# design 1

design_1/port_trees.png
(4 px per um)
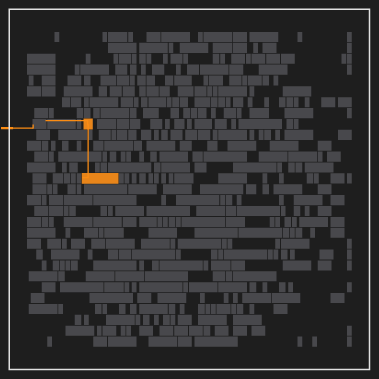

===== src/rtl/program_loader.sv =====
// program_loader: boot-time byte-stream loader for the MIPS instruction ROM.
// Takes a word count followed by big-endian 32-bit instructions. It writes each
// instruction to program memory and holds the core in reset until the whole
// image has been loaded.
// Optional build macro: PROGRAM_LOADER_CHECKSUM_EN appends an XOR checksum byte
// that must match before the core is released.
module program_loader #(
  parameter int unsigned MEMORY_DEPTH = 32,
  parameter logic [31:0] BASE_ADDR    = 32'h0000_0000
) (
  input  logic        clk,
  input  logic        reset,
  input  logic [7:0]  rx_data_i,
  input  logic        rx_valid_i,
  output logic        rx_ready_o,
  output logic        mem_we_o,
  output logic [31:0] mem_addr_o,
  output logic [31:0] mem_data_o,
  output logic        cpu_reset_o,
  output logic        done_o,
  output logic        error_o,
  output logic [7:0]  words_loaded_o
);

`ifdef PROGRAM_LOADER_CHECKSUM_EN
  typedef enum logic [2:0] {IDLE, LOAD, CHECK, DONE, ERROR} state_t;
`else
  typedef enum logic [2:0] {IDLE, LOAD, DONE, ERROR} state_t;
`endif

  state_t      state;
  state_t      state_next;
  logic [7:0]  word_count;
  logic [1:0]  byte_cnt;
  logic [23:0] asm_word;
  logic        xfer;
  logic        count_bad;
  logic        last_byte;
  logic        last_word;
  logic        done_next;
`ifdef PROGRAM_LOADER_CHECKSUM_EN
  logic [7:0]  csum;
`endif

  // The loader accepts bytes in every state that still expects input
`ifdef PROGRAM_LOADER_CHECKSUM_EN
  assign rx_ready_o = (state == IDLE) || (state == LOAD) || (state == CHECK);
`else
  assign rx_ready_o = (state == IDLE) || (state == LOAD);
`endif
  assign xfer      = rx_valid_i && rx_ready_o;
  assign count_bad = (rx_data_i == 8'd0) || ({24'd0, rx_data_i} > MEMORY_DEPTH);
  assign last_byte = (byte_cnt == 2'd3);
  assign last_word = ((words_loaded_o + 8'd1) == word_count);

  // The done flag rises one cycle after the DONE state is entered from LOAD.
  // After a checksum pass it rises together with the state change.
`ifdef PROGRAM_LOADER_CHECKSUM_EN
  assign done_next = (state == DONE) || ((state == CHECK) && (state_next == DONE));
`else
  assign done_next = (state == DONE);
`endif

  // State register
  always_ff @(posedge clk) begin
    if (reset) state <= IDLE;
    else       state <= state_next;
  end

  // Next-state logic
  always_comb begin
    state_next = state;
    case (state)
      IDLE: begin
        if (xfer) state_next = count_bad ? ERROR : LOAD;
      end
      LOAD: begin
        if (xfer && last_byte && last_word) begin
`ifdef PROGRAM_LOADER_CHECKSUM_EN
          state_next = CHECK;
`else
          state_next = DONE;
`endif
        end
      end
`ifdef PROGRAM_LOADER_CHECKSUM_EN
      CHECK: begin
        if (xfer) state_next = (rx_data_i == csum) ? DONE : ERROR;
      end
`endif
      DONE:    state_next = DONE;
      ERROR:   state_next = ERROR;
      default: state_next = IDLE;
    endcase
  end

  // Holds the upper three bytes of the word being assembled. Data only, so no reset.
  always_ff @(posedge clk) begin
    if (xfer && (state == LOAD)) asm_word <= {asm_word[15:0], rx_data_i};
  end

  // Control, counters and the registered memory write port
  always_ff @(posedge clk) begin
    if (reset) begin
      word_count     <= 8'd0;
      byte_cnt       <= 2'd0;
      mem_we_o       <= 1'b0;
      mem_addr_o     <= BASE_ADDR;
      mem_data_o     <= 32'd0;
      words_loaded_o <= 8'd0;
      done_o         <= 1'b0;
      error_o        <= 1'b0;
      cpu_reset_o    <= 1'b1;
    end else begin
      mem_we_o    <= 1'b0;
      done_o      <= done_next;
      error_o     <= (state_next == ERROR);
      cpu_reset_o <= !done_next;
      if (xfer && (state == IDLE)) word_count <= rx_data_i;
      if (xfer && (state == LOAD)) begin
        byte_cnt <= byte_cnt + 2'd1;
        if (last_byte) begin
          mem_we_o       <= 1'b1;
          mem_data_o     <= {asm_word, rx_data_i};
          mem_addr_o     <= BASE_ADDR + {22'd0, words_loaded_o, 2'b00};
          words_loaded_o <= words_loaded_o + 8'd1;
        end
      end
    end
  end

`ifdef PROGRAM_LOADER_CHECKSUM_EN
  // Running XOR over the count byte and every image byte
  always_ff @(posedge clk) begin
    if (reset)                                         csum <= 8'd0;
    else if (xfer && ((state == IDLE) || (state == LOAD))) csum <= csum ^ rx_data_i;
  end
`endif

endmodule


===== config.mk =====
export PLATFORM = sky130hd
export DESIGN_NAME = program_loader
export DESIGN_NICKNAME = d
export VERILOG_FILES = /design/src/rtl/program_loader.sv
export SDC_FILE = /design/constraint.sdc
export NUM_CORES = 1
export LEC_CHECK = 0
export CAP_MARGIN = 25
export CORE_MARGIN = 4
export CORE_UTILIZATION = 52
export CTS_CLUSTER_SIZE = 8
export DETAILED_ROUTE_END_ITERATION = 7
export PLACE_DENSITY = 0.84
export SLEW_MARGIN = 20
export SYNTH_ARGS = -nofsm -noshare
export SYNTH_HDL_FRONTEND = slang
export SYNTH_SLANG_ARGS = --single-unit
export TNS_END_PERCENT = 20

===== constraint.sdc =====
create_clock -name clk -period 2.9 [get_ports clk]
set_input_delay 0.58 -clock clk [delete_from_list [all_inputs] [get_ports clk]]
set_output_delay 0.58 -clock clk [all_outputs]
set_load 0.005 [all_outputs]

# design 2

[config.mk]
export PLATFORM = sky130hd
export DESIGN_NAME = alu_exec_unit
export DESIGN_NICKNAME = d
export VERILOG_FILES = /design/src/rtl/alu_exec_unit.sv
export SDC_FILE = /design/constraint.sdc
export NUM_CORES = 1
export LEC_CHECK = 0
export CAP_MARGIN = 20
export CORE_MARGIN = 2
export CORE_UTILIZATION = 50
export DETAILED_ROUTE_END_ITERATION = 6
export PLACE_DENSITY = 0.69
export SLEW_MARGIN = 20
export SYNTH_ARGS = -nofsm -noshare
export SYNTH_HDL_FRONTEND = slang
export SYNTH_SLANG_ARGS = --single-unit
[constraint.sdc]
create_clock -name clk -period 3.9 [get_ports clk]
set_input_delay 0.78 -clock clk [delete_from_list [all_inputs] [get_ports clk]]
set_output_delay 0.78 -clock clk [all_outputs]
set_load 0.05 [all_outputs]
[src/rtl/alu_exec_unit.sv]
// Execute-stage ALU: 1-cycle logic/arith ops, 32-iteration MULT and DIV engines with HI/LO.
// Optional divider datapath enabled by defining ALU_EXEC_DIV_EN.
module alu_exec_unit #(
    parameter int WIDTH = 32
) (
    input  logic             clk,
    input  logic             rst_n,
    input  logic             in_valid,
    output logic             in_ready,
    input  logic [3:0]       alu_ctrl,
    input  logic [WIDTH-1:0] src_a,
    input  logic [WIDTH-1:0] src_b,
    output logic             out_valid,
    output logic [WIDTH-1:0] result,
    output logic             zero,
    output logic             illegal,
    output logic             busy
);

    localparam logic [3:0] OP_ADD  = 4'b0000;
    localparam logic [3:0] OP_SUB  = 4'b0001;
    localparam logic [3:0] OP_AND  = 4'b0010;
    localparam logic [3:0] OP_OR   = 4'b0011;
    localparam logic [3:0] OP_XOR  = 4'b0100;
    localparam logic [3:0] OP_NOR  = 4'b0110;
    localparam logic [3:0] OP_SLT  = 4'b1000;
    localparam logic [3:0] OP_MULT = 4'b1001;
`ifdef ALU_EXEC_DIV_EN
    localparam logic [3:0] OP_DIV  = 4'b1010;
`endif
    localparam logic [3:0] OP_MFHI = 4'b1011;
    localparam logic [3:0] OP_MFLO = 4'b1100;

    localparam int CW = $clog2(WIDTH);
    localparam logic [CW-1:0] CNT_LAST = CW'(WIDTH - 1);

`ifdef ALU_EXEC_DIV_EN
    typedef enum logic [2:0] {S_IDLE, S_MUL, S_DIV, S_FIX, S_DONE} state_t;
`else
    typedef enum logic [2:0] {S_IDLE, S_MUL, S_FIX, S_DONE} state_t;
`endif

    state_t state, state_d;

    logic [CW-1:0]        cnt;
    logic [2*WIDTH-1:0]   acc;
    logic [WIDTH-1:0]     opnd;
    logic                 neg_q;
    logic [WIDTH-1:0]     hi, lo;
    logic [WIDTH-1:0]     res_q;
    logic                 zero_q, ill_q;
`ifdef ALU_EXEC_DIV_EN
    logic                 is_div, neg_r, dz;
    logic [WIDTH-1:0]     a_q;
    logic [WIDTH:0]       div_sh, div_dif;
    logic                 div_ge;
`endif

    logic                 accept;
    logic [WIDTH-1:0]     abs_a, abs_b;
    logic [WIDTH-1:0]     alu_res;
    logic                 alu_ill;
    logic [WIDTH:0]       mul_sum;
    logic [2*WIDTH-1:0]   prod_s;
    logic [WIDTH-1:0]     fix_hi, fix_lo;

    assign in_ready  = (state == S_IDLE);
    assign accept    = in_valid && in_ready;
    assign out_valid = (state == S_DONE);
`ifdef ALU_EXEC_DIV_EN
    assign busy      = (state == S_MUL) || (state == S_DIV) || (state == S_FIX);
`else
    assign busy      = (state == S_MUL) || (state == S_FIX);
`endif
    assign result    = res_q;
    assign zero      = zero_q;
    assign illegal   = ill_q;

    assign abs_a = src_a[WIDTH-1] ? -src_a : src_a;
    assign abs_b = src_b[WIDTH-1] ? -src_b : src_b;

    always_comb begin
        alu_res = '0;
        alu_ill = 1'b0;
        case (alu_ctrl)
            OP_ADD:  alu_res = src_a + src_b;
            OP_SUB:  alu_res = src_a - src_b;
            OP_AND:  alu_res = src_a & src_b;
            OP_OR:   alu_res = src_a | src_b;
            OP_XOR:  alu_res = src_a ^ src_b;
            OP_NOR:  alu_res = ~(src_a | src_b);
            OP_SLT:  alu_res = {{(WIDTH-1){1'b0}}, $signed(src_a) < $signed(src_b)};
            OP_MULT: alu_res = '0;
`ifdef ALU_EXEC_DIV_EN
            OP_DIV:  alu_res = '0;
`endif
            OP_MFHI: alu_res = hi;
            OP_MFLO: alu_res = lo;
            default: alu_ill = 1'b1;
        endcase
    end

    // Multiplier: acc = {partial product, remaining multiplier bits}, shifted right each step.
    assign mul_sum = {1'b0, acc[2*WIDTH-1:WIDTH]} + (acc[0] ? {1'b0, opnd} : '0);

`ifdef ALU_EXEC_DIV_EN
    // Divider: acc = {remainder, dividend/quotient}, shifted left each step.
    assign div_sh  = {acc[2*WIDTH-1:WIDTH], acc[WIDTH-1]};
    assign div_dif = div_sh - {1'b0, opnd};
    assign div_ge  = ~div_dif[WIDTH];
`endif

    always_comb begin
        prod_s = neg_q ? -acc : acc;
        fix_hi = prod_s[2*WIDTH-1:WIDTH];
        fix_lo = prod_s[WIDTH-1:0];
`ifdef ALU_EXEC_DIV_EN
        if (is_div) begin
            if (dz) begin
                fix_lo = '1;
                fix_hi = a_q;
            end else begin
                fix_lo = neg_q ? -acc[WIDTH-1:0] : acc[WIDTH-1:0];
                fix_hi = neg_r ? -acc[2*WIDTH-1:WIDTH] : acc[2*WIDTH-1:WIDTH];
            end
        end
`endif
    end

    always_ff @(posedge clk) begin
        if (!rst_n) state <= S_IDLE;
        else        state <= state_d;
    end

    always_comb begin
        state_d = state;
        case (state)
            S_IDLE: begin
                if (accept) begin
                    if (alu_ctrl == OP_MULT) state_d = S_MUL;
`ifdef ALU_EXEC_DIV_EN
                    else if (alu_ctrl == OP_DIV) state_d = S_DIV;
`endif
                    else state_d = S_DONE;
                end
            end
            S_MUL:   if (cnt == CNT_LAST) state_d = S_FIX;
`ifdef ALU_EXEC_DIV_EN
            S_DIV:   if (cnt == CNT_LAST) state_d = S_FIX;
`endif
            S_FIX:   state_d = S_DONE;
            S_DONE:  state_d = S_IDLE;
            default: state_d = S_IDLE;
        endcase
    end

    always_ff @(posedge clk) begin
        if (!rst_n) begin
            cnt    <= '0;
            acc    <= '0;
            opnd   <= '0;
            neg_q  <= 1'b0;
            hi     <= '0;
            lo     <= '0;
            res_q  <= '0;
            zero_q <= 1'b0;
            ill_q  <= 1'b0;
`ifdef ALU_EXEC_DIV_EN
            is_div <= 1'b0;
            neg_r  <= 1'b0;
            dz     <= 1'b0;
            a_q    <= '0;
`endif
        end else begin
            case (state)
                S_IDLE: begin
                    if (accept) begin
                        cnt   <= '0;
                        neg_q <= src_a[WIDTH-1] ^ src_b[WIDTH-1];
`ifdef ALU_EXEC_DIV_EN
                        is_div <= (alu_ctrl == OP_DIV);
                        neg_r  <= src_a[WIDTH-1];
                        dz     <= (src_b == '0);
                        a_q    <= src_a;
`endif
                        if (alu_ctrl == OP_MULT) begin
                            acc  <= {{WIDTH{1'b0}}, abs_b};
                            opnd <= abs_a;
                        end
`ifdef ALU_EXEC_DIV_EN
                        else if (alu_ctrl == OP_DIV) begin
                            acc  <= {{WIDTH{1'b0}}, abs_a};
                            opnd <= abs_b;
                        end
`endif
                        else begin
                            res_q  <= alu_res;
                            zero_q <= (alu_res == '0);
                            ill_q  <= alu_ill;
                        end
                    end
                end
                S_MUL: begin
                    acc <= {mul_sum, acc[WIDTH-1:1]};
                    cnt <= cnt + 1'b1;
                end
`ifdef ALU_EXEC_DIV_EN
                S_DIV: begin
                    acc <= {div_ge ? div_dif[WIDTH-1:0] : div_sh[WIDTH-1:0], acc[WIDTH-2:0], div_ge};
                    cnt <= cnt + 1'b1;
                end
`endif
                S_FIX: begin
                    hi     <= fix_hi;
                    lo     <= fix_lo;
                    res_q  <= fix_lo;
                    zero_q <= (fix_lo == '0);
                    ill_q  <= 1'b0;
                end
                default: ;
            endcase
        end
    end

endmodule


==> gallery <==
Register map, names as in the netlist.
Plate I
(1.5 px per um) Other sequential cells in the stronger gray, the rest of the logic in the fainter gray.
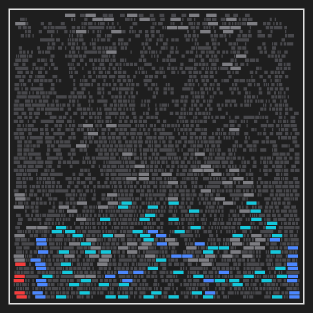
Plate II
(3 px per um) Other sequential cells in the stronger gray, the rest of the logic in the fainter gray.
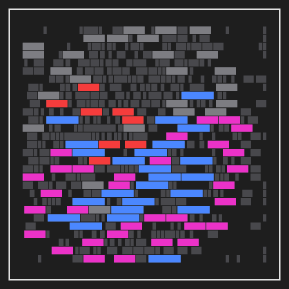
- largest die: Plate I
- most sequential cells: Plate I
For design 1, see Plate II.
For design 2, see Plate I.

design_2/pinout.png
(1.5 px per um) Pins as bars across the die edge, other pins in gray.
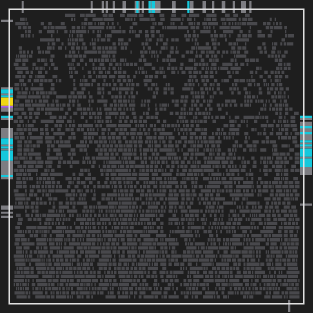
color	port	pins	direction	edge
purple	zero	1	output	west
cyan	src_b	32	input	14 west, 13 east, 5 north
yellow	alu_ctrl	4	input	west
all pins by edge	44 west, 34 north, 29 east, 1 south

==> flow_summary.html, design 2 <==
<h3>Run summary</h3>
<table>
<tr><th>Metric</th><th>Value</th></tr>
<tr><th colspan="2">Setup path</th></tr>
<tr><td>Worst setup path endpoint</td><td>zero$_SDFFE_PN0P_</td></tr>
<tr><th colspan="2">Final timing</th></tr>
<tr><td>Crit path setup slack, layout</td><td>-0.155 ns</td></tr>
<tr><td>Number of setup violations in the final report</td><td>2</td></tr>
<tr><th colspan="2">Status</th></tr>
<tr><td>Status</td><td>finished, violations left</td></tr>
<tr><td>Failing checks</td><td>negative setup slack</td></tr>
<tr><th colspan="2">Place</th></tr>
<tr><td>Detailed placer's ending HPWL</td><td>68200 um</td></tr>
<tr><th colspan="2">Global routing</th></tr>
<tr><td>Pin count of the biggest net entering global routing</td><td>149</td></tr>
<tr><th colspan="2">Finish</th></tr>
<tr><td>Combinational share of cell area</td><td>55.4%</td></tr>
<tr><td>Comb. cell area</td><td>13800 um2</td></tr>
<tr><td>Share of post-route cells with drive strength above 1</td><td>24.1%</td></tr>
<tr><td>Number of sequential cells</td><td>202</td></tr>
<tr><th colspan="2">Detailed routing</th></tr>
<tr><td>Router iterations before antenna repair</td><td>5</td></tr>
<tr><td>Routed via count divided by cell count</td><td>6.44</td></tr>
<tr><th colspan="2">Clock network</th></tr>
<tr><td>H-tree levels</td><td>1</td></tr>
<tr><th colspan="2">Die</th></tr>
<tr><td>Area of the chip</td><td>38200 um2</td></tr>
<tr><th colspan="2">Power and ir drop</th></tr>
<tr><td>Clk network pwr share</td><td>21.8%</td></tr>
</table>
design_1/layers.png
(4 px per um)
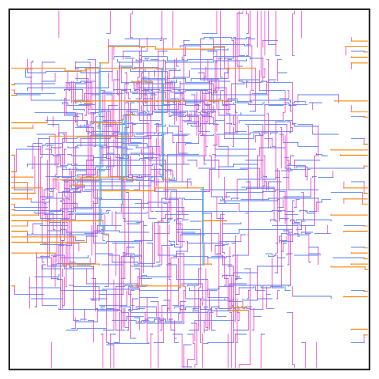
color	layer	wire length
magenta	M2	3630 um
cyan	M4	127 um
blue	M1	3170 um
orange	M3	488 um
post-detailed-route wirelength per cell: 14.5 um
Vias: 2629
aggregate routed wire length: 7420 um

Notes on design_1/port_trees.png above:
color	port	bits	direction	edge	end cells	wire
orange	rx_valid_i	1	input	west	2	32.4 um
top-level port count: 88
count of input and output buffers: 63

==> flow_summary.html, design 1 <==
<h3>Run summary</h3>
<table>
<tr><th>Metric</th><th>Value</th></tr>
<tr><th colspan="2">Die</th></tr>
<tr><td>Tap cells</td><td>77</td></tr>
<tr><th colspan="2">Logic synthesis</th></tr>
<tr><td>Synthesis area per yosys</td><td>3470 um2</td></tr>
<tr><td>Count of state elements after synthesis</td><td>89</td></tr>
<tr><td>Biggest area cells</td><td>dfxtp_1 (37%), edfxtp_1 (21%), nand2_1 (11%), a21oi_1 (7.4%), buf_4 (5.4%)</td></tr>
<tr><th colspan="2">Finish</th></tr>
<tr><td>Non-CTS buffers</td><td>72</td></tr>
<tr><td>Reg with most FFs</td><td>mem_data_o</td></tr>
<tr><td>Clk cell area share</td><td>4.80%</td></tr>
<tr><td>Synth-to-layout area growth</td><td>23.9%</td></tr>
<tr><td>Most frequent cells in the layout</td><td>nand2_1 (103), dfxtp_1 (65), clkdlybuf4s50_1 (62)</td></tr>
<tr><td>Number of sequential cells</td><td>89</td></tr>
<tr><td>Number of flip-flops in the largest register</td><td>32</td></tr>
<tr><td>Final non-filler cell area</td><td>4300 um2</td></tr>
<tr><th colspan="2">Detailed routing</th></tr>
<tr><td>Sum of met3 wire segment lengths after detailed routing</td><td>487 um</td></tr>
<tr><th colspan="2">Global routing</th></tr>
<tr><td>Global-route wire length before repair</td><td>12300 um</td></tr>
<tr><td>Busiest grt layer</td><td>met2</td></tr>
<tr><th colspan="2">Final timing</th></tr>
<tr><td>Max Transition Viols Final</td><td>0</td></tr>
<tr><th colspan="2">Place</th></tr>
<tr><td>Detailed placer's ending HPWL</td><td>5250 um</td></tr>
<tr><th colspan="2">Status</th></tr>
<tr><td>Status</td><td>completed</td></tr>
</table>

# design 3

design_3/pinout.png
(4 px per um) Pins as bars across the die edge, other pins in gray.
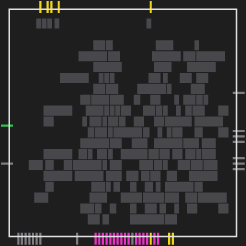

## config.mk

```make
export PLATFORM = sky130hd
export DESIGN_NAME = joypad_port
export DESIGN_NICKNAME = d
export VERILOG_FILES = /design/src/rtl/joypad_pkg.sv /design/src/rtl/joypad_chan.sv /design/src/rtl/joypad_port.sv
export SDC_FILE = /design/constraint.sdc
export NUM_CORES = 1
export LEC_CHECK = 0
export CAP_MARGIN = 20
export CORE_MARGIN = 1.5
export CORE_UTILIZATION = 33
export DETAILED_ROUTE_END_ITERATION = 8
export PLACE_DENSITY = 0.76
export SYNTH_ARGS = -nofsm -noshare
export SYNTH_HDL_FRONTEND = slang
export SYNTH_HIERARCHICAL = 1
export SYNTH_SLANG_ARGS = --single-unit
```

## constraint.sdc

```tcl
create_clock -name clk -period 1.7 [get_ports clk]
set_input_delay 0.34 -clock clk [delete_from_list [all_inputs] [get_ports clk]]
set_output_delay 0.34 -clock clk [all_outputs]
set_load 0.05 [all_outputs]
```

## src/rtl/joypad_pkg.sv

```systemverilog
// Shared constants and types for the two-port serial joypad interface.
package joypad_pkg;

    localparam logic [15:0] JOY0_ADDR = 16'h4016;
    localparam logic [15:0] JOY1_ADDR = 16'h4017;

    localparam int unsigned PULSE_LEN_DEFAULT = 4;

    typedef enum logic {
        IDLE,
        PULSE
    } port_state_e;

endpackage

```

## src/rtl/joypad_chan.sv

```systemverilog
// One joypad channel: pad data synchronizer plus the shift-clock pulse generator.
module joypad_chan
    import joypad_pkg::*;
#(
    parameter int unsigned PULSE_LEN = PULSE_LEN_DEFAULT
) (
    input  logic clk_i,
    input  logic rst_ni,
    input  logic pad_data_i,
    input  logic latch_i,
    input  logic start_i,
    output logic bit_o,
    output logic js_clk_o
);

    localparam logic [3:0] CNT_LOAD = 4'(PULSE_LEN - 1);

    logic [1:0]  sync_q;
    port_state_e state_q;
    logic [3:0]  cnt_q;
    logic        js_clk_q;

    // Pad data is asynchronous and active-low; idle pads read back as 0.
    always_ff @(posedge clk_i) begin
        if (!rst_ni) begin
            sync_q <= 2'b11;
        end else begin
            sync_q <= {sync_q[0], pad_data_i};
        end
    end

    always_ff @(posedge clk_i) begin
        if (!rst_ni) begin
            state_q  <= IDLE;
            cnt_q    <= 4'd0;
            js_clk_q <= 1'b1;
        end else if (state_q == IDLE) begin
            if (start_i && !latch_i) begin
                state_q  <= PULSE;
                cnt_q    <= CNT_LOAD;
                js_clk_q <= 1'b0;
            end
        end else begin
            // Latch and further reads are ignored here so a pulse always runs to length.
            if (cnt_q == 4'd0) begin
                state_q  <= IDLE;
                js_clk_q <= 1'b1;
            end else begin
                cnt_q <= cnt_q - 4'd1;
            end
        end
    end

    assign bit_o    = ~sync_q[1];
    assign js_clk_o = js_clk_q;

endmodule

```

## src/rtl/joypad_port.sv

```systemverilog
// CPU-facing joypad port at 4016/4017; define JOYPAD_OPEN_BUS_EN for open-bus high bits.
module joypad_port
    import joypad_pkg::*;
#(
    parameter int unsigned PULSE_LEN = PULSE_LEN_DEFAULT
) (
    input  logic        clk,
    input  logic        rst_n,
    input  logic [15:0] addr,
    input  logic [7:0]  data_in,
    input  logic        mem_en,
    input  logic        mem_rw,
    output logic [7:0]  data_out,
    output logic        rd_valid,
    output logic        js_latch,
    output logic        js_clk0,
    output logic        js_clk1,
    input  logic        js_data0,
    input  logic        js_data1
);

`ifdef JOYPAD_OPEN_BUS_EN
    localparam logic [2:0] HI_BITS = 3'b010;
`else
    localparam logic [2:0] HI_BITS = 3'b000;
`endif

    logic       rd0, rd1, wr0;
    logic       bit0, bit1;
    logic       latch_q, latch_d;
    logic       rd_valid_q, rd_valid_d;
    logic [7:0] data_out_q, data_out_d;
    logic       data_unused;

    assign rd0 = mem_en && mem_rw && (addr == JOY0_ADDR);
    assign rd1 = mem_en && mem_rw && (addr == JOY1_ADDR);
    assign wr0 = mem_en && !mem_rw && (addr == JOY0_ADDR);

    assign data_unused = ^data_in[7:1];

    joypad_chan #(.PULSE_LEN(PULSE_LEN)) u_chan0 (
        .clk_i      (clk),
        .rst_ni     (rst_n),
        .pad_data_i (js_data0),
        .latch_i    (latch_q),
        .start_i    (rd0),
        .bit_o      (bit0),
        .js_clk_o   (js_clk0)
    );

    joypad_chan #(.PULSE_LEN(PULSE_LEN)) u_chan1 (
        .clk_i      (clk),
        .rst_ni     (rst_n),
        .pad_data_i (js_data1),
        .latch_i    (latch_q),
        .start_i    (rd1),
        .bit_o      (bit1),
        .js_clk_o   (js_clk1)
    );

    always_comb begin
        latch_d    = latch_q;
        rd_valid_d = rd0 || rd1;
        data_out_d = 8'h00;
        if (wr0) begin
            latch_d = data_in[0];
        end
        if (rd0) begin
            data_out_d = {HI_BITS, 4'b0000, bit0};
        end else if (rd1) begin
            data_out_d = {HI_BITS, 4'b0000, bit1};
        end
    end

    always_ff @(posedge clk) begin
        if (!rst_n) begin
            latch_q    <= 1'b0;
            rd_valid_q <= 1'b0;
            data_out_q <= 8'h00;
        end else begin
            latch_q    <= latch_d;
            rd_valid_q <= rd_valid_d;
            data_out_q <= data_out_d;
        end
    end

    assign js_latch = latch_q;
    assign rd_valid = rd_valid_q;
    assign data_out = data_out_q;

endmodule

```

# design 4

--- src/rtl/des_encryption_iterative.sv ---
// Iterative DES encryptor: one shared round per clock, 17 cycles per 64-bit block.
// Bit numbering follows FIPS 46-3 (bit 1 is the MSB) so the permutation tables read as published.
module des_encryption_iterative (
  input  logic        CLK,
  input  logic        RST_N,
  input  logic        START,
  input  logic [1:64] PLAINTEXT,
  input  logic [1:64] KEY,
  output logic        BUSY,
  output logic        DONE,
  output logic [1:64] CIPHERTEXT,
  output logic [1:56] KEY_OUT
);

  typedef enum logic [1:0] {
    IDLE   = 2'd0,
    ROUND  = 2'd1,
    FINISH = 2'd2
  } state_e;

  localparam int IP_T [1:64] = '{
    58, 50, 42, 34, 26, 18, 10, 2,  60, 52, 44, 36, 28, 20, 12, 4,
    62, 54, 46, 38, 30, 22, 14, 6,  64, 56, 48, 40, 32, 24, 16, 8,
    57, 49, 41, 33, 25, 17,  9, 1,  59, 51, 43, 35, 27, 19, 11, 3,
    61, 53, 45, 37, 29, 21, 13, 5,  63, 55, 47, 39, 31, 23, 15, 7
  };

  localparam int FP_T [1:64] = '{
    40, 8, 48, 16, 56, 24, 64, 32,  39, 7, 47, 15, 55, 23, 63, 31,
    38, 6, 46, 14, 54, 22, 62, 30,  37, 5, 45, 13, 53, 21, 61, 29,
    36, 4, 44, 12, 52, 20, 60, 28,  35, 3, 43, 11, 51, 19, 59, 27,
    34, 2, 42, 10, 50, 18, 58, 26,  33, 1, 41,  9, 49, 17, 57, 25
  };

  localparam int E_T [1:48] = '{
    32,  1,  2,  3,  4,  5,   4,  5,  6,  7,  8,  9,
     8,  9, 10, 11, 12, 13,  12, 13, 14, 15, 16, 17,
    16, 17, 18, 19, 20, 21,  20, 21, 22, 23, 24, 25,
    24, 25, 26, 27, 28, 29,  28, 29, 30, 31, 32,  1
  };

  localparam int P_T [1:32] = '{
    16,  7, 20, 21, 29, 12, 28, 17,   1, 15, 23, 26,  5, 18, 31, 10,
     2,  8, 24, 14, 32, 27,  3,  9,  19, 13, 30,  6, 22, 11,  4, 25
  };

  localparam int PC1_T [1:56] = '{
    57, 49, 41, 33, 25, 17,  9,  1, 58, 50, 42, 34, 26, 18,
    10,  2, 59, 51, 43, 35, 27, 19, 11,  3, 60, 52, 44, 36,
    63, 55, 47, 39, 31, 23, 15,  7, 62, 54, 46, 38, 30, 22,
    14,  6, 61, 53, 45, 37, 29, 21, 13,  5, 28, 20, 12,  4
  };

  localparam int PC2_T [1:48] = '{
    14, 17, 11, 24,  1,  5,  3, 28, 15,  6, 21, 10,
    23, 19, 12,  4, 26,  8, 16,  7, 27, 20, 13,  2,
    41, 52, 31, 37, 47, 55, 30, 40, 51, 45, 33, 48,
    44, 49, 39, 56, 34, 53, 46, 42, 50, 36, 29, 32
  };

  // Each box is stored row-major: entry index = row * 16 + column.
  localparam int SBOX [0:7][0:63] = '{
    '{14,  4, 13,  1,  2, 15, 11,  8,  3, 10,  6, 12,  5,  9,  0,  7,
       0, 15,  7,  4, 14,  2, 13,  1, 10,  6, 12, 11,  9,  5,  3,  8,
       4,  1, 14,  8, 13,  6,  2, 11, 15, 12,  9,  7,  3, 10,  5,  0,
      15, 12,  8,  2,  4,  9,  1,  7,  5, 11,  3, 14, 10,  0,  6, 13},
    '{15,  1,  8, 14,  6, 11,  3,  4,  9,  7,  2, 13, 12,  0,  5, 10,
       3, 13,  4,  7, 15,  2,  8, 14, 12,  0,  1, 10,  6,  9, 11,  5,
       0, 14,  7, 11, 10,  4, 13,  1,  5,  8, 12,  6,  9,  3,  2, 15,
      13,  8, 10,  1,  3, 15,  4,  2, 11,  6,  7, 12,  0,  5, 14,  9},
    '{10,  0,  9, 14,  6,  3, 15,  5,  1, 13, 12,  7, 11,  4,  2,  8,
      13,  7,  0,  9,  3,  4,  6, 10,  2,  8,  5, 14, 12, 11, 15,  1,
      13,  6,  4,  9,  8, 15,  3,  0, 11,  1,  2, 12,  5, 10, 14,  7,
       1, 10, 13,  0,  6,  9,  8,  7,  4, 15, 14,  3, 11,  5,  2, 12},
    '{ 7, 13, 14,  3,  0,  6,  9, 10,  1,  2,  8,  5, 11, 12,  4, 15,
      13,  8, 11,  5,  6, 15,  0,  3,  4,  7,  2, 12,  1, 10, 14,  9,
      10,  6,  9,  0, 12, 11,  7, 13, 15,  1,  3, 14,  5,  2,  8,  4,
       3, 15,  0,  6, 10,  1, 13,  8,  9,  4,  5, 11, 12,  7,  2, 14},
    '{ 2, 12,  4,  1,  7, 10, 11,  6,  8,  5,  3, 15, 13,  0, 14,  9,
      14, 11,  2, 12,  4,  7, 13,  1,  5,  0, 15, 10,  3,  9,  8,  6,
       4,  2,  1, 11, 10, 13,  7,  8, 15,  9, 12,  5,  6,  3,  0, 14,
      11,  8, 12,  7,  1, 14,  2, 13,  6, 15,  0,  9, 10,  4,  5,  3},
    '{12,  1, 10, 15,  9,  2,  6,  8,  0, 13,  3,  4, 14,  7,  5, 11,
      10, 15,  4,  2,  7, 12,  9,  5,  6,  1, 13, 14,  0, 11,  3,  8,
       9, 14, 15,  5,  2,  8, 12,  3,  7,  0,  4, 10,  1, 13, 11,  6,
       4,  3,  2, 12,  9,  5, 15, 10, 11, 14,  1,  7,  6,  0,  8, 13},
    '{ 4, 11,  2, 14, 15,  0,  8, 13,  3, 12,  9,  7,  5, 10,  6,  1,
      13,  0, 11,  7,  4,  9,  1, 10, 14,  3,  5, 12,  2, 15,  8,  6,
       1,  4, 11, 13, 12,  3,  7, 14, 10, 15,  6,  8,  0,  5,  9,  2,
       6, 11, 13,  8,  1,  4, 10,  7,  9,  5,  0, 15, 14,  2,  3, 12},
    '{13,  2,  8,  4,  6, 15, 11,  1, 10,  9,  3, 14,  5,  0, 12,  7,
       1, 15, 13,  8, 10,  3,  7,  4, 12,  5,  6, 11,  0, 14,  9,  2,
       7, 11,  4,  1,  9, 12, 14,  2,  0,  6, 10, 13, 15,  3,  5,  8,
       2,  1, 14,  7,  4, 10,  8, 13, 15, 12,  9,  0,  3,  5,  6, 11}
  };

  state_e      state_q, state_d;
  logic [4:0]  cnt_q, cnt_d;
  logic [1:32] l_q, l_d, r_q, r_d;
  logic [1:28] c_q, c_d, d_q, d_d;
  logic        busy_q, busy_d, done_q, done_d;
  logic [1:64] ct_q, ct_d;
  logic [1:56] key_out_q, key_out_d;

  logic [1:64] ip_out, fp_in, fp_out;
  logic [1:56] pc1_out, cd_rot;
  logic [1:28] c_rot, d_rot;
  logic [1:48] k_n, e_exp, e_x;
  logic [1:32] s_out, f_out;
  logic        one_shift, accept;
  logic        key_parity_unused;

  // Parity bits of the key play no part in the cipher.
  assign key_parity_unused = ^{KEY[8], KEY[16], KEY[24], KEY[32],
                               KEY[40], KEY[48], KEY[56], KEY[64]};

  for (genvar g = 1; g <= 64; g++) begin : g_ip_fp
    assign ip_out[g] = PLAINTEXT[IP_T[g]];
    assign fp_out[g] = fp_in[FP_T[g]];
  end

  for (genvar g = 1; g <= 56; g++) begin : g_pc1
    assign pc1_out[g] = KEY[PC1_T[g]];
  end

  // Shared round datapath: key schedule step, then f(R, Kn).
  assign one_shift = (cnt_q == 5'd1) || (cnt_q == 5'd2) || (cnt_q == 5'd9) || (cnt_q == 5'd16);
  assign c_rot     = one_shift ? {c_q[2:28], c_q[1]} : {c_q[3:28], c_q[1:2]};
  assign d_rot     = one_shift ? {d_q[2:28], d_q[1]} : {d_q[3:28], d_q[1:2]};
  assign cd_rot    = {c_rot, d_rot};

  for (genvar g = 1; g <= 48; g++) begin : g_pc2_e
    assign k_n[g]   = cd_rot[PC2_T[g]];
    assign e_exp[g] = r_q[E_T[g]];
  end

  assign e_x = e_exp ^ k_n;

  // Outer bits b1,b6 select the row, inner bits b2..b5 the column.
  for (genvar j = 0; j < 8; j++) begin : g_sbox
    logic [5:0] sel;
    assign sel                = {e_x[6*j+1], e_x[6*j+6], e_x[6*j+2 +: 4]};
    assign s_out[4*j+1 +: 4]  = 4'(SBOX[j][sel]);
  end

  for (genvar g = 1; g <= 32; g++) begin : g_p
    assign f_out[g] = s_out[P_T[g]];
  end

  // Final swap: the output permutation sees R16 || L16.
  assign fp_in = {r_q, l_q};

  // A block is also accepted in FINISH so that a held START streams one block every 17 cycles.
  assign accept = START && ((state_q == IDLE) || (state_q == FINISH));

  always_comb begin
    // NOTE: every _d starts from its hold value, so no branch can leave a latch behind.
    state_d   = state_q;
    cnt_d     = cnt_q;
    l_d       = l_q;
    r_d       = r_q;
    c_d       = c_q;
    d_d       = d_q;
    ct_d      = ct_q;
    key_out_d = key_out_q;
    done_d    = 1'b0;

    case (state_q)
      IDLE: ;
      ROUND: begin
        l_d = r_q;
        r_d = l_q ^ f_out;
        c_d = c_rot;
        d_d = d_rot;
        if (cnt_q == 5'd16) state_d = FINISH;
        else                cnt_d   = cnt_q + 5'd1;
      end
      FINISH: begin
        ct_d    = fp_out;
        done_d  = 1'b1;
        state_d = IDLE;
        cnt_d   = '0;
      end
      default: begin
        state_d = IDLE;
        cnt_d   = '0;
      end
    endcase

    if (accept) begin
      l_d       = ip_out[1:32];
      r_d       = ip_out[33:64];
      c_d       = pc1_out[1:28];
      d_d       = pc1_out[29:56];
      key_out_d = pc1_out;
      cnt_d     = 5'd1;
      state_d   = ROUND;
    end

    busy_d = (state_d != IDLE);
  end

  always_ff @(posedge CLK or negedge RST_N) begin
    if (!RST_N) begin
      state_q   <= IDLE;
      cnt_q     <= '0;
      l_q       <= '0;
      r_q       <= '0;
      c_q       <= '0;
      d_q       <= '0;
      busy_q    <= 1'b0;
      done_q    <= 1'b0;
      ct_q      <= '0;
      key_out_q <= '0;
    end else begin
      // NOTE: non-blocking updates so every flop samples the pre-edge values of the others.
      state_q   <= state_d;
      cnt_q     <= cnt_d;
      l_q       <= l_d;
      r_q       <= r_d;
      c_q       <= c_d;
      d_q       <= d_d;
      busy_q    <= busy_d;
      done_q    <= done_d;
      ct_q      <= ct_d;
      key_out_q <= key_out_d;
    end
  end

  assign BUSY       = busy_q;
  assign DONE       = done_q;
  assign CIPHERTEXT = ct_q;
  assign KEY_OUT    = key_out_q;

endmodule
--- config.mk ---
export PLATFORM = sky130hd
export DESIGN_NAME = des_encryption_iterative
export DESIGN_NICKNAME = d
export VERILOG_FILES = /design/src/rtl/des_encryption_iterative.sv
export SDC_FILE = /design/constraint.sdc
export NUM_CORES = 1
export LEC_CHECK = 0
export CORE_MARGIN = 2
export CORE_UTILIZATION = 51
export DETAILED_ROUTE_END_ITERATION = 12
export GPL_TIMING_DRIVEN = 1
export PLACE_DENSITY = 0.8
export SETUP_SLACK_MARGIN = 0.05
export SYNTH_ARGS = -nofsm -noshare
export SYNTH_HDL_FRONTEND = slang
export SYNTH_SLANG_ARGS = --single-unit
--- constraint.sdc ---
create_clock -name CLK -period 4.4 [get_ports CLK]
set_input_delay 0.88 -clock CLK [delete_from_list [all_inputs] [get_ports CLK]]
set_output_delay 0.88 -clock CLK [all_outputs]
set_load 0.03 [all_outputs]

==> screenshots <==
I/O nets highlighted.
image #1
(6 px per um)
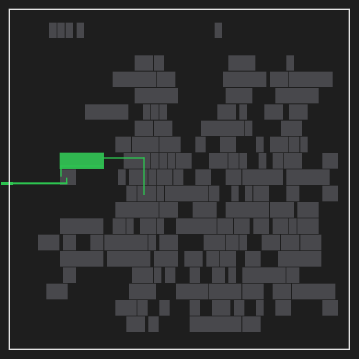
image #2
(2 px per um)
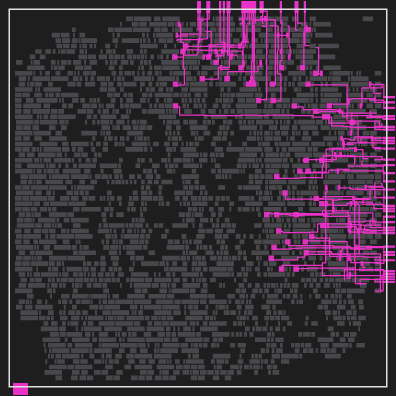
- design 4 = image #2
- design 3 = image #1
The one with the largest die is image #2.
The one with the most cells is image #2.

Key to image #2:
color	port	bits	direction	edge	end cells	wire
magenta	KEY	64	input	34 east, 22 north, 8 south	100	2860 um

design_4/layers.png
(2 px per um)
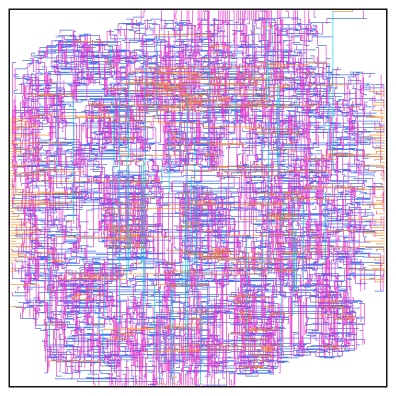
color	layer	wire length
magenta	M2	25.9 mm
orange	M3	4810 um
blue	M1	25.1 mm
cyan	M4	2470 um

==> flow_summary.html, design 4 <==
<h3>Run summary</h3>
<table>
<tr><th>Metric</th><th>Value</th></tr>
<tr><th colspan="2">Die</th></tr>
<tr><td>Floorplan Utilization</td><td>51.6%</td></tr>
<tr><th colspan="2">Logic synthesis</th></tr>
<tr><td>Xor/xnor share of the synthesized area</td><td>3.35%</td></tr>
<tr><td>Biggest area cells</td><td>dfrtp_1 (36%), nand2_1 (6.9%), ha_1 (4.8%), a22oi_1 (4.6%), o21ai_0 (3.6%)</td></tr>
<tr><td>Most frequent cells after synthesis</td><td>nand2_1 (317), dfrtp_1 (249), o21ai_0 (125), a22oi_1 (105), clkbuf_1 (77)</td></tr>
<tr><td>Proportion of synthesized chip area in sequential cells</td><td>36.1%</td></tr>
<tr><td>Post-Syn Area</td><td>17300 um2</td></tr>
<tr><th colspan="2">Global routing</th></tr>
<tr><td>Global-route wire length before repair</td><td>90700 um</td></tr>
<tr><td>Met3 usage</td><td>5.84%</td></tr>
<tr><td>Number of global-route vias before repair</td><td>15910</td></tr>
<tr><th colspan="2">Finish</th></tr>
<tr><td>Combinational share of cell area</td><td>47.9%</td></tr>
<tr><td>Layout Cells excl Fill</td><td>2629</td></tr>
<tr><td>Synth-to-layout area growth</td><td>24.4%</td></tr>
<tr><td>Non-clock buffers, area share</td><td>15.0%</td></tr>
<tr><td>Total of clock buffers placed in the layout</td><td>35</td></tr>
<tr><th colspan="2">Detailed routing</th></tr>
<tr><td>Remaining antenna violation count after routing</td><td>0</td></tr>
<tr><td>Sum of met3 wire segment lengths after detailed routing</td><td>4810 um</td></tr>
<tr><th colspan="2">Place</th></tr>
<tr><td>Global placer's final weighted congestion</td><td>0.954</td></tr>
<tr><th colspan="2">Status</th></tr>
<tr><td>Status</td><td>completed</td></tr>
<tr><th colspan="2">Clock network</th></tr>
<tr><td>Post-cts gate resize count</td><td>0</td></tr>
</table>
design_3/ff_map.png
(4 px per um) Other sequential cells in the stronger gray, the rest of the logic in the fainter gray.
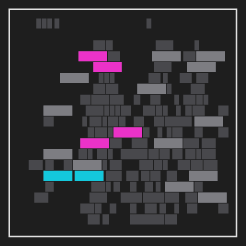
color	netlist name	flops
magenta	u_chan0/cnt_q	4
cyan	u_chan1/sync_q	2
sequential share of cell area: 29.3%
area of all sequential standard cells: 380 um2

About design_3/pinout.png:
color	port	pins	direction	edge
yellow	data_out	8	output	5 north, 3 south
magenta	addr	16	input	south
green	js_clk0	1	output	west
count of input and output buffers: 27
Die Y: 56.4 um
horizontal die dimension: 56.4 um

==> flow_summary.html, design 3 <==
<h3>Run summary</h3>
<table>
<tr><th>Metric</th><th>Value</th></tr>
<tr><th colspan="2">Setup path</th></tr>
<tr><td>Startpoint type of the worst setup path</td><td>input pin</td></tr>
<tr><td>Crit. Startpoint</td><td>addr[3]</td></tr>
<tr><td>Standard cell with the maximum stage delay on the critical path</td><td>or3b_4</td></tr>
<tr><td>FF-to-FF setup slack</td><td>0.13 ns</td></tr>
<tr><th colspan="2">Status</th></tr>
<tr><td>Status</td><td>completed</td></tr>
<tr><th colspan="2">Finish</th></tr>
<tr><td>Clk cell area share</td><td>2.02%</td></tr>
<tr><td>Non-clock buffers, area share</td><td>21.1%</td></tr>
<tr><td>Layout Cells excl Fill</td><td>170</td></tr>
<tr><td>Count of antenna diodes in the layout</td><td>0</td></tr>
<tr><td>Comb. cell area</td><td>539 um2</td></tr>
<tr><th colspan="2">Logic synthesis</th></tr>
<tr><td>Async set-or-reset flop fraction in the synthesized netlist</td><td>0%</td></tr>
<tr><td>Fraction of synthesized area in multiplexers</td><td>1.20%</td></tr>
<tr><td>Post-Synthesis Cells</td><td>102</td></tr>
<tr><th colspan="2">Global routing</th></tr>
<tr><td>Met1 usage in global routing</td><td>14.6%</td></tr>
<tr><td>Number of global-route vias before repair</td><td>774</td></tr>
<tr><th colspan="2">Die</th></tr>
<tr><td>Area of the chip</td><td>3180 um2</td></tr>
<tr><td>Top-level port count</td><td>42</td></tr>
<tr><th colspan="2">Clock network</th></tr>
<tr><td>Skew-Pair Late Insertion Delay</td><td>0.30 ns</td></tr>
<tr><td>Clock-pin slew of the registers on the worst-case setup and hold paths</td><td>0.11 ns</td></tr>
<tr><th colspan="2">Detailed routing</th></tr>
<tr><td>Routed wire length on met2</td><td>1020 um</td></tr>
<tr><th colspan="2">Final timing</th></tr>
<tr><td>Max Transition Viols Final</td><td>0</td></tr>
</table>

# design 5

design_5/sizing.png
(6 px per um)
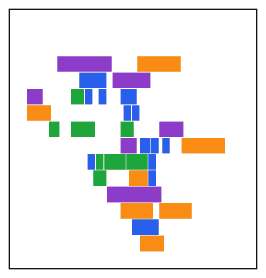

==> src/rtl/result_checker_pkg.sv <==
// Shared definitions for the result checker: operation encodings,
// FSM state type and counter width.
package result_checker_pkg;

  localparam int unsigned CNT_W = 8;

  typedef enum logic [1:0] {
    OP_AND = 2'b00,
    OP_OR  = 2'b01,
    OP_XOR = 2'b10,
    OP_ADD = 2'b11
  } op_e;

  typedef enum logic [1:0] {
    IDLE = 2'b00,
    RUN  = 2'b01,
    DONE = 2'b10
  } state_e;

endpackage

==> src/rtl/result_checker_ref.sv <==
// Combinational reference model: expected 2-bit result of a op b.
module result_checker_ref
  import result_checker_pkg::*;
(
  input  logic [1:0] a,
  input  logic [1:0] b,
  input  logic [1:0] op_sel,
  output logic [1:0] exp_c
);

  // Select the reference operation; ADD wraps naturally in 2 bits
  always_comb begin
    exp_c = '0;
    case (op_e'(op_sel))
      OP_AND:  exp_c = a & b;
      OP_OR:   exp_c = a | b;
      OP_XOR:  exp_c = a ^ b;
      OP_ADD:  exp_c = a + b;
      default: exp_c = '0;
    endcase
  end

endmodule

==> config.mk <==
export PLATFORM = sky130hd
export DESIGN_NAME = result_checker_ref
export DESIGN_NICKNAME = d
export VERILOG_FILES = /design/src/rtl/result_checker_pkg.sv /design/src/rtl/result_checker_ref.sv
export SDC_FILE = /design/constraint.sdc
export NUM_CORES = 1
export LEC_CHECK = 0
export ABC_AREA = 1
export ABC_CLOCK_PERIOD_IN_PS = 800
export CORE_AREA = 2 2 39 41
export DETAILED_ROUTE_END_ITERATION = 10
export DIE_AREA = 0 0 41 43
export PLACE_DENSITY = 0.39
export SLEW_MARGIN = 0
export SYNTH_ARGS = -nofsm -noshare
export SYNTH_HDL_FRONTEND = slang
export SYNTH_SLANG_ARGS = --single-unit
export TNS_END_PERCENT = 10
==> constraint.sdc <==
create_clock -name vclk -period 0.8
set_input_delay 0.12 -clock vclk [all_inputs]
set_output_delay 0.12 -clock vclk [all_outputs]
set_load 0.05 [all_outputs]
# design 6

==> src/rtl/multiport_regfile_if.sv <==
// Bus bundle for multiport_regfile: read ports, write-back ports and the
// issue/scoreboard handshake. The master drives requests; the register file is the slave.
interface multiport_regfile_if #(
    parameter int XLEN   = 32,
    parameter int NREGS  = 32,
    parameter int NREAD  = 2,
    parameter int NWRITE = 2
) ();
    localparam int AW = $clog2(NREGS);
    localparam int CW = $clog2(NREGS + 1);

    logic                   rd_en;
    logic [NREAD*AW-1:0]    rd_addr;
    logic [NREAD*XLEN-1:0]  rd_data;
    logic [NREAD-1:0]       rd_busy;

    logic [NWRITE-1:0]      wr_en;
    logic [NWRITE*AW-1:0]   wr_addr;
    logic [NWRITE*XLEN-1:0] wr_data;

    logic                   iss_en;
    logic [AW-1:0]          iss_addr;
    logic                   iss_ready;
    logic [CW-1:0]          busy_cnt;

    modport master (
        output rd_en, rd_addr, wr_en, wr_addr, wr_data, iss_en, iss_addr,
        input  rd_data, rd_busy, iss_ready, busy_cnt
    );

    modport slave (
        input  rd_en, rd_addr, wr_en, wr_addr, wr_data, iss_en, iss_addr,
        output rd_data, rd_busy, iss_ready, busy_cnt
    );
endinterface

==> src/rtl/multiport_regfile.sv <==
// Multi-port register file with a per-register pending-write scoreboard (x0 hardwired to zero).
// Define MULTIPORT_REGFILE_BYPASS_EN to forward same-cycle write data onto the read ports.
module multiport_regfile #(
    parameter int XLEN   = 32,
    parameter int NREGS  = 32,
    parameter int NREAD  = 2,
    parameter int NWRITE = 2
) (
    input  logic                 clk,
    input  logic                 rst,
    multiport_regfile_if.slave   bus
);
    localparam int AW = $clog2(NREGS);
    localparam int CW = $clog2(NREGS + 1);

    logic [XLEN-1:0]  r_regs [NREGS];
    logic [NREGS-1:0] r_busy;
    logic [CW-1:0]    r_busyCnt;

    logic [AW-1:0]     w_wrAddr [NWRITE];
    logic [XLEN-1:0]   w_wrData [NWRITE];
    logic [NWRITE-1:0] w_wrValid;
    logic [AW-1:0]     w_rdAddr [NREAD];
    logic [NREGS-1:0]  w_busyNext;
    logic              w_issReady;
    logic              w_issFire;

    function automatic logic [CW-1:0] popCount(input logic [NREGS-1:0] v);
        logic [CW-1:0] c;
        c = '0;
        for (int i = 0; i < NREGS; i++) begin
            c = c + CW'(v[i]);
        end
        return c;
    endfunction

    // A write port only counts when enabled and not aimed at the hardwired zero register.
    always_comb begin
        for (int p = 0; p < NWRITE; p++) begin
            w_wrAddr[p]  = bus.wr_addr[p*AW +: AW];
            w_wrData[p]  = bus.wr_data[p*XLEN +: XLEN];
            w_wrValid[p] = bus.wr_en[p] && (bus.wr_addr[p*AW +: AW] != '0);
        end
        for (int i = 0; i < NREAD; i++) begin
            w_rdAddr[i] = bus.rd_addr[i*AW +: AW];
        end
    end

    // Port order gives priority: the highest-numbered port's assignment lands last.
    always_ff @(posedge clk or posedge rst) begin
        if (rst) begin
            for (int r = 0; r < NREGS; r++) begin
                r_regs[r] <= '0;
            end
        end else begin
            for (int p = 0; p < NWRITE; p++) begin
                if (w_wrValid[p]) begin
                    r_regs[w_wrAddr[p]] <= w_wrData[p];
                end
            end
        end
    end

    assign w_issReady = (bus.iss_addr == '0) || !r_busy[bus.iss_addr];
    assign w_issFire  = bus.iss_en && w_issReady && (bus.iss_addr != '0);

    // Write-back clears first so a same-cycle issue to that register leaves it pending.
    always_comb begin
        w_busyNext = r_busy;
        for (int p = 0; p < NWRITE; p++) begin
            if (w_wrValid[p]) begin
                w_busyNext[w_wrAddr[p]] = 1'b0;
            end
        end
        if (w_issFire) begin
            w_busyNext[bus.iss_addr] = 1'b1;
        end
        w_busyNext[0] = 1'b0;
    end

    always_ff @(posedge clk or posedge rst) begin
        if (rst) begin
            r_busy    <= '0;
            r_busyCnt <= '0;
        end else begin
            r_busy    <= w_busyNext;
            r_busyCnt <= popCount(w_busyNext);
        end
    end

    assign bus.iss_ready = w_issReady;
    assign bus.busy_cnt  = r_busyCnt;

`ifdef MULTIPORT_REGFILE_BYPASS_EN
    logic [NREAD-1:0] w_fwdHit;
    logic [XLEN-1:0]  w_fwdData [NREAD];

    // Forwarding is suppressed during reset so reads stay zero while rst is high.
    always_comb begin
        for (int i = 0; i < NREAD; i++) begin
            w_fwdHit[i]  = 1'b0;
            w_fwdData[i] = '0;
            for (int p = 0; p < NWRITE; p++) begin
                if (!rst && w_wrValid[p] && (w_wrAddr[p] == w_rdAddr[i])) begin
                    w_fwdHit[i]  = 1'b1;
                    w_fwdData[i] = w_wrData[p];
                end
            end
        end
    end

    always_comb begin
        bus.rd_data = '0;
        bus.rd_busy = '0;
        for (int i = 0; i < NREAD; i++) begin
            if (bus.rd_en && (w_rdAddr[i] != '0)) begin
                if (w_fwdHit[i]) begin
                    bus.rd_data[i*XLEN +: XLEN] = w_fwdData[i];
                end else begin
                    bus.rd_data[i*XLEN +: XLEN] = r_regs[w_rdAddr[i]];
                    bus.rd_busy[i]              = r_busy[w_rdAddr[i]];
                end
            end
        end
    end
`else
    always_comb begin
        bus.rd_data = '0;
        bus.rd_busy = '0;
        for (int i = 0; i < NREAD; i++) begin
            if (bus.rd_en && (w_rdAddr[i] != '0)) begin
                bus.rd_data[i*XLEN +: XLEN] = r_regs[w_rdAddr[i]];
                bus.rd_busy[i]              = r_busy[w_rdAddr[i]];
            end
        end
    end
`endif

endmodule

==> src/flat_wrapper.sv <==
// flat-port wrapper written by rule: the top's interface ports become plain ports
module multiport_regfile_flat 
#(
    parameter int XLEN   = 32,
    parameter int NREGS  = 32,
    parameter int NREAD  = 2,
    parameter int NWRITE = 2
)
  (clk, rst, bus_rd_en, bus_rd_addr, bus_wr_en, bus_wr_addr, bus_wr_data, bus_iss_en, bus_iss_addr, bus_rd_data, bus_rd_busy, bus_iss_ready, bus_busy_cnt);
  multiport_regfile_if #(.XLEN(XLEN), .NREGS(NREGS), .NREAD(NREAD), .NWRITE(NWRITE)) bus_i ();
  input  logic clk;
  input  logic rst;
  input wire logic [$bits(bus_i.rd_en)-1:0] bus_rd_en;
  input wire logic [$bits(bus_i.rd_addr)-1:0] bus_rd_addr;
  input wire logic [$bits(bus_i.wr_en)-1:0] bus_wr_en;
  input wire logic [$bits(bus_i.wr_addr)-1:0] bus_wr_addr;
  input wire logic [$bits(bus_i.wr_data)-1:0] bus_wr_data;
  input wire logic [$bits(bus_i.iss_en)-1:0] bus_iss_en;
  input wire logic [$bits(bus_i.iss_addr)-1:0] bus_iss_addr;
  output wire logic [$bits(bus_i.rd_data)-1:0] bus_rd_data;
  output wire logic [$bits(bus_i.rd_busy)-1:0] bus_rd_busy;
  output wire logic [$bits(bus_i.iss_ready)-1:0] bus_iss_ready;
  output wire logic [$bits(bus_i.busy_cnt)-1:0] bus_busy_cnt;
  assign bus_i.rd_en = bus_rd_en;
  assign bus_i.rd_addr = bus_rd_addr;
  assign bus_i.wr_en = bus_wr_en;
  assign bus_i.wr_addr = bus_wr_addr;
  assign bus_i.wr_data = bus_wr_data;
  assign bus_i.iss_en = bus_iss_en;
  assign bus_i.iss_addr = bus_iss_addr;
  assign bus_rd_data = bus_i.rd_data;
  assign bus_rd_busy = bus_i.rd_busy;
  assign bus_iss_ready = bus_i.iss_ready;
  assign bus_busy_cnt = bus_i.busy_cnt;
  multiport_regfile #(.XLEN(XLEN), .NREGS(NREGS), .NREAD(NREAD), .NWRITE(NWRITE)) u_core (.clk(clk), .rst(rst), .bus(bus_i));
endmodule
==> config.mk <==
export PLATFORM = sky130hd
export DESIGN_NAME = multiport_regfile_flat
export DESIGN_NICKNAME = d
export VERILOG_FILES = /design/src/rtl/multiport_regfile_if.sv /design/src/rtl/multiport_regfile.sv /design/src/flat_wrapper.sv
export SDC_FILE = /design/constraint.sdc
export NUM_CORES = 2
export LEC_CHECK = 0
export CAP_MARGIN = 5
export CELL_PAD_IN_SITES_DETAIL_PLACEMENT = 1
export CELL_PAD_IN_SITES_GLOBAL_PLACEMENT = 1
export CORE_MARGIN = 1.5
export CORE_UTILIZATION = 31
export CTS_CLUSTER_DIAMETER = 50
export DETAILED_ROUTE_END_ITERATION = 12
export PLACE_DENSITY = 0.55
export RECOVER_POWER = 50
export SLEW_MARGIN = 15
export SYNTH_ARGS = -nofsm -noshare
export SYNTH_HDL_FRONTEND = slang
export SYNTH_SLANG_ARGS = --single-unit
==> constraint.sdc <==
create_clock -name clk -period 44.2 [get_ports clk]
set_clock_uncertainty 0.05 [all_clocks]
set_input_delay 8.84 -clock clk [delete_from_list [all_inputs] [get_ports clk]]
set_output_delay 8.84 -clock clk [all_outputs]
set_load 0.005 [all_outputs]
# design 7

--- src/rtl/ram_access_ctrl_pkg.sv ---
// rtl/ram_access_ctrl_pkg.sv - shared constants and types for the RAM access controller
package ram_access_ctrl_pkg;

    localparam logic [1:0] MAS_BYTE = 2'b00;
    localparam logic [1:0] MAS_HALF = 2'b01;
    localparam logic [1:0] MAS_WORD = 2'b10;
    localparam logic [1:0] MAS_ILL  = 2'b11;

    localparam logic REQ_IF = 1'b0;
    localparam logic REQ_DP = 1'b1;

    typedef enum logic [1:0] {
        IDLE   = 2'b00,
        ACCESS = 2'b01,
        RESP   = 2'b10,
        FAULT  = 2'b11
    } state_t;

endpackage

--- src/rtl/ram_rr_arbiter.sv ---
// rtl/ram_rr_arbiter.sv - two-input round-robin arbiter between fetch and data ports
module ram_rr_arbiter
    import ram_access_ctrl_pkg::*;
(
    input  logic clk,
    input  logic rst_n,
    input  logic en,
    input  logic req_if,
    input  logic req_dp,
    output logic gnt_if,
    output logic gnt_dp
);

    logic last;

    // Grant the lone requester; on a tie grant the port that was not served last.
    always_comb begin
        gnt_if = 1'b0;
        gnt_dp = 1'b0;
        if (en) begin
            if (req_if && req_dp) begin
                if (last == REQ_IF) gnt_dp = 1'b1;
                else                gnt_if = 1'b1;
            end else begin
                gnt_if = req_if;
                gnt_dp = req_dp;
            end
        end
    end

    // Remember which port was served most recently.
    always_ff @(posedge clk or negedge rst_n) begin
        if (!rst_n)      last <= REQ_IF;
        else if (gnt_dp) last <= REQ_DP;
        else if (gnt_if) last <= REQ_IF;
    end

endmodule

--- src/rtl/ram_access_ctrl.sv ---
// rtl/ram_access_ctrl.sv - arbitrated, size-checked access controller for the shared ram512x8
module ram_access_ctrl
    import ram_access_ctrl_pkg::*;
#(
    parameter int ADDR_W       = 9,
    parameter int DATA_W       = 32,
    parameter int SETUP_CYCLES = 2,
    parameter int TIMEOUT      = 15
) (
    input  logic              clk,
    input  logic              rst_n,
    input  logic              if_req,
    input  logic [ADDR_W-1:0] if_addr,
    output logic              if_gnt,
    output logic              if_rvalid,
    output logic              if_fault,
    output logic [DATA_W-1:0] if_rdata,
    input  logic              dp_req,
    input  logic              dp_we,
    input  logic [1:0]        dp_mas,
    input  logic [ADDR_W-1:0] dp_addr,
    input  logic [DATA_W-1:0] dp_wdata,
    output logic              dp_gnt,
    output logic              dp_rvalid,
    output logic              dp_fault,
    output logic [DATA_W-1:0] dp_rdata,
    output logic              ram_enable,
    output logic              ram_read_write,
    output logic [1:0]        ram_mas,
    output logic [ADDR_W-1:0] ram_address,
    output logic [DATA_W-1:0] ram_data_in,
    input  logic [DATA_W-1:0] ram_data_out,
    input  logic              ram_done
);

    localparam int CNT_W = $clog2(TIMEOUT + 1);
    localparam logic [CNT_W-1:0] SETUP_LAST = CNT_W'(SETUP_CYCLES - 1);
    localparam logic [CNT_W-1:0] TO_LAST    = CNT_W'(TIMEOUT - 1);

    state_t            state;
    state_t            state_next;
    logic [CNT_W-1:0]  cnt;
    logic              owner;
    logic              timed_out;
    logic              any_gnt;
    logic              access_done;
    logic              sel_we;
    logic [1:0]        sel_mas;
    logic [ADDR_W-1:0] sel_addr;
    logic [DATA_W-1:0] sel_wdata;
    logic [ADDR_W:0]   size_m1;
    logic [ADDR_W:0]   end_addr;
    logic              illegal;
    logic [DATA_W-1:0] rdata_masked;

    ram_rr_arbiter u_arb (
        .clk    (clk),
        .rst_n  (rst_n),
        .en     (state == IDLE),
        .req_if (if_req),
        .req_dp (dp_req),
        .gnt_if (if_gnt),
        .gnt_dp (dp_gnt)
    );

    assign any_gnt     = if_gnt | dp_gnt;
    assign access_done = (cnt >= SETUP_LAST) && ram_done;

    // Select the winning request's fields; fetches are always word reads.
    always_comb begin
        sel_we    = 1'b0;
        sel_mas   = MAS_WORD;
        sel_addr  = if_addr;
        sel_wdata = '0;
        if (dp_gnt) begin
            sel_we    = dp_we;
            sel_mas   = dp_mas;
            sel_addr  = dp_addr;
            sel_wdata = dp_wdata;
        end
    end

    // Legality: size code, natural alignment, and last byte inside the RAM.
    always_comb begin
        size_m1 = '0;
        case (sel_mas)
            MAS_HALF: size_m1 = (ADDR_W+1)'(1);
            MAS_WORD: size_m1 = (ADDR_W+1)'(3);
            default:  size_m1 = '0;
        endcase
        end_addr = {1'b0, sel_addr} + size_m1;
        illegal  = (sel_mas == MAS_ILL)
                 | ((sel_mas == MAS_HALF) && sel_addr[0])
                 | ((sel_mas == MAS_WORD) && (sel_addr[1:0] != 2'b00))
                 | end_addr[ADDR_W];
    end

    // Zero the bytes above the access size so reads come back zero-extended.
    always_comb begin
        rdata_masked = ram_data_out;
        case (ram_mas)
            MAS_BYTE: rdata_masked = {{(DATA_W-8){1'b0}},  ram_data_out[7:0]};
            MAS_HALF: rdata_masked = {{(DATA_W-16){1'b0}}, ram_data_out[15:0]};
            default:  rdata_masked = ram_data_out;
        endcase
    end

    // State register.
    always_ff @(posedge clk or negedge rst_n) begin
        if (!rst_n) state <= IDLE;
        else        state <= state_next;
    end

    // Next-state and response/enable decode.
    always_comb begin
        state_next = state;
        ram_enable = 1'b0;
        if_rvalid  = 1'b0;
        dp_rvalid  = 1'b0;
        if_fault   = 1'b0;
        dp_fault   = 1'b0;
        case (state)
            IDLE: begin
                if (any_gnt) state_next = illegal ? FAULT : ACCESS;
            end
            ACCESS: begin
                ram_enable = 1'b1;
                if (access_done || (cnt == TO_LAST)) state_next = RESP;
            end
            RESP: begin
                if_rvalid  = !timed_out && (owner == REQ_IF);
                dp_rvalid  = !timed_out && (owner == REQ_DP);
                if_fault   = timed_out && (owner == REQ_IF);
                dp_fault   = timed_out && (owner == REQ_DP);
                state_next = IDLE;
            end
            FAULT: begin
                if_fault   = (owner == REQ_IF);
                dp_fault   = (owner == REQ_DP);
                state_next = IDLE;
            end
            default: state_next = IDLE;
        endcase
    end

    // Latch the granted request, run the access counter, capture read data.
    always_ff @(posedge clk or negedge rst_n) begin
        if (!rst_n) begin
            ram_read_write <= 1'b1;
            ram_mas        <= MAS_WORD;
            ram_address    <= '0;
            ram_data_in    <= '0;
            owner          <= REQ_IF;
            timed_out      <= 1'b0;
            cnt            <= '0;
            if_rdata       <= '0;
            dp_rdata       <= '0;
        end else begin
            case (state)
                IDLE: begin
                    if (any_gnt) begin
                        ram_read_write <= !sel_we;
                        ram_mas        <= sel_mas;
                        ram_address    <= sel_addr;
                        ram_data_in    <= sel_wdata;
                        owner          <= dp_gnt ? REQ_DP : REQ_IF;
                        timed_out      <= 1'b0;
                        cnt            <= '0;
                    end
                end
                ACCESS: begin
                    cnt <= cnt + 1'b1;
                    if (access_done) begin
                        if (ram_read_write) begin
                            if (owner == REQ_DP) dp_rdata <= rdata_masked;
                            else                 if_rdata <= rdata_masked;
                        end
                    end else if (cnt == TO_LAST) begin
                        timed_out <= 1'b1;
                    end
                end
                default: ;
            endcase
        end
    end

endmodule

--- config.mk ---
export PLATFORM = sky130hd
export DESIGN_NAME = ram_access_ctrl
export DESIGN_NICKNAME = d
export VERILOG_FILES = /design/src/rtl/ram_access_ctrl_pkg.sv /design/src/rtl/ram_rr_arbiter.sv /design/src/rtl/ram_access_ctrl.sv
export SDC_FILE = /design/constraint.sdc
export NUM_CORES = 1
export LEC_CHECK = 0
export CAP_MARGIN = 25
export CORE_ASPECT_RATIO = 1.2
export CORE_MARGIN = 1
export CORE_UTILIZATION = 44
export CTS_BUF_LIST = sky130_fd_sc_hd__clkbuf_4 sky130_fd_sc_hd__clkbuf_8
export CTS_CLUSTER_SIZE = 30
export DETAILED_ROUTE_END_ITERATION = 8
export PLACE_DENSITY_LB_ADDON = 0.12
export SETUP_SLACK_MARGIN = 0.2
export SLEW_MARGIN = 20
export SYNTH_ARGS = -nofsm -noshare
export SYNTH_HDL_FRONTEND = slang
export SYNTH_SLANG_ARGS = --single-unit
--- constraint.sdc ---
create_clock -name clk -period 2.8 [get_ports clk]
set_clock_uncertainty 0.1 [all_clocks]
set_input_delay 0.7 -clock clk [delete_from_list [all_inputs] [get_ports clk]]
set_output_delay 0.7 -clock clk [all_outputs]
set_load 0.05 [all_outputs]
design_5/congestion_map.png
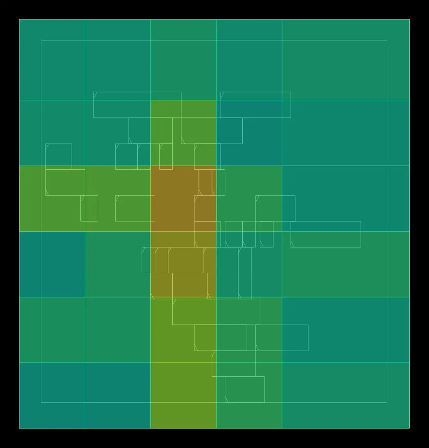
aggregate global-route resource usage: 4.80%
met3 usage: 0%
met2 track demand over resource in global routing: 8.44%

design_5/port_trees.png
(8 px per um)
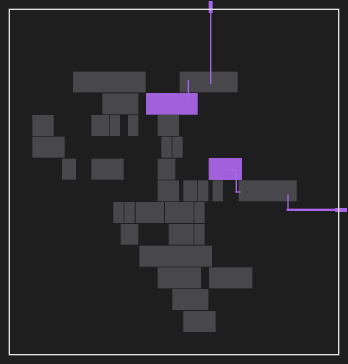
color	port	bits	direction	edge	end cells	wire
purple	exp_c	2	output	1 north, 1 east	2	23.9 um

## Picture notes: design_5/sizing.png
color	size	cells	share
green	x2	8	24%
orange	x6 and larger	7	21%
purple	x3 and x4	6	18%
blue	x1 and smaller	13	38%

==> flow_summary.html, design 5 <==
<h3>Run summary</h3>
<table>
<tr><th>Metric</th><th>Value</th></tr>
<tr><th colspan="2">Status</th></tr>
<tr><td>Status</td><td>finished, violations left</td></tr>
<tr><td>Failing checks</td><td>negative setup slack</td></tr>
<tr><th colspan="2">Final timing</th></tr>
<tr><td>Crit path setup slack, layout</td><td>-0.174 ns</td></tr>
<tr><td>Max frequency</td><td>1030 MHz</td></tr>
<tr><td>Number of setup violations in the final report</td><td>2</td></tr>
<tr><td>Worst-case hold slack</td><td>0.662 ns</td></tr>
<tr><th colspan="2">Finish</th></tr>
<tr><td>Largest cell class by area</td><td>combinational gates</td></tr>
<tr><td>Clk cell area share</td><td>0%</td></tr>
<tr><td>Total of clock buffers placed in the layout</td><td>0</td></tr>
<tr><td>Synth-to-layout area growth</td><td>146%</td></tr>
<tr><td>Combinational share of cell area</td><td>49.3%</td></tr>
<tr><th colspan="2">Die</th></tr>
<tr><td>Total number of placement rows</td><td>14</td></tr>
<tr><td>Area of the chip</td><td>1760 um2</td></tr>
<tr><td>Top-level port count</td><td>8</td></tr>
<tr><th colspan="2">Logic synthesis</th></tr>
<tr><td>Post-synthesis cell count from yosys</td><td>25</td></tr>
<tr><td>Simple-Gate Fraction of Synth Area</td><td>42.9%</td></tr>
<tr><td>Number of nets produced by synthesis</td><td>35</td></tr>
<tr><td>Average footprint of a synthesized cell</td><td>5.61 um2</td></tr>
<tr><th colspan="2">Power and ir drop</th></tr>
<tr><td>Clock net power</td><td>0 mW</td></tr>
<tr><td>Sequential share of power</td><td>0%</td></tr>
<tr><th colspan="2">Detailed routing</th></tr>
<tr><td>Vias</td><td>183</td></tr>
<tr><th colspan="2">Global routing</th></tr>
<tr><td>Pin count of the biggest net entering global routing</td><td>6</td></tr>
<tr><td>Number of antenna violations at the first check in global routing</td><td>0</td></tr>
<tr><th colspan="2">Hold path</th></tr>
<tr><td>Cell depth of the worst hold path</td><td>4</td></tr>
<tr><th colspan="2">Setup path</th></tr>
<tr><td>Max stage delay on crit path</td><td>0.26 ns</td></tr>
</table>
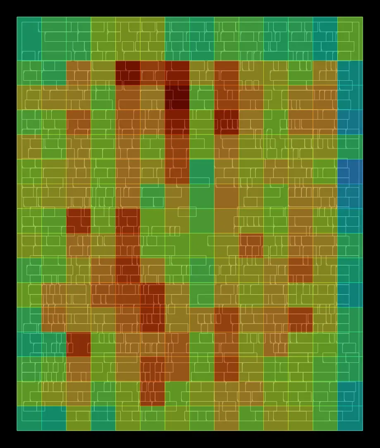
design_7/congestion_map.png
busiest grt layer: met2
aggregate global-route resource usage: 23.8%
post-detailed-route wirelength per cell: 16.3 um

==> flow_summary.html, design 7 <==
<h3>Run summary</h3>
<table>
<tr><th>Metric</th><th>Value</th></tr>
<tr><th colspan="2">Clock network</th></tr>
<tr><td>Number of buffers inserted during clock tree synthesis</td><td>17</td></tr>
<tr><th colspan="2">Die</th></tr>
<tr><td>Die Y</td><td>116 um</td></tr>
<tr><td>Floorplan Utilization</td><td>45.1%</td></tr>
<tr><th colspan="2">Detailed routing</th></tr>
<tr><td>Met1 Wirelength</td><td>5260 um</td></tr>
<tr><td>Sum of met3 wire segment lengths after detailed routing</td><td>919 um</td></tr>
<tr><td>Count of unresolved DRC violations after routing</td><td>0</td></tr>
<tr><td>Vias</td><td>4217</td></tr>
<tr><th colspan="2">Global routing</th></tr>
<tr><td>Global-route wire length before repair</td><td>20900 um</td></tr>
<tr><td>Number of antenna violations at the first check in global routing</td><td>0</td></tr>
<tr><td>Met2 track demand over resource in global routing</td><td>41.0%</td></tr>
<tr><td>Pin count of the biggest net entering global routing</td><td>60</td></tr>
<tr><th colspan="2">Status</th></tr>
<tr><td>Status</td><td>completed</td></tr>
<tr><th colspan="2">Place</th></tr>
<tr><td>Cell area reported after detailed placement</td><td>7070 um2</td></tr>
<tr><th colspan="2">Final timing</th></tr>
<tr><td>Unrepaired setup endpoints after global routing</td><td>true</td></tr>
<tr><td>Max Transition Viols Final</td><td>0</td></tr>
<tr><th colspan="2">Setup path</th></tr>
<tr><td>Startpoint type of the worst setup path</td><td>flop</td></tr>
<tr><th colspan="2">Finish</th></tr>
<tr><td>Count of antenna diodes in the layout</td><td>0</td></tr>
<tr><th colspan="2">Logic synthesis</th></tr>
<tr><td>Post-synth tally of flip-flops with integrated enable</td><td>0</td></tr>
</table>
design_6/congestion_map.png
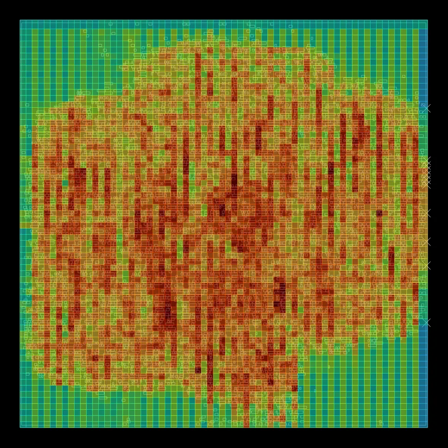
aggregate global-route resource usage: 30.1%
met3 usage: 4.21%
busiest grt layer: met2
met2 track demand over resource in global routing: 48.6%

design_6/pinout.png
(0.5 px per um) Pins as bars across the die edge, other pins in gray.
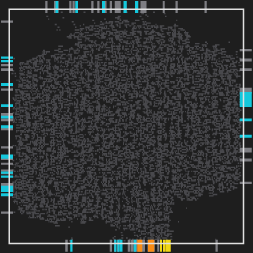
color	port	pins	direction	edge
orange	bus_wr_addr	10	input	south
cyan	bus_rd_data	64	output	24 east, 23 west, 10 north, 7 south
yellow	bus_busy_cnt	6	output	south
all pins by edge	50 south, 44 west, 42 east, 32 north
count of input and output buffers: 167
horizontal die dimension: 466 um

==> flow_summary.html, design 6 <==
<h3>Run summary</h3>
<table>
<tr><th>Metric</th><th>Value</th></tr>
<tr><th colspan="2">Clock network</th></tr>
<tr><td>CTS sink cnt</td><td>1061</td></tr>
<tr><td>Max clock buf depth</td><td>3</td></tr>
<tr><th colspan="2">Detailed routing</th></tr>
<tr><td>Count of unresolved DRC violations after routing</td><td>11</td></tr>
<tr><td>Initial detailed-routing violation count</td><td>5852</td></tr>
<tr><th colspan="2">Final timing</th></tr>
<tr><td>Max Transition Viols Final</td><td>1689</td></tr>
<tr><td>Worst Max-Slew Pin Slew</td><td>5.15 ns</td></tr>
<tr><th colspan="2">Global routing</th></tr>
<tr><td>Number of global-route vias before repair</td><td>58750</td></tr>
<tr><th colspan="2">Setup path</th></tr>
<tr><td>Worst setup path class</td><td>in2out</td></tr>
<tr><td>Element type at the critical path end</td><td>output port</td></tr>
<tr><td>Worst setup path endpoint</td><td>bus_iss_ready</td></tr>
<tr><th colspan="2">Finish</th></tr>
<tr><td>Number of flip-flops in the largest register</td><td>1024</td></tr>
<tr><td>Share of post-route cells with drive strength above 1</td><td>11.3%</td></tr>
<tr><td>Total of clock buffers placed in the layout</td><td>219</td></tr>
<tr><th colspan="2">Logic synthesis</th></tr>
<tr><td>Yosys synthesis warning count</td><td>0</td></tr>
<tr><th colspan="2">Status</th></tr>
<tr><td>Failing checks</td><td>design-rule violations, max-capacitance violations, max-slew violations</td></tr>
<tr><td>Status</td><td>finished, violations left</td></tr>
<tr><th colspan="2">Die</th></tr>
<tr><td>Floorplan Utilization</td><td>31.2%</td></tr>
<tr><th colspan="2">Job</th></tr>
<tr><td>Reported max-cap violation count</td><td>52</td></tr>
</table>

==> gallery <==
Wiring by layer.
picture 1
(1 px per um)
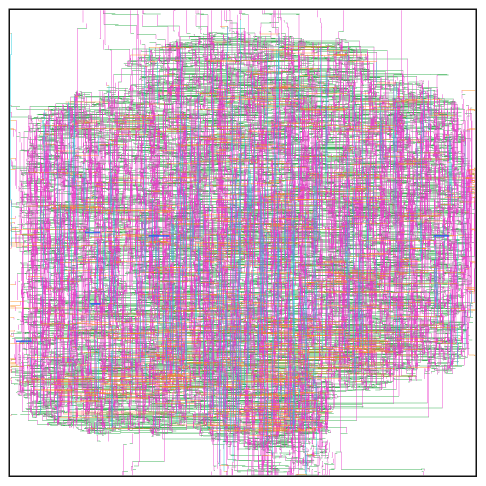
picture 2
(8 px per um)
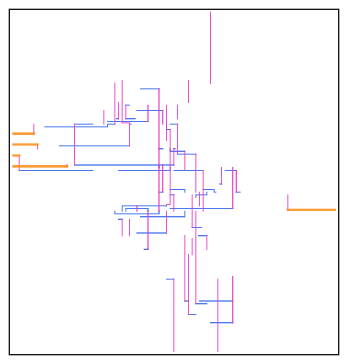
picture 3
(3 px per um)
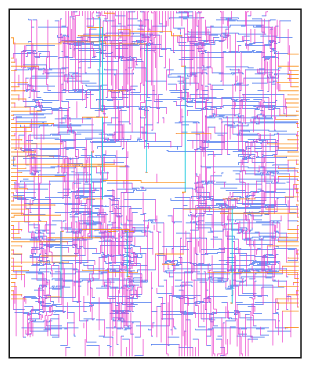
The one with the least wire is picture 2.
The one with the smallest die is picture 2.
Picture 1 is design 6.
Picture 2 is design 5.
Picture 3 is design 7.

Key to picture 3:
color	layer	wire length
magenta	M2	6590 um
blue	M1	5260 um
cyan	M4	267 um
orange	M3	919 um


# design 8

design_8/layers.png
(2 px per um)
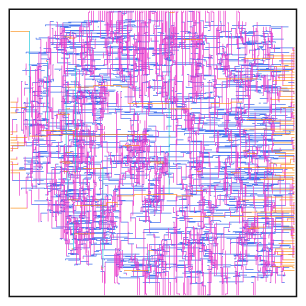

[config.mk]
export PLATFORM = sky130hd
export DESIGN_NAME = seg_display_arbiter
export DESIGN_NICKNAME = d
export VERILOG_FILES = /design/src/rtl/seg_disp_pkg.sv /design/src/rtl/ms_tick_gen.sv /design/src/rtl/seg_display_arbiter.sv
export SDC_FILE = /design/constraint.sdc
export NUM_CORES = 1
export LEC_CHECK = 0
export CAP_MARGIN = 30
export CORE_MARGIN = 3
export CORE_UTILIZATION = 46
export DETAILED_ROUTE_END_ITERATION = 7
export GPL_TIMING_DRIVEN = 1
export PLACE_DENSITY_LB_ADDON = 0.15
export SETUP_SLACK_MARGIN = 0.02
export SYNTH_ARGS = -nofsm -noshare
export SYNTH_HDL_FRONTEND = slang
export SYNTH_HIERARCHICAL = 1
export SYNTH_SLANG_ARGS = --single-unit
export TNS_END_PERCENT = 50
[constraint.sdc]
create_clock -name i_sclk -period 1.8 [get_ports i_sclk]
set_clock_uncertainty 0.05 [all_clocks]
set_input_delay 0.36 -clock i_sclk [delete_from_list [all_inputs] [get_ports i_sclk]]
set_output_delay 0.36 -clock i_sclk [all_outputs]
set_load 0.02 [all_outputs]
[src/rtl/seg_disp_pkg.sv]
// seg_disp_pkg: shared types, source codes and digit helpers for the segment display arbiter.
package seg_disp_pkg;

   typedef enum logic [1:0] {LIVE, LAP, MSG} disp_state_e;

   typedef logic [5:0][7:0] digits_t;

   localparam logic [1:0]  SRC_LIVE  = 2'b00;
   localparam logic [1:0]  SRC_LAP   = 2'b01;
   localparam logic [1:0]  SRC_MSG   = 2'b10;
   localparam logic [7:0]  SEG_BLANK = 8'hFF;
   localparam logic [47:0] ALL_BLANK = {6{SEG_BLANK}};

   function automatic digits_t unpack_digits(input logic [47:0] segs);
      digits_t d;
      for (int i = 0; i < 6; i++) d[i] = segs[8*i +: 8];
      return d;
   endfunction

endpackage

[src/rtl/ms_tick_gen.sv]
// ms_tick_gen: free-running divider emitting a registered 1-cycle tick every DIV_TICK clocks.
module ms_tick_gen #(
   parameter int DIV_TICK = 100000
) (
   input  logic clk_i,
   input  logic rst_ni,
   output logic tick_o
);

   localparam int W = DIV_TICK > 1 ? $clog2(DIV_TICK) : 1;

   logic [W-1:0] cnt_q, cnt_d;
   logic         tick_q;
   logic         wrap;

   assign wrap   = cnt_q == W'(DIV_TICK - 1);
   assign cnt_d  = wrap ? '0 : cnt_q + 1'b1;
   assign tick_o = tick_q;

   always_ff @(posedge clk_i or negedge rst_ni) begin
      if (!rst_ni) begin
         cnt_q  <= '0;
         tick_q <= 1'b0;
      end else begin
         cnt_q  <= cnt_d;
         tick_q <= wrap;
      end
   end

endmodule

[src/rtl/seg_display_arbiter.sv]
// seg_display_arbiter: picks message, lap snapshot or live time for the 6-digit display,
// with timed holds and lap blinking; all outputs are registered.
module seg_display_arbiter
   import seg_disp_pkg::*;
#(
   parameter int DIV_TICK = 100000,
   parameter int HOLD_MS  = 2000,
   parameter int MSG_MS   = 1000,
   parameter int BLINK_MS = 250
) (
   input  logic        i_sclk,
   input  logic        i_reset_n,
   input  logic [47:0] i_live_segs,
   input  logic        i_lap_req,
   input  logic [47:0] i_lap_segs,
   input  logic        i_msg_req,
   input  logic [47:0] i_msg_segs,
   output logic        o_lap_ack,
   output logic        o_msg_ack,
   output logic [7:0]  o_segout1,
   output logic [7:0]  o_segout2,
   output logic [7:0]  o_segout3,
   output logic [7:0]  o_segout4,
   output logic [7:0]  o_segout5,
   output logic [7:0]  o_segout6,
   output logic [1:0]  o_src
);

   localparam int TMAX = HOLD_MS > MSG_MS ? HOLD_MS : MSG_MS;
   localparam int TW   = $clog2(TMAX + 1);
   localparam int BW   = BLINK_MS > 1 ? $clog2(BLINK_MS) : 1;

   disp_state_e state_q, state_d;
   logic [TW-1:0] timer_q, timer_d;
   logic [BW-1:0] blink_q, blink_d;
   logic          phase_q, phase_d;
   logic          pend_q, pend_d;
   logic [47:0]   lap_q, lap_d, msg_q, msg_d, seg_q, seg_d;
   logic [1:0]    src_q, src_d;
   logic          lap_ack_q, msg_ack_q;
   logic          tick, expire, blink_wrap;
   digits_t       digs;

   ms_tick_gen #(.DIV_TICK(DIV_TICK)) u_tick (
      .clk_i  (i_sclk),
      .rst_ni (i_reset_n),
      .tick_o (tick)
   );

   assign expire     = tick && timer_q <= TW'(1);
   assign blink_wrap = blink_q == BW'(BLINK_MS - 1);
   assign lap_d      = i_lap_req ? i_lap_segs : lap_q;
   assign msg_d      = i_msg_req ? i_msg_segs : msg_q;

   // One lap buffer serves as both the displayed snapshot and the pending buffer:
   // while MSG is shown the lap data is invisible, so overwriting it is safe.
   always_comb begin
      state_d = state_q;
      timer_d = timer_q;
      blink_d = blink_q;
      phase_d = phase_q;
      pend_d  = pend_q;
      if (i_msg_req) begin
         state_d = MSG;
         timer_d = TW'(MSG_MS);
         pend_d  = pend_q | i_lap_req;
      end else if (i_lap_req && state_q != MSG) begin
         state_d = LAP;
         timer_d = TW'(HOLD_MS);
         phase_d = 1'b1;
         blink_d = '0;
      end else if (state_q == MSG) begin
         if (expire) begin
            state_d = (pend_q || i_lap_req) ? LAP : LIVE;
            timer_d = TW'(HOLD_MS);
            phase_d = 1'b1;
            blink_d = '0;
            pend_d  = 1'b0;
         end else begin
            pend_d  = pend_q | i_lap_req;
            timer_d = tick ? timer_q - 1'b1 : timer_q;
         end
      end else if (state_q == LAP && tick) begin
         state_d = expire ? LIVE : LAP;
         timer_d = timer_q - 1'b1;
         blink_d = blink_wrap ? '0 : blink_q + 1'b1;
         phase_d = phase_q ^ (BLINK_MS != 0 && blink_wrap);
      end
   end

   assign seg_d = state_q == MSG ? msg_q :
                  state_q == LAP ? (phase_q ? lap_q : ALL_BLANK) : i_live_segs;
   assign src_d = state_q == MSG ? SRC_MSG : state_q == LAP ? SRC_LAP : SRC_LIVE;

   always_ff @(posedge i_sclk or negedge i_reset_n) begin
      if (!i_reset_n) begin
         state_q   <= LIVE;
         timer_q   <= '0;
         blink_q   <= '0;
         phase_q   <= 1'b1;
         pend_q    <= 1'b0;
         lap_q     <= '0;
         msg_q     <= '0;
         seg_q     <= ALL_BLANK;
         src_q     <= SRC_LIVE;
         lap_ack_q <= 1'b0;
         msg_ack_q <= 1'b0;
      end else begin
         state_q   <= state_d;
         timer_q   <= timer_d;
         blink_q   <= blink_d;
         phase_q   <= phase_d;
         pend_q    <= pend_d;
         lap_q     <= lap_d;
         msg_q     <= msg_d;
         seg_q     <= seg_d;
         src_q     <= src_d;
         lap_ack_q <= i_lap_req;
         msg_ack_q <= i_msg_req;
      end
   end

   assign digs      = unpack_digits(seg_q);
   assign o_segout1 = digs[0];
   assign o_segout2 = digs[1];
   assign o_segout3 = digs[2];
   assign o_segout4 = digs[3];
   assign o_segout5 = digs[4];
   assign o_segout6 = digs[5];
   assign o_src     = src_q;
   assign o_lap_ack = lap_ack_q;
   assign o_msg_ack = msg_ack_q;

endmodule

# design 9

[config.mk]
export PLATFORM = sky130hd
export DESIGN_NAME = uart_img_recv
export DESIGN_NICKNAME = d
export VERILOG_FILES = /design/src/rtl/uart_img_pkg.sv /design/src/rtl/uart_recv.sv /design/src/rtl/uart_img_recv.sv
export SDC_FILE = /design/constraint.sdc
export NUM_CORES = 1
export LEC_CHECK = 0
export CORE_ASPECT_RATIO = 1.5
export CORE_MARGIN = 1.5
export CORE_UTILIZATION = 59
export CTS_CLUSTER_DIAMETER = 30
export DETAILED_ROUTE_END_ITERATION = 12
export GPL_TIMING_DRIVEN = 0
export PLACE_DENSITY = 0.82
export SKIP_LAST_GASP = 1
export SLEW_MARGIN = 40
export SYNTH_ARGS = -nofsm -noshare
export SYNTH_HDL_FRONTEND = slang
export SYNTH_SLANG_ARGS = --single-unit
[constraint.sdc]
create_clock -name clk -period 3 [get_ports clk]
set_input_delay 0.45 -clock clk [delete_from_list [all_inputs] [get_ports clk]]
set_output_delay 0.45 -clock clk [all_outputs]
set_load 0.05 [all_outputs]
[src/rtl/uart_img_pkg.sv]
// Shared constants for the UART image sender/receiver pair: image size, bit timing, FSM encoding.
package uart_img_pkg;

  localparam int IMG_BYTES_DEF = 784;
  localparam int ADDR_W        = 10;

  localparam logic [1:0] ST_IDLE = 2'd0;
  localparam logic [1:0] ST_RECV = 2'd1;
  localparam logic [1:0] ST_DONE = 2'd2;

  function automatic int bit_cyc(input int clk_freq, input int bps);
    return clk_freq / bps;
  endfunction

endpackage

[src/rtl/uart_recv.sv]
// UART 8N1 receiver: 2-FF synchronizer, start-bit qualification at half bit, centre sampling.
// rx_valid / rx_frame_err are 1-cycle pulses at the stop-bit centre.
module uart_recv #(
  parameter int BIT_CYC = 434
) (
  input  logic       clk,
  input  logic       rst,
  input  logic       rxd,
  output logic       rx_valid,
  output logic [7:0] rx_data,
  output logic       rx_frame_err
);

  localparam int CW = $clog2(BIT_CYC + 1);
  localparam logic [CW-1:0] FULL = CW'(BIT_CYC - 1);
  localparam logic [CW-1:0] HALF = CW'(BIT_CYC / 2 - 1);

  localparam logic [2:0] RX_IDLE  = 3'd0;
  localparam logic [2:0] RX_START = 3'd1;
  localparam logic [2:0] RX_DATA  = 3'd2;
  localparam logic [2:0] RX_STOP  = 3'd3;
  localparam logic [2:0] RX_WAITH = 3'd4;

  logic          sync1_q, sync2_q, prev_q;
  logic [2:0]    state_q, state_d;
  logic [CW-1:0] cnt_q, cnt_d;
  logic [2:0]    bit_q, bit_d;
  logic [7:0]    shift_q, shift_d;
  logic          valid_q, valid_d;
  logic          ferr_q, ferr_d;

  always_comb begin
    state_d = state_q;
    cnt_d   = cnt_q + CW'(1);
    bit_d   = bit_q;
    shift_d = shift_q;
    valid_d = 1'b0;
    ferr_d  = 1'b0;
    case (state_q)
      RX_IDLE: begin
        cnt_d = '0;
        if (prev_q && !sync2_q) state_d = RX_START;
      end
      RX_START: begin
        // A start bit that is high again at half-bit was only a glitch.
        if (cnt_q == HALF) begin
          cnt_d = '0;
          if (sync2_q) begin
            state_d = RX_IDLE;
          end else begin
            state_d = RX_DATA;
            bit_d   = 3'd0;
          end
        end
      end
      RX_DATA: begin
        if (cnt_q == FULL) begin
          cnt_d   = '0;
          shift_d = {sync2_q, shift_q[7:1]};
          bit_d   = bit_q + 3'd1;
          if (bit_q == 3'd7) state_d = RX_STOP;
        end
      end
      RX_STOP: begin
        if (cnt_q == FULL) begin
          cnt_d = '0;
          if (sync2_q) begin
            valid_d = 1'b1;
            state_d = RX_IDLE;
          end else begin
            ferr_d  = 1'b1;
            state_d = RX_WAITH;
          end
        end
      end
      RX_WAITH: begin
        cnt_d = '0;
        if (sync2_q) state_d = RX_IDLE;
      end
      default: state_d = RX_IDLE;
    endcase
  end

  always_ff @(posedge clk or posedge rst) begin
    if (rst) begin
      sync1_q <= 1'b1;
      sync2_q <= 1'b1;
      prev_q  <= 1'b1;
      state_q <= RX_IDLE;
      cnt_q   <= '0;
      bit_q   <= 3'd0;
      shift_q <= 8'd0;
      valid_q <= 1'b0;
      ferr_q  <= 1'b0;
    end else begin
      sync1_q <= rxd;
      sync2_q <= sync1_q;
      prev_q  <= sync2_q;
      state_q <= state_d;
      cnt_q   <= cnt_d;
      bit_q   <= bit_d;
      shift_q <= shift_d;
      valid_q <= valid_d;
      ferr_q  <= ferr_d;
    end
  end

  assign rx_valid     = valid_q;
  assign rx_data      = shift_q;
  assign rx_frame_err = ferr_q;

endmodule

[src/rtl/uart_img_recv.sv]
// Receives one image over UART and writes it byte by byte to the image RAM from address 0.
// RAM write is registered: ram_we the cycle after the byte's stop-bit centre; done one cycle later.
module uart_img_recv
  import uart_img_pkg::*;
#(
  parameter int CLK_FREQ    = 50000000,
  parameter int UART_BPS    = 115200,
  parameter int IMG_BYTES   = IMG_BYTES_DEF,
  parameter int TIMEOUT_CYC = 5000000
) (
  input  logic              clk,
  input  logic              rst,
  input  logic              start,
  input  logic              uart_rxd,
  output logic              ram_we,
  output logic [ADDR_W-1:0] ram_addr,
  output logic [7:0]        ram_wdata,
  output logic              busy,
  output logic              done,
  output logic              err_timeout,
  output logic              err_frame
);

  localparam int BIT_CYC = bit_cyc(CLK_FREQ, UART_BPS);
  localparam int TW      = $clog2(TIMEOUT_CYC + 1);
  localparam logic [ADDR_W-1:0] LAST_ADDR = ADDR_W'(IMG_BYTES - 1);
  localparam logic [TW-1:0]     TO_MAX    = TW'(TIMEOUT_CYC);

  logic       rx_valid, rx_frame_err;
  logic [7:0] rx_data;

  logic [1:0]        state_q, state_d;
  logic [ADDR_W-1:0] byte_cnt_q, byte_cnt_d;
  logic [TW-1:0]     to_cnt_q, to_cnt_d;
  logic              ram_we_q, ram_we_d;
  logic [ADDR_W-1:0] ram_addr_q, ram_addr_d;
  logic [7:0]        ram_wdata_q, ram_wdata_d;
  logic              done_q, done_d;
  logic              err_timeout_q, err_timeout_d;
  logic              err_frame_q, err_frame_d;

  uart_recv #(.BIT_CYC(BIT_CYC)) u_recv (
    .clk          (clk),
    .rst          (rst),
    .rxd          (uart_rxd),
    .rx_valid     (rx_valid),
    .rx_data      (rx_data),
    .rx_frame_err (rx_frame_err)
  );

  always_comb begin
    state_d       = state_q;
    byte_cnt_d    = byte_cnt_q;
    to_cnt_d      = to_cnt_q;
    ram_we_d      = 1'b0;
    ram_addr_d    = ram_addr_q;
    ram_wdata_d   = ram_wdata_q;
    done_d        = 1'b0;
    err_timeout_d = err_timeout_q;
    err_frame_d   = err_frame_q;
    case (state_q)
      ST_IDLE: begin
        if (start) begin
          state_d       = ST_RECV;
          byte_cnt_d    = '0;
          to_cnt_d      = '0;
          err_timeout_d = 1'b0;
          err_frame_d   = 1'b0;
        end
      end
      ST_RECV: begin
        // A byte landing on the expiry cycle takes priority over the timeout.
        if (rx_valid) begin
          ram_we_d    = 1'b1;
          ram_addr_d  = byte_cnt_q;
          ram_wdata_d = rx_data;
          byte_cnt_d  = byte_cnt_q + ADDR_W'(1);
          to_cnt_d    = '0;
          if (byte_cnt_q == LAST_ADDR) state_d = ST_DONE;
        end else begin
          if (rx_frame_err) err_frame_d = 1'b1;
          if (to_cnt_q == TO_MAX) begin
            state_d       = ST_IDLE;
            err_timeout_d = 1'b1;
          end else begin
            to_cnt_d = to_cnt_q + TW'(1);
          end
        end
      end
      ST_DONE: begin
        done_d  = 1'b1;
        state_d = ST_IDLE;
      end
      default: state_d = ST_IDLE;
    endcase
  end

  always_ff @(posedge clk or posedge rst) begin
    if (rst) begin
      state_q       <= ST_IDLE;
      byte_cnt_q    <= '0;
      to_cnt_q      <= '0;
      ram_we_q      <= 1'b0;
      ram_addr_q    <= '0;
      ram_wdata_q   <= 8'd0;
      done_q        <= 1'b0;
      err_timeout_q <= 1'b0;
      err_frame_q   <= 1'b0;
    end else begin
      state_q       <= state_d;
      byte_cnt_q    <= byte_cnt_d;
      to_cnt_q      <= to_cnt_d;
      ram_we_q      <= ram_we_d;
      ram_addr_q    <= ram_addr_d;
      ram_wdata_q   <= ram_wdata_d;
      done_q        <= done_d;
      err_timeout_q <= err_timeout_d;
      err_frame_q   <= err_frame_d;
    end
  end

  assign ram_we      = ram_we_q;
  assign ram_addr    = ram_addr_q;
  assign ram_wdata   = ram_wdata_q;
  assign busy        = (state_q == ST_RECV);
  assign done        = done_q;
  assign err_timeout = err_timeout_q;
  assign err_frame   = err_frame_q;

endmodule

design_9/port_trees.png
(4 px per um)
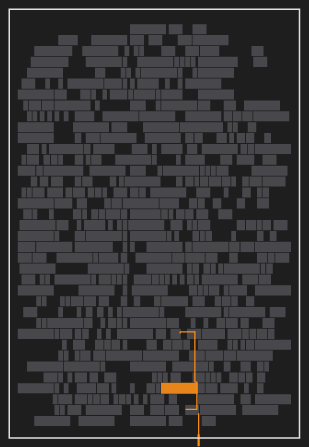
color	port	bits	direction	edge	end cells	wire
orange	err_timeout	1	output	south	1	32.2 um
count of input and output buffers: 26
top-level port count: 27

==> flow_summary.html, design 9 <==
<h3>Run summary</h3>
<table>
<tr><th>Metric</th><th>Value</th></tr>
<tr><th colspan="2">Power and ir drop</th></tr>
<tr><td>Largest vdd supply drop</td><td>0.397 mV</td></tr>
<tr><td>Fraction of power spent switching nets</td><td>24.5%</td></tr>
<tr><th colspan="2">Global routing</th></tr>
<tr><td>Busiest grt layer</td><td>met2</td></tr>
<tr><td>Met3 usage</td><td>6.02%</td></tr>
<tr><th colspan="2">Finish</th></tr>
<tr><td>Fin nets</td><td>477</td></tr>
<tr><td>Non-clock buffers, area share</td><td>8.59%</td></tr>
<tr><th colspan="2">Detailed routing</th></tr>
<tr><td>Routed via count divided by cell count</td><td>6.05</td></tr>
<tr><td>Count of unresolved DRC violations after routing</td><td>0</td></tr>
<tr><td>Routed wire length on met2</td><td>4810 um</td></tr>
<tr><td>Post-detailed-route wirelength per cell</td><td>16.5 um</td></tr>
<tr><th colspan="2">Hold path</th></tr>
<tr><td>Type of the most critical hold path</td><td>reg2reg</td></tr>
<tr><th colspan="2">Clock network</th></tr>
<tr><td>Clock-pin slew of the registers on the worst-case setup and hold paths</td><td>0.08 ns</td></tr>
<tr><td>Library cell used as clock root buffer</td><td>clkbuf_8</td></tr>
<tr><th colspan="2">Setup path</th></tr>
<tr><td>Startpoint type of the worst setup path</td><td>flop</td></tr>
<tr><th colspan="2">Logic synthesis</th></tr>
<tr><td>Synthesis area per yosys</td><td>4240 um2</td></tr>
<tr><th colspan="2">Status</th></tr>
<tr><td>Status</td><td>completed</td></tr>
</table>
design_8/pinout.png
(2 px per um) Pins as bars across the die edge, other pins in gray.
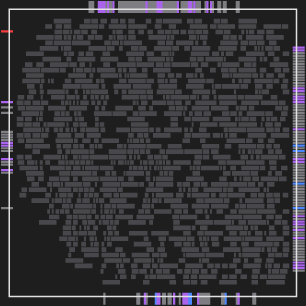
color	port	pins	direction	edge
red	i_sclk	1	input	west
blue	o_segout1	8	output	4 east, 4 south
purple	i_lap_segs	48	input	18 east, 16 north, 9 south, 5 west
all pins by edge	83 east, 66 north, 33 south, 18 west

design_8/congestion_map.png
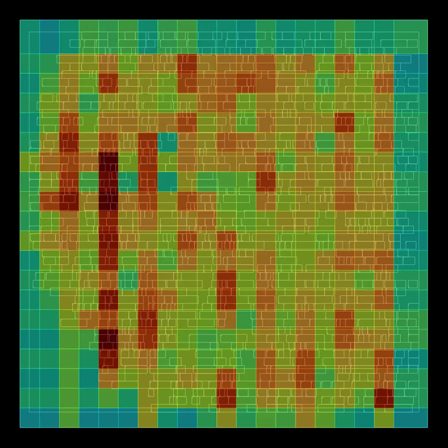
met1 usage in global routing: 29.1%
aggregate global-route resource usage: 22.6%
busiest grt layer: met2
met2 track demand over resource in global routing: 39.0%
met3 usage: 4.59%

Notes on design_8/layers.png above:
color	layer	wire length
magenta	M2	11900 um
orange	M3	1100 um
blue	M1	9850 um
cyan	M4	344 um
post-detailed-route wirelength per cell: 19.2 um
aggregate routed wire length: 23200 um
Vias: 6767

==> flow_summary.html, design 8 <==
<h3>Run summary</h3>
<table>
<tr><th>Metric</th><th>Value</th></tr>
<tr><th colspan="2">Status</th></tr>
<tr><td>Status</td><td>finished, violations left</td></tr>
<tr><td>Failing checks</td><td>negative setup slack</td></tr>
<tr><th colspan="2">Setup path</th></tr>
<tr><td>Crit path cell chain</td><td>or4_1 -&gt; or4_4 -&gt; nor4_4 -&gt; buf_4 -&gt; nor2b_1</td></tr>
<tr><td>Data required, critical path</td><td>2.06 ns</td></tr>
<tr><th colspan="2">Finish</th></tr>
<tr><td>Non-clock buffers, area share</td><td>21.6%</td></tr>
<tr><td>Most frequent cells in the layout</td><td>mux2_2 (144), clkdlybuf4s50_1 (144), dfrtp_1 (138)</td></tr>
<tr><td>Synth-to-layout area growth</td><td>39.8%</td></tr>
<tr><td>Clk cell area share</td><td>4.78%</td></tr>
<tr><td>Total number of multi-input combinational cells</td><td>475</td></tr>
<tr><th colspan="2">Global routing</th></tr>
<tr><td>Number of antenna violations at the first check in global routing</td><td>0</td></tr>
<tr><th colspan="2">Power and ir drop</th></tr>
<tr><td>Clock net power</td><td>3.70 mW</td></tr>
<tr><td>Power dissipated in combinational cells</td><td>2.70 mW</td></tr>
<tr><td>Leakage power summed over all cells</td><td>4.97 nW</td></tr>
<tr><td>Clk network pwr share</td><td>32.0%</td></tr>
<tr><th colspan="2">Logic synthesis</th></tr>
<tr><td>Post-synthesis cell count from yosys</td><td>719</td></tr>
<tr><td>Post-synth tally of flip-flops with integrated enable</td><td>0</td></tr>
<tr><td>Number of nets produced by synthesis</td><td>872</td></tr>
<tr><th colspan="2">Final timing</th></tr>
<tr><td>Crit path setup slack, layout</td><td>-0.106 ns</td></tr>
<tr><td>Number of setup violations in the final report</td><td>10</td></tr>
<tr><td>Minimum period implied by the final worst setup slack</td><td>1.91 ns</td></tr>
<tr><th colspan="2">Hold path</th></tr>
<tr><td>Min-Delay Startpoint</td><td>i_msg_req</td></tr>
<tr><th colspan="2">Detailed routing</th></tr>
<tr><td>Remaining antenna violation count after routing</td><td>0</td></tr>
<tr><th colspan="2">Die</th></tr>
<tr><td>Floorplan core area</td><td>18200 um2</td></tr>
<tr><td>Die Y</td><td>143 um</td></tr>
<tr><th colspan="2">Place</th></tr>
<tr><td>Global placer's final weighted congestion</td><td>0.845</td></tr>
</table>

# design 10

design_10/port_trees.png
(3 px per um)
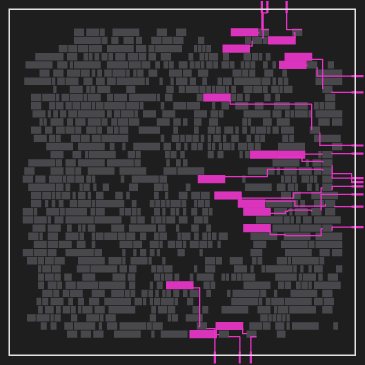

File: config.mk
export PLATFORM = sky130hd
export DESIGN_NAME = ac_multizone_control
export DESIGN_NICKNAME = d
export VERILOG_FILES = /design/src/rtl/ac_pkg.sv /design/src/rtl/ac_zone_channel.sv /design/src/rtl/ac_multizone_control.sv
export SDC_FILE = /design/constraint.sdc
export NUM_CORES = 1
export LEC_CHECK = 0
export CAP_MARGIN = 20
export CORE_MARGIN = 4
export CORE_UTILIZATION = 53
export DETAILED_ROUTE_END_ITERATION = 12
export PLACE_DENSITY = 0.78
export RECOVER_POWER = 100
export SLEW_MARGIN = 15
export SYNTH_ARGS = -nofsm -noshare
export SYNTH_HDL_FRONTEND = slang
export SYNTH_HIERARCHICAL = 1
export SYNTH_SLANG_ARGS = --single-unit
File: constraint.sdc
create_clock -name clk -period 3.1 [get_ports clk]
set_input_delay 0.31 -clock clk [delete_from_list [all_inputs] [get_ports clk]]
set_output_delay 0.31 -clock clk [all_outputs]
set_load 0.02 [all_outputs]
File: src/rtl/ac_pkg.sv
// rtl/ac_pkg.sv - shared mode, speed and AUTO-table constants for the multizone AC controller
package ac_pkg;

    typedef enum logic [1:0] {
        MODE_OFF  = 2'b00,
        MODE_AUTO = 2'b01,
        MODE_FAST = 2'b10,
        MODE_ECO  = 2'b11
    } mode_e;

    localparam logic [2:0] SPEED_OFF  = 3'd0;
    localparam logic [2:0] SPEED_LOW  = 3'd1;
    localparam logic [2:0] SPEED_MID  = 3'd2;
    localparam logic [2:0] SPEED_HIGH = 3'd3;
    localparam logic [2:0] SPEED_MAX  = 3'd4;

    // AUTO mode: upper diff bound of each band (inclusive)
    localparam int AUTO_DIFF_IDLE = 2;
    localparam int AUTO_DIFF_LOW  = 4;
    localparam int AUTO_DIFF_MID  = 6;
    localparam int AUTO_DIFF_HIGH = 8;

    // Outlet target is setpoint minus one of these offsets
    localparam int HEAT_OFS_LOW  = 1;
    localparam int HEAT_OFS_MID  = 3;
    localparam int HEAT_OFS_HIGH = 5;
    localparam int HEAT_OFS_ECO  = 2;

    // Setpoint minus offset, clamped at zero
    function automatic logic [7:0] heat_minus(input logic [7:0] sp, input int ofs);
        logic [7:0] o;
        o = 8'(ofs);
        return (sp > o) ? (sp - o) : 8'd0;
    endfunction

endpackage

File: src/rtl/ac_zone_channel.sv
// rtl/ac_zone_channel.sv - one AC zone: button edges, setpoint, mode FSM, diff, target, fan ramp (AC_AUTOREPEAT_EN adds held-button repeat)
module ac_zone_channel
    import ac_pkg::*;
#(
    parameter int TEMP_W        = 7,
    parameter int MIN_TEMP      = 18,
    parameter int MAX_TEMP      = 26,
    parameter int RAMP_CYCLES   = 16,
    parameter int REPEAT_CYCLES = 50
) (
    input  logic              clk,
    input  logic              reset,
    input  logic              button_up,
    input  logic              button_down,
    input  logic              button_ac,
    input  logic [TEMP_W-1:0] temperature,
    output logic [TEMP_W-1:0] setpoint,
    output logic [1:0]        mode,
    output logic [2:0]        fan_speed,
    output logic [7:0]        fan_heat
);

    localparam int RAMP_W = $clog2(RAMP_CYCLES + 1);

    if (RAMP_CYCLES < 1 || REPEAT_CYCLES < 1) begin : g_bad_cycles
        $error("ac_zone_channel: RAMP_CYCLES and REPEAT_CYCLES must be >= 1");
    end

    logic              up_prev_q, down_prev_q, ac_prev_q;
    logic [TEMP_W-1:0] setpoint_q, setpoint_d;
    mode_e             mode_q, mode_d;
    logic [TEMP_W-1:0] diff_q, diff_d;
    logic [2:0]        tgt_speed_q, tgt_speed_d;
    logic [7:0]        fan_heat_q, fan_heat_d;
    logic [2:0]        fan_speed_q, fan_speed_d;
    logic [RAMP_W-1:0] ramp_cnt_q, ramp_cnt_d;

    logic up_press, down_press, ac_press;
    logic up_step, down_step;

    assign up_press   = button_up & ~up_prev_q;
    assign down_press = button_down & ~down_prev_q;
    assign ac_press   = button_ac & ~ac_prev_q;

`ifdef AC_AUTOREPEAT_EN
    localparam int REP_W = $clog2(REPEAT_CYCLES + 1);

    logic             rep_hold, rep_fire;
    logic [REP_W-1:0] rep_cnt_q, rep_cnt_d;

    // Exactly one setpoint button held: count the hold and fire a step every REPEAT_CYCLES
    always_comb begin
        rep_cnt_d = rep_cnt_q;
        rep_fire  = 1'b0;
        rep_hold  = button_up ^ button_down;
        if (!rep_hold || up_press || down_press) begin
            rep_cnt_d = '0;
        end else if (rep_cnt_q == REP_W'(REPEAT_CYCLES - 1)) begin
            rep_cnt_d = '0;
            rep_fire  = 1'b1;
        end else begin
            rep_cnt_d = rep_cnt_q + REP_W'(1);
        end
    end

    // Repeat counter; cleared by reset and whenever the hold is broken
    always_ff @(posedge clk or negedge reset) begin
        if (!reset) begin
            rep_cnt_q <= '0;
        end else begin
            rep_cnt_q <= rep_cnt_d;
        end
    end

    assign up_step   = up_press | (rep_fire & button_up);
    assign down_step = down_press | (rep_fire & button_down);
`else
    assign up_step   = up_press;
    assign down_step = down_press;
`endif

    // Setpoint saturating step and mode cycle OFF->AUTO->FAST->ECO->OFF
    always_comb begin
        setpoint_d = setpoint_q;
        if (up_step && !down_step && setpoint_q < TEMP_W'(MAX_TEMP)) begin
            setpoint_d = setpoint_q + TEMP_W'(1);
        end else if (down_step && !up_step && setpoint_q > TEMP_W'(MIN_TEMP)) begin
            setpoint_d = setpoint_q - TEMP_W'(1);
        end
        mode_d = mode_q;
        if (ac_press) begin
            case (mode_q)
                MODE_OFF:  mode_d = MODE_AUTO;
                MODE_AUTO: mode_d = MODE_FAST;
                MODE_FAST: mode_d = MODE_ECO;
                MODE_ECO:  mode_d = MODE_OFF;
                default:   mode_d = MODE_OFF;
            endcase
        end
    end

    // Absolute error against the setpoint, then the per-mode speed/heat target from last cycle's error
    always_comb begin
        diff_d      = (temperature >= setpoint_q) ? (temperature - setpoint_q)
                                                  : (setpoint_q - temperature);
        tgt_speed_d = SPEED_OFF;
        fan_heat_d  = 8'd0;
        case (mode_q)
            MODE_AUTO: begin
                if (diff_q <= TEMP_W'(AUTO_DIFF_IDLE)) begin
                    tgt_speed_d = SPEED_OFF;
                end else if (diff_q <= TEMP_W'(AUTO_DIFF_LOW)) begin
                    tgt_speed_d = SPEED_LOW;
                    fan_heat_d  = heat_minus(8'(setpoint_q), HEAT_OFS_LOW);
                end else if (diff_q <= TEMP_W'(AUTO_DIFF_MID)) begin
                    tgt_speed_d = SPEED_MID;
                    fan_heat_d  = heat_minus(8'(setpoint_q), HEAT_OFS_MID);
                end else begin
                    tgt_speed_d = (diff_q <= TEMP_W'(AUTO_DIFF_HIGH)) ? SPEED_HIGH : SPEED_MAX;
                    fan_heat_d  = heat_minus(8'(setpoint_q), HEAT_OFS_HIGH);
                end
            end
            MODE_FAST: begin
                tgt_speed_d = SPEED_MAX;
                fan_heat_d  = heat_minus(8'(setpoint_q), HEAT_OFS_HIGH);
            end
            MODE_ECO: begin
                tgt_speed_d = SPEED_MID;
                fan_heat_d  = heat_minus(8'(setpoint_q), HEAT_OFS_ECO);
            end
            default: begin
                tgt_speed_d = SPEED_OFF;
                fan_heat_d  = 8'd0;
            end
        endcase
    end

    // Soft-start: one speed step per RAMP_CYCLES toward target; OFF drops the fan immediately
    always_comb begin
        fan_speed_d = fan_speed_q;
        ramp_cnt_d  = ramp_cnt_q;
        if (mode_q == MODE_OFF) begin
            fan_speed_d = SPEED_OFF;
            ramp_cnt_d  = '0;
        end else if (fan_speed_q == tgt_speed_q) begin
            ramp_cnt_d = '0;
        end else if (ramp_cnt_q == RAMP_W'(RAMP_CYCLES - 1)) begin
            ramp_cnt_d  = '0;
            fan_speed_d = (fan_speed_q < tgt_speed_q) ? (fan_speed_q + 3'd1) : (fan_speed_q - 3'd1);
        end else begin
            ramp_cnt_d = ramp_cnt_q + RAMP_W'(1);
        end
    end

    // Zone state registers with asynchronous clear to the power-on state
    always_ff @(posedge clk or negedge reset) begin
        if (!reset) begin
            up_prev_q   <= 1'b0;
            down_prev_q <= 1'b0;
            ac_prev_q   <= 1'b0;
            setpoint_q  <= TEMP_W'(MIN_TEMP);
            mode_q      <= MODE_OFF;
            diff_q      <= '0;
            tgt_speed_q <= SPEED_OFF;
            fan_heat_q  <= 8'd0;
            fan_speed_q <= SPEED_OFF;
            ramp_cnt_q  <= '0;
        end else begin
            up_prev_q   <= button_up;
            down_prev_q <= button_down;
            ac_prev_q   <= button_ac;
            setpoint_q  <= setpoint_d;
            mode_q      <= mode_d;
            diff_q      <= diff_d;
            tgt_speed_q <= tgt_speed_d;
            fan_heat_q  <= fan_heat_d;
            fan_speed_q <= fan_speed_d;
            ramp_cnt_q  <= ramp_cnt_d;
        end
    end

    assign setpoint  = setpoint_q;
    assign mode      = mode_q;
    assign fan_speed = fan_speed_q;
    assign fan_heat  = fan_heat_q;

endmodule

File: src/rtl/ac_multizone_control.sv
// rtl/ac_multizone_control.sv - NUM_ZONES independent AC zone channels on flat buses (AC_AUTOREPEAT_EN enables button auto-repeat)
module ac_multizone_control
    import ac_pkg::*;
#(
    parameter int NUM_ZONES     = 2,
    parameter int TEMP_W        = 7,
    parameter int MIN_TEMP      = 18,
    parameter int MAX_TEMP      = 26,
    parameter int RAMP_CYCLES   = 16,
    parameter int REPEAT_CYCLES = 50
) (
    input  logic                        clk,
    input  logic                        reset,
    input  logic [NUM_ZONES-1:0]        button_up,
    input  logic [NUM_ZONES-1:0]        button_down,
    input  logic [NUM_ZONES-1:0]        button_ac,
    input  logic [NUM_ZONES*TEMP_W-1:0] temperature,
    output logic [NUM_ZONES*TEMP_W-1:0] temperature_registered,
    output logic [NUM_ZONES*2-1:0]      current_mode,
    output logic [NUM_ZONES*3-1:0]      fan_speed,
    output logic [NUM_ZONES*8-1:0]      fan_heat
);

    if (NUM_ZONES < 1 || NUM_ZONES > 8) begin : g_bad_zones
        $error("ac_multizone_control: NUM_ZONES must be 1..8");
    end

    for (genvar z = 0; z < NUM_ZONES; z++) begin : g_zone
        ac_zone_channel #(
            .TEMP_W        (TEMP_W),
            .MIN_TEMP      (MIN_TEMP),
            .MAX_TEMP      (MAX_TEMP),
            .RAMP_CYCLES   (RAMP_CYCLES),
            .REPEAT_CYCLES (REPEAT_CYCLES)
        ) u_zone (
            .clk         (clk),
            .reset       (reset),
            .button_up   (button_up[z]),
            .button_down (button_down[z]),
            .button_ac   (button_ac[z]),
            .temperature (temperature[z*TEMP_W +: TEMP_W]),
            .setpoint    (temperature_registered[z*TEMP_W +: TEMP_W]),
            .mode        (current_mode[z*2 +: 2]),
            .fan_speed   (fan_speed[z*3 +: 3]),
            .fan_heat    (fan_heat[z*8 +: 8])
        );
    end

endmodule

# design 11

[config.mk]
export PLATFORM = sky130hd
export DESIGN_NAME = fpu_cmd_issuer
export DESIGN_NICKNAME = d
export VERILOG_FILES = /design/src/rtl/fpu_cmd_issuer.sv
export SDC_FILE = /design/constraint.sdc
export NUM_CORES = 1
export LEC_CHECK = 0
export CAP_MARGIN = 25
export CORE_UTILIZATION = 30
export CTS_BUF_LIST = sky130_fd_sc_hd__clkbuf_4 sky130_fd_sc_hd__clkbuf_8 sky130_fd_sc_hd__clkbuf_16
export DETAILED_ROUTE_END_ITERATION = 10
export PLACE_DENSITY = 0.57
export SLEW_MARGIN = 15
export SYNTH_ARGS = -nofsm -noshare
export SYNTH_HDL_FRONTEND = slang
export SYNTH_SLANG_ARGS = --single-unit
[constraint.sdc]
create_clock -name clk -period 3.4 [get_ports clk]
set_clock_uncertainty 0.05 [all_clocks]
set_input_delay 0.68 -clock clk [delete_from_list [all_inputs] [get_ports clk]]
set_output_delay 0.68 -clock clk [all_outputs]
set_load 0.005 [all_outputs]
[src/rtl/fpu_cmd_issuer.sv]
// fpu_cmd_issuer: buffers core FPU commands and issues them to FPU_top one at a time, returning reg_lo/reg_hi.
module fpu_cmd_issuer #(
  parameter int OP_W        = 5,
  parameter int DATA_W      = 32,
  parameter int FPU_LATENCY = 10,
  parameter int FIFO_DEPTH  = 4
) (
  input  logic              clk,
  input  logic              rst_n,
  input  logic              cmd_valid,
  output logic              cmd_ready,
  input  logic [OP_W-1:0]   cmd_op,
  input  logic [DATA_W-1:0] cmd_a,
  input  logic [DATA_W-1:0] cmd_b,
  output logic [OP_W-1:0]   fpu_op_mask,
  output logic              fpu_instr_received,
  output logic [DATA_W-1:0] fpu_input_1,
  output logic [DATA_W-1:0] fpu_input_2,
  input  logic [DATA_W-1:0] fpu_reg_lo,
  input  logic [DATA_W-1:0] fpu_reg_hi,
  output logic              rsp_valid,
  input  logic              rsp_ready,
  output logic [DATA_W-1:0] rsp_lo,
  output logic [DATA_W-1:0] rsp_hi,
  output logic              busy
);
  localparam int AW = $clog2(FIFO_DEPTH);
  typedef enum logic [1:0] {IDLE, ISSUE, WAIT, HOLD} state_t;
  state_t state, state_nx;
  logic [OP_W-1:0]   op_mem [FIFO_DEPTH];
  logic [DATA_W-1:0] a_mem  [FIFO_DEPTH];
  logic [DATA_W-1:0] b_mem  [FIFO_DEPTH];
  logic [AW:0] wr_ptr, rd_ptr;
  logic [7:0] cnt;
  logic full, empty, push, pop;
  // extra pointer bit distinguishes full from empty
  assign empty = wr_ptr == rd_ptr;
  assign full = (wr_ptr ^ rd_ptr) == {1'b1, {AW{1'b0}}};
  assign cmd_ready = !full;
  assign push = cmd_valid && !full;
  assign fpu_instr_received = state == ISSUE;
  assign rsp_valid = state == HOLD;
  assign busy = state != IDLE || !empty;
  always_comb begin
    state_nx = state;
    pop = 1'b0;
    case (state)
      IDLE: begin
        pop = !empty;
        state_nx = empty ? IDLE : ISSUE;
      end
      ISSUE: state_nx = WAIT;
      WAIT: state_nx = cnt == 8'd0 ? HOLD : WAIT;
      HOLD: begin
        pop = rsp_ready && !empty;
        state_nx = !rsp_ready ? HOLD : empty ? IDLE : ISSUE;
      end
      default: state_nx = IDLE;
    endcase
  end
  always_ff @(posedge clk) begin
    if (!rst_n) state <= IDLE;
    else state <= state_nx;
  end
  always_ff @(posedge clk) begin
    if (push) begin
      op_mem[wr_ptr[AW-1:0]] <= cmd_op;
      a_mem[wr_ptr[AW-1:0]]  <= cmd_a;
      b_mem[wr_ptr[AW-1:0]]  <= cmd_b;
    end
  end
  always_ff @(posedge clk) begin
    if (!rst_n) begin
      wr_ptr      <= '0;
      rd_ptr      <= '0;
      cnt         <= '0;
      fpu_op_mask <= '0;
      fpu_input_1 <= '0;
      fpu_input_2 <= '0;
      rsp_lo      <= '0;
      rsp_hi      <= '0;
    end else begin
      if (push) wr_ptr <= wr_ptr + 1'b1;
      if (pop) begin
        rd_ptr      <= rd_ptr + 1'b1;
        fpu_op_mask <= op_mem[rd_ptr[AW-1:0]];
        fpu_input_1 <= a_mem[rd_ptr[AW-1:0]];
        fpu_input_2 <= b_mem[rd_ptr[AW-1:0]];
      end
      cnt <= state == ISSUE ? 8'(FPU_LATENCY - 1) : (state == WAIT && cnt != 8'd0) ? cnt - 1'b1 : cnt;
      if (state == WAIT && cnt == 8'd0) begin
        rsp_lo <= fpu_reg_lo;
        rsp_hi <= fpu_reg_hi;
      end
    end
  end
endmodule

design_10/pinout.png
(2 px per um) Pins as bars across the die edge, other pins in gray.
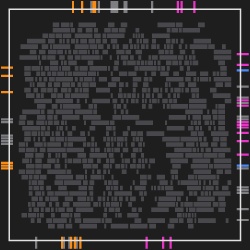
color	port	pins	direction	edge
blue	button_ac	2	input	east
orange	temperature	14	input	6 west, 4 south, 4 north
magenta	fan_heat	16	output	10 east, 3 north, 3 south
all pins by edge	23 east, 16 north, 12 west, 11 south

Notes on design_10/port_trees.png above:
color	port	bits	direction	edge	end cells	wire
magenta	fan_heat	16	output	10 east, 3 north, 3 south	16	389 um

==> flow_summary.html, design 10 <==
<h3>Run summary</h3>
<table>
<tr><th>Metric</th><th>Value</th></tr>
<tr><th colspan="2">Clock network</th></tr>
<tr><td>Post-cts gate resize count</td><td>0</td></tr>
<tr><td>Post-CTS repair timing setup buffer count</td><td>0</td></tr>
<tr><td>Skew-Pair Late Insertion Delay</td><td>0.35 ns</td></tr>
<tr><th colspan="2">Final timing</th></tr>
<tr><td>Max Transition Viols Final</td><td>77</td></tr>
<tr><td>Minimum period implied by the final worst setup slack</td><td>2.85 ns</td></tr>
<tr><td>Number of setup violations in the final report</td><td>0</td></tr>
<tr><td>Period utilisation layout</td><td>91.9%</td></tr>
<tr><td>Hold Vio Cnt, Final</td><td>0</td></tr>
<tr><th colspan="2">Setup path</th></tr>
<tr><td>Worst setup path class</td><td>reg2reg</td></tr>
<tr><td>Biggest fanout along the worst timing path</td><td>9</td></tr>
<tr><th colspan="2">Logic synthesis</th></tr>
<tr><td>Synthesis area per yosys</td><td>6050 um2</td></tr>
<tr><td>Average footprint of a synthesized cell</td><td>9.11 um2</td></tr>
<tr><td>Post-synth tally of flip-flops with integrated enable</td><td>0</td></tr>
<tr><td>Post-synthesis cell count from yosys</td><td>664</td></tr>
<tr><th colspan="2">Status</th></tr>
<tr><td>Failing checks</td><td>max-capacitance violations, max-slew violations</td></tr>
<tr><td>Status</td><td>finished, violations left</td></tr>
<tr><th colspan="2">Hold path</th></tr>
<tr><td>Type of the most critical hold path</td><td>reg2reg</td></tr>
<tr><th colspan="2">Global routing</th></tr>
<tr><td>Met1 usage in global routing</td><td>35.5%</td></tr>
<tr><th colspan="2">Finish</th></tr>
<tr><td>Final core utilization</td><td>64.2%</td></tr>
<tr><td>Fin nets</td><td>831</td></tr>
<tr><td>Largest cell class by area</td><td>combinational gates</td></tr>
<tr><td>Clk cell area share</td><td>3.78%</td></tr>
<tr><td>Comb. cell area</td><td>3810 um2</td></tr>
<tr><td>FILL cells</td><td>976</td></tr>
<tr><th colspan="2">Job</th></tr>
<tr><td>Reported max-cap violation count</td><td>1</td></tr>
<tr><th colspan="2">Die</th></tr>
<tr><td>Die Y</td><td>115 um</td></tr>
<tr><th colspan="2">Power and ir drop</th></tr>
<tr><td>Net switching power</td><td>3.82 mW</td></tr>
<tr><th colspan="2">Detailed routing</th></tr>
<tr><td>Initial detailed-routing violation count</td><td>547</td></tr>
</table>
design_11/pinout.png
(1 px per um) Pins as bars across the die edge, other pins in gray.
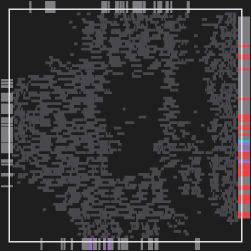
color	port	pins	direction	edge
purple	fpu_op_mask	5	output	3 east, 2 south
cyan	cmd_ready	1	output	east
red	rsp_lo	32	output	east
all pins by edge	148 east, 46 west, 41 south, 39 north
horizontal die dimension: 231 um
count of input and output buffers: 273
Die Y: 231 um

==> flow_summary.html, design 11 <==
<h3>Run summary</h3>
<table>
<tr><th>Metric</th><th>Value</th></tr>
<tr><th colspan="2">Status</th></tr>
<tr><td>Status</td><td>completed</td></tr>
<tr><th colspan="2">Power and ir drop</th></tr>
<tr><td>Comb pwr share</td><td>24.1%</td></tr>
<tr><td>Fraction of power spent switching nets</td><td>27.2%</td></tr>
<tr><td>Largest vdd supply drop</td><td>0.342 mV</td></tr>
<tr><td>Sequential logic power</td><td>6.61 mW</td></tr>
<tr><th colspan="2">Logic synthesis</th></tr>
<tr><td>Library cell occupying the most area in the post-synthesis netlist</td><td>edfxtp_1</td></tr>
<tr><td>Count of different cell masters after synthesis</td><td>42</td></tr>
<tr><td>Area share of the largest cell type after synthesis</td><td>52.7%</td></tr>
<tr><td>Average footprint of a synthesized cell</td><td>14.9 um2</td></tr>
<tr><td>Post-synth tally of flip-flops with integrated enable</td><td>276</td></tr>
<tr><td>Most frequent cells after synthesis</td><td>edfxtp_1 (276), dfxtp_1 (149), nand2_1 (139), nand3_1 (136), o21ai_0 (104)</td></tr>
<tr><th colspan="2">Setup path</th></tr>
<tr><td>Worst Reg2Reg Path Length in Cells</td><td>4</td></tr>
<tr><td>Buffers &amp; Inverters on Critical Path</td><td>1</td></tr>
<tr><th colspan="2">Die</th></tr>
<tr><td>Area of the chip</td><td>53400 um2</td></tr>
<tr><td>Tap cells</td><td>680</td></tr>
<tr><th colspan="2">Finish</th></tr>
<tr><td>Clk cell area share</td><td>8.10%</td></tr>
<tr><td>Final core utilization</td><td>40.7%</td></tr>
<tr><td>Most frequently placed logic cell in the final layout</td><td>edfxtp_1</td></tr>
<tr><th colspan="2">Global routing</th></tr>
<tr><td>Number of global-route vias before repair</td><td>9414</td></tr>
<tr><td>Met3 usage</td><td>4.11%</td></tr>
<tr><th colspan="2">Final timing</th></tr>
<tr><td>Max Transition Viols Final</td><td>0</td></tr>
<tr><td>Setup total negative slack</td><td>0 ns</td></tr>
<tr><td>Worst Max-Slew Pin Slew</td><td>0.727 ns</td></tr>
<tr><th colspan="2">Detailed routing</th></tr>
<tr><td>Top layer used by detailed routing</td><td>met5</td></tr>
</table>

==> gallery <==
Register map, names as in the netlist.
(a)
(2 px per um) Other sequential cells in the stronger gray, the rest of the logic in the fainter gray.
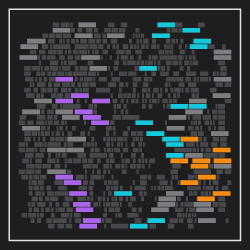
(b)
(1 px per um) Other sequential cells in the stronger gray, the rest of the logic in the fainter gray.
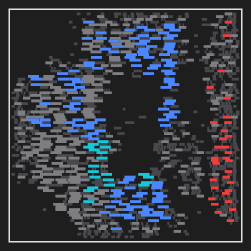
(a) comes from design 10.
(b) comes from design 11.
- largest die: (b)



==> screenshots <==
Pin map.
panel A
(2 px per um) Pins as bars across the die edge, other pins in gray.
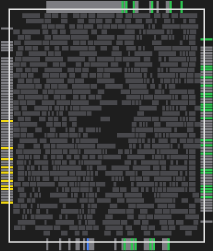
panel B
(3 px per um) Pins as bars across the die edge, other pins in gray.
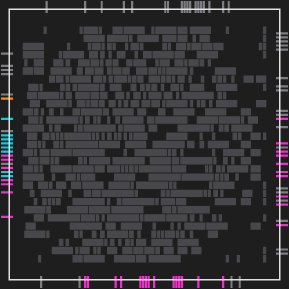
panel C
(1.5 px per um) Pins as bars across the die edge, other pins in gray.
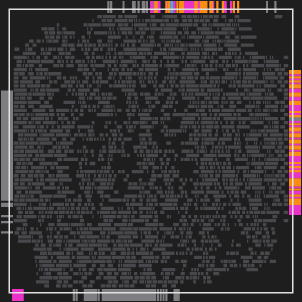
panel D
(2 px per um) Pins as bars across the die edge, other pins in gray.
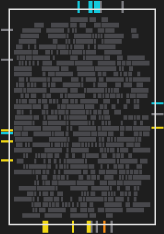
The one with the fewest pins is panel D.
The one with the most pins is panel C.
design 7 -> panel A
design 1 -> panel B
design 4 -> panel C
design 9 -> panel D

Key to panel B:
color	port	pins	direction	edge
cyan	rx_data_i	8	input	west
orange	rx_valid_i	1	input	west
magenta	mem_data_o	32	output	15 south, 10 east, 7 west
all pins by edge	28 east, 23 west, 19 south, 18 north


## Gallery

Register map, names as in the netlist.
shot_01.png
(2 px per um) Other sequential cells in the stronger gray, the rest of the logic in the fainter gray.
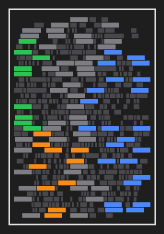
shot_02.png
(2 px per um) Other sequential cells in the stronger gray, the rest of the logic in the fainter gray.
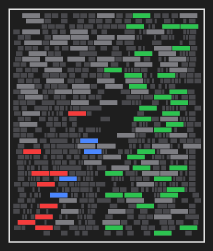
shot_03.png
(1 px per um) Other cells in gray.
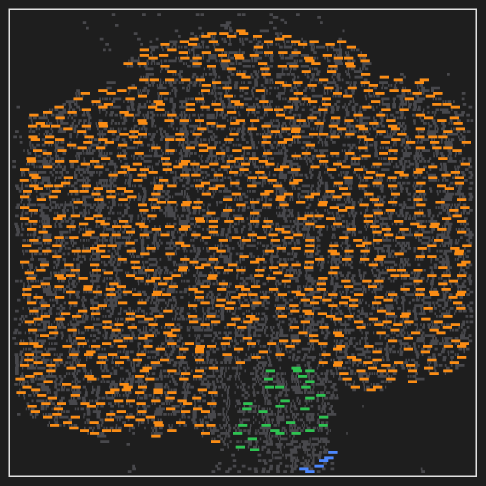
shot_04.png
(1.5 px per um) Other sequential cells in the stronger gray, the rest of the logic in the fainter gray.
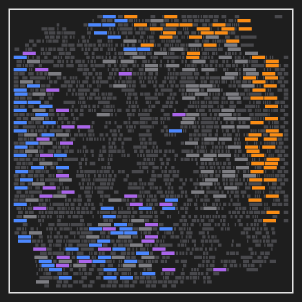
shot_05.png
(2 px per um) Other sequential cells in the stronger gray, the rest of the logic in the fainter gray.
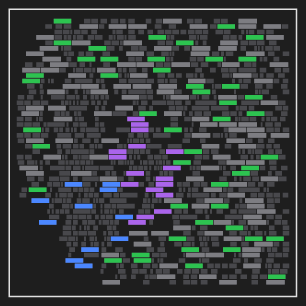
shot_03.png comes from design 6.
shot_02.png comes from design 7.
shot_01.png comes from design 9.
shot_05.png comes from design 8.
shot_04.png comes from design 4.

Power and IR drop assume default switching activity.
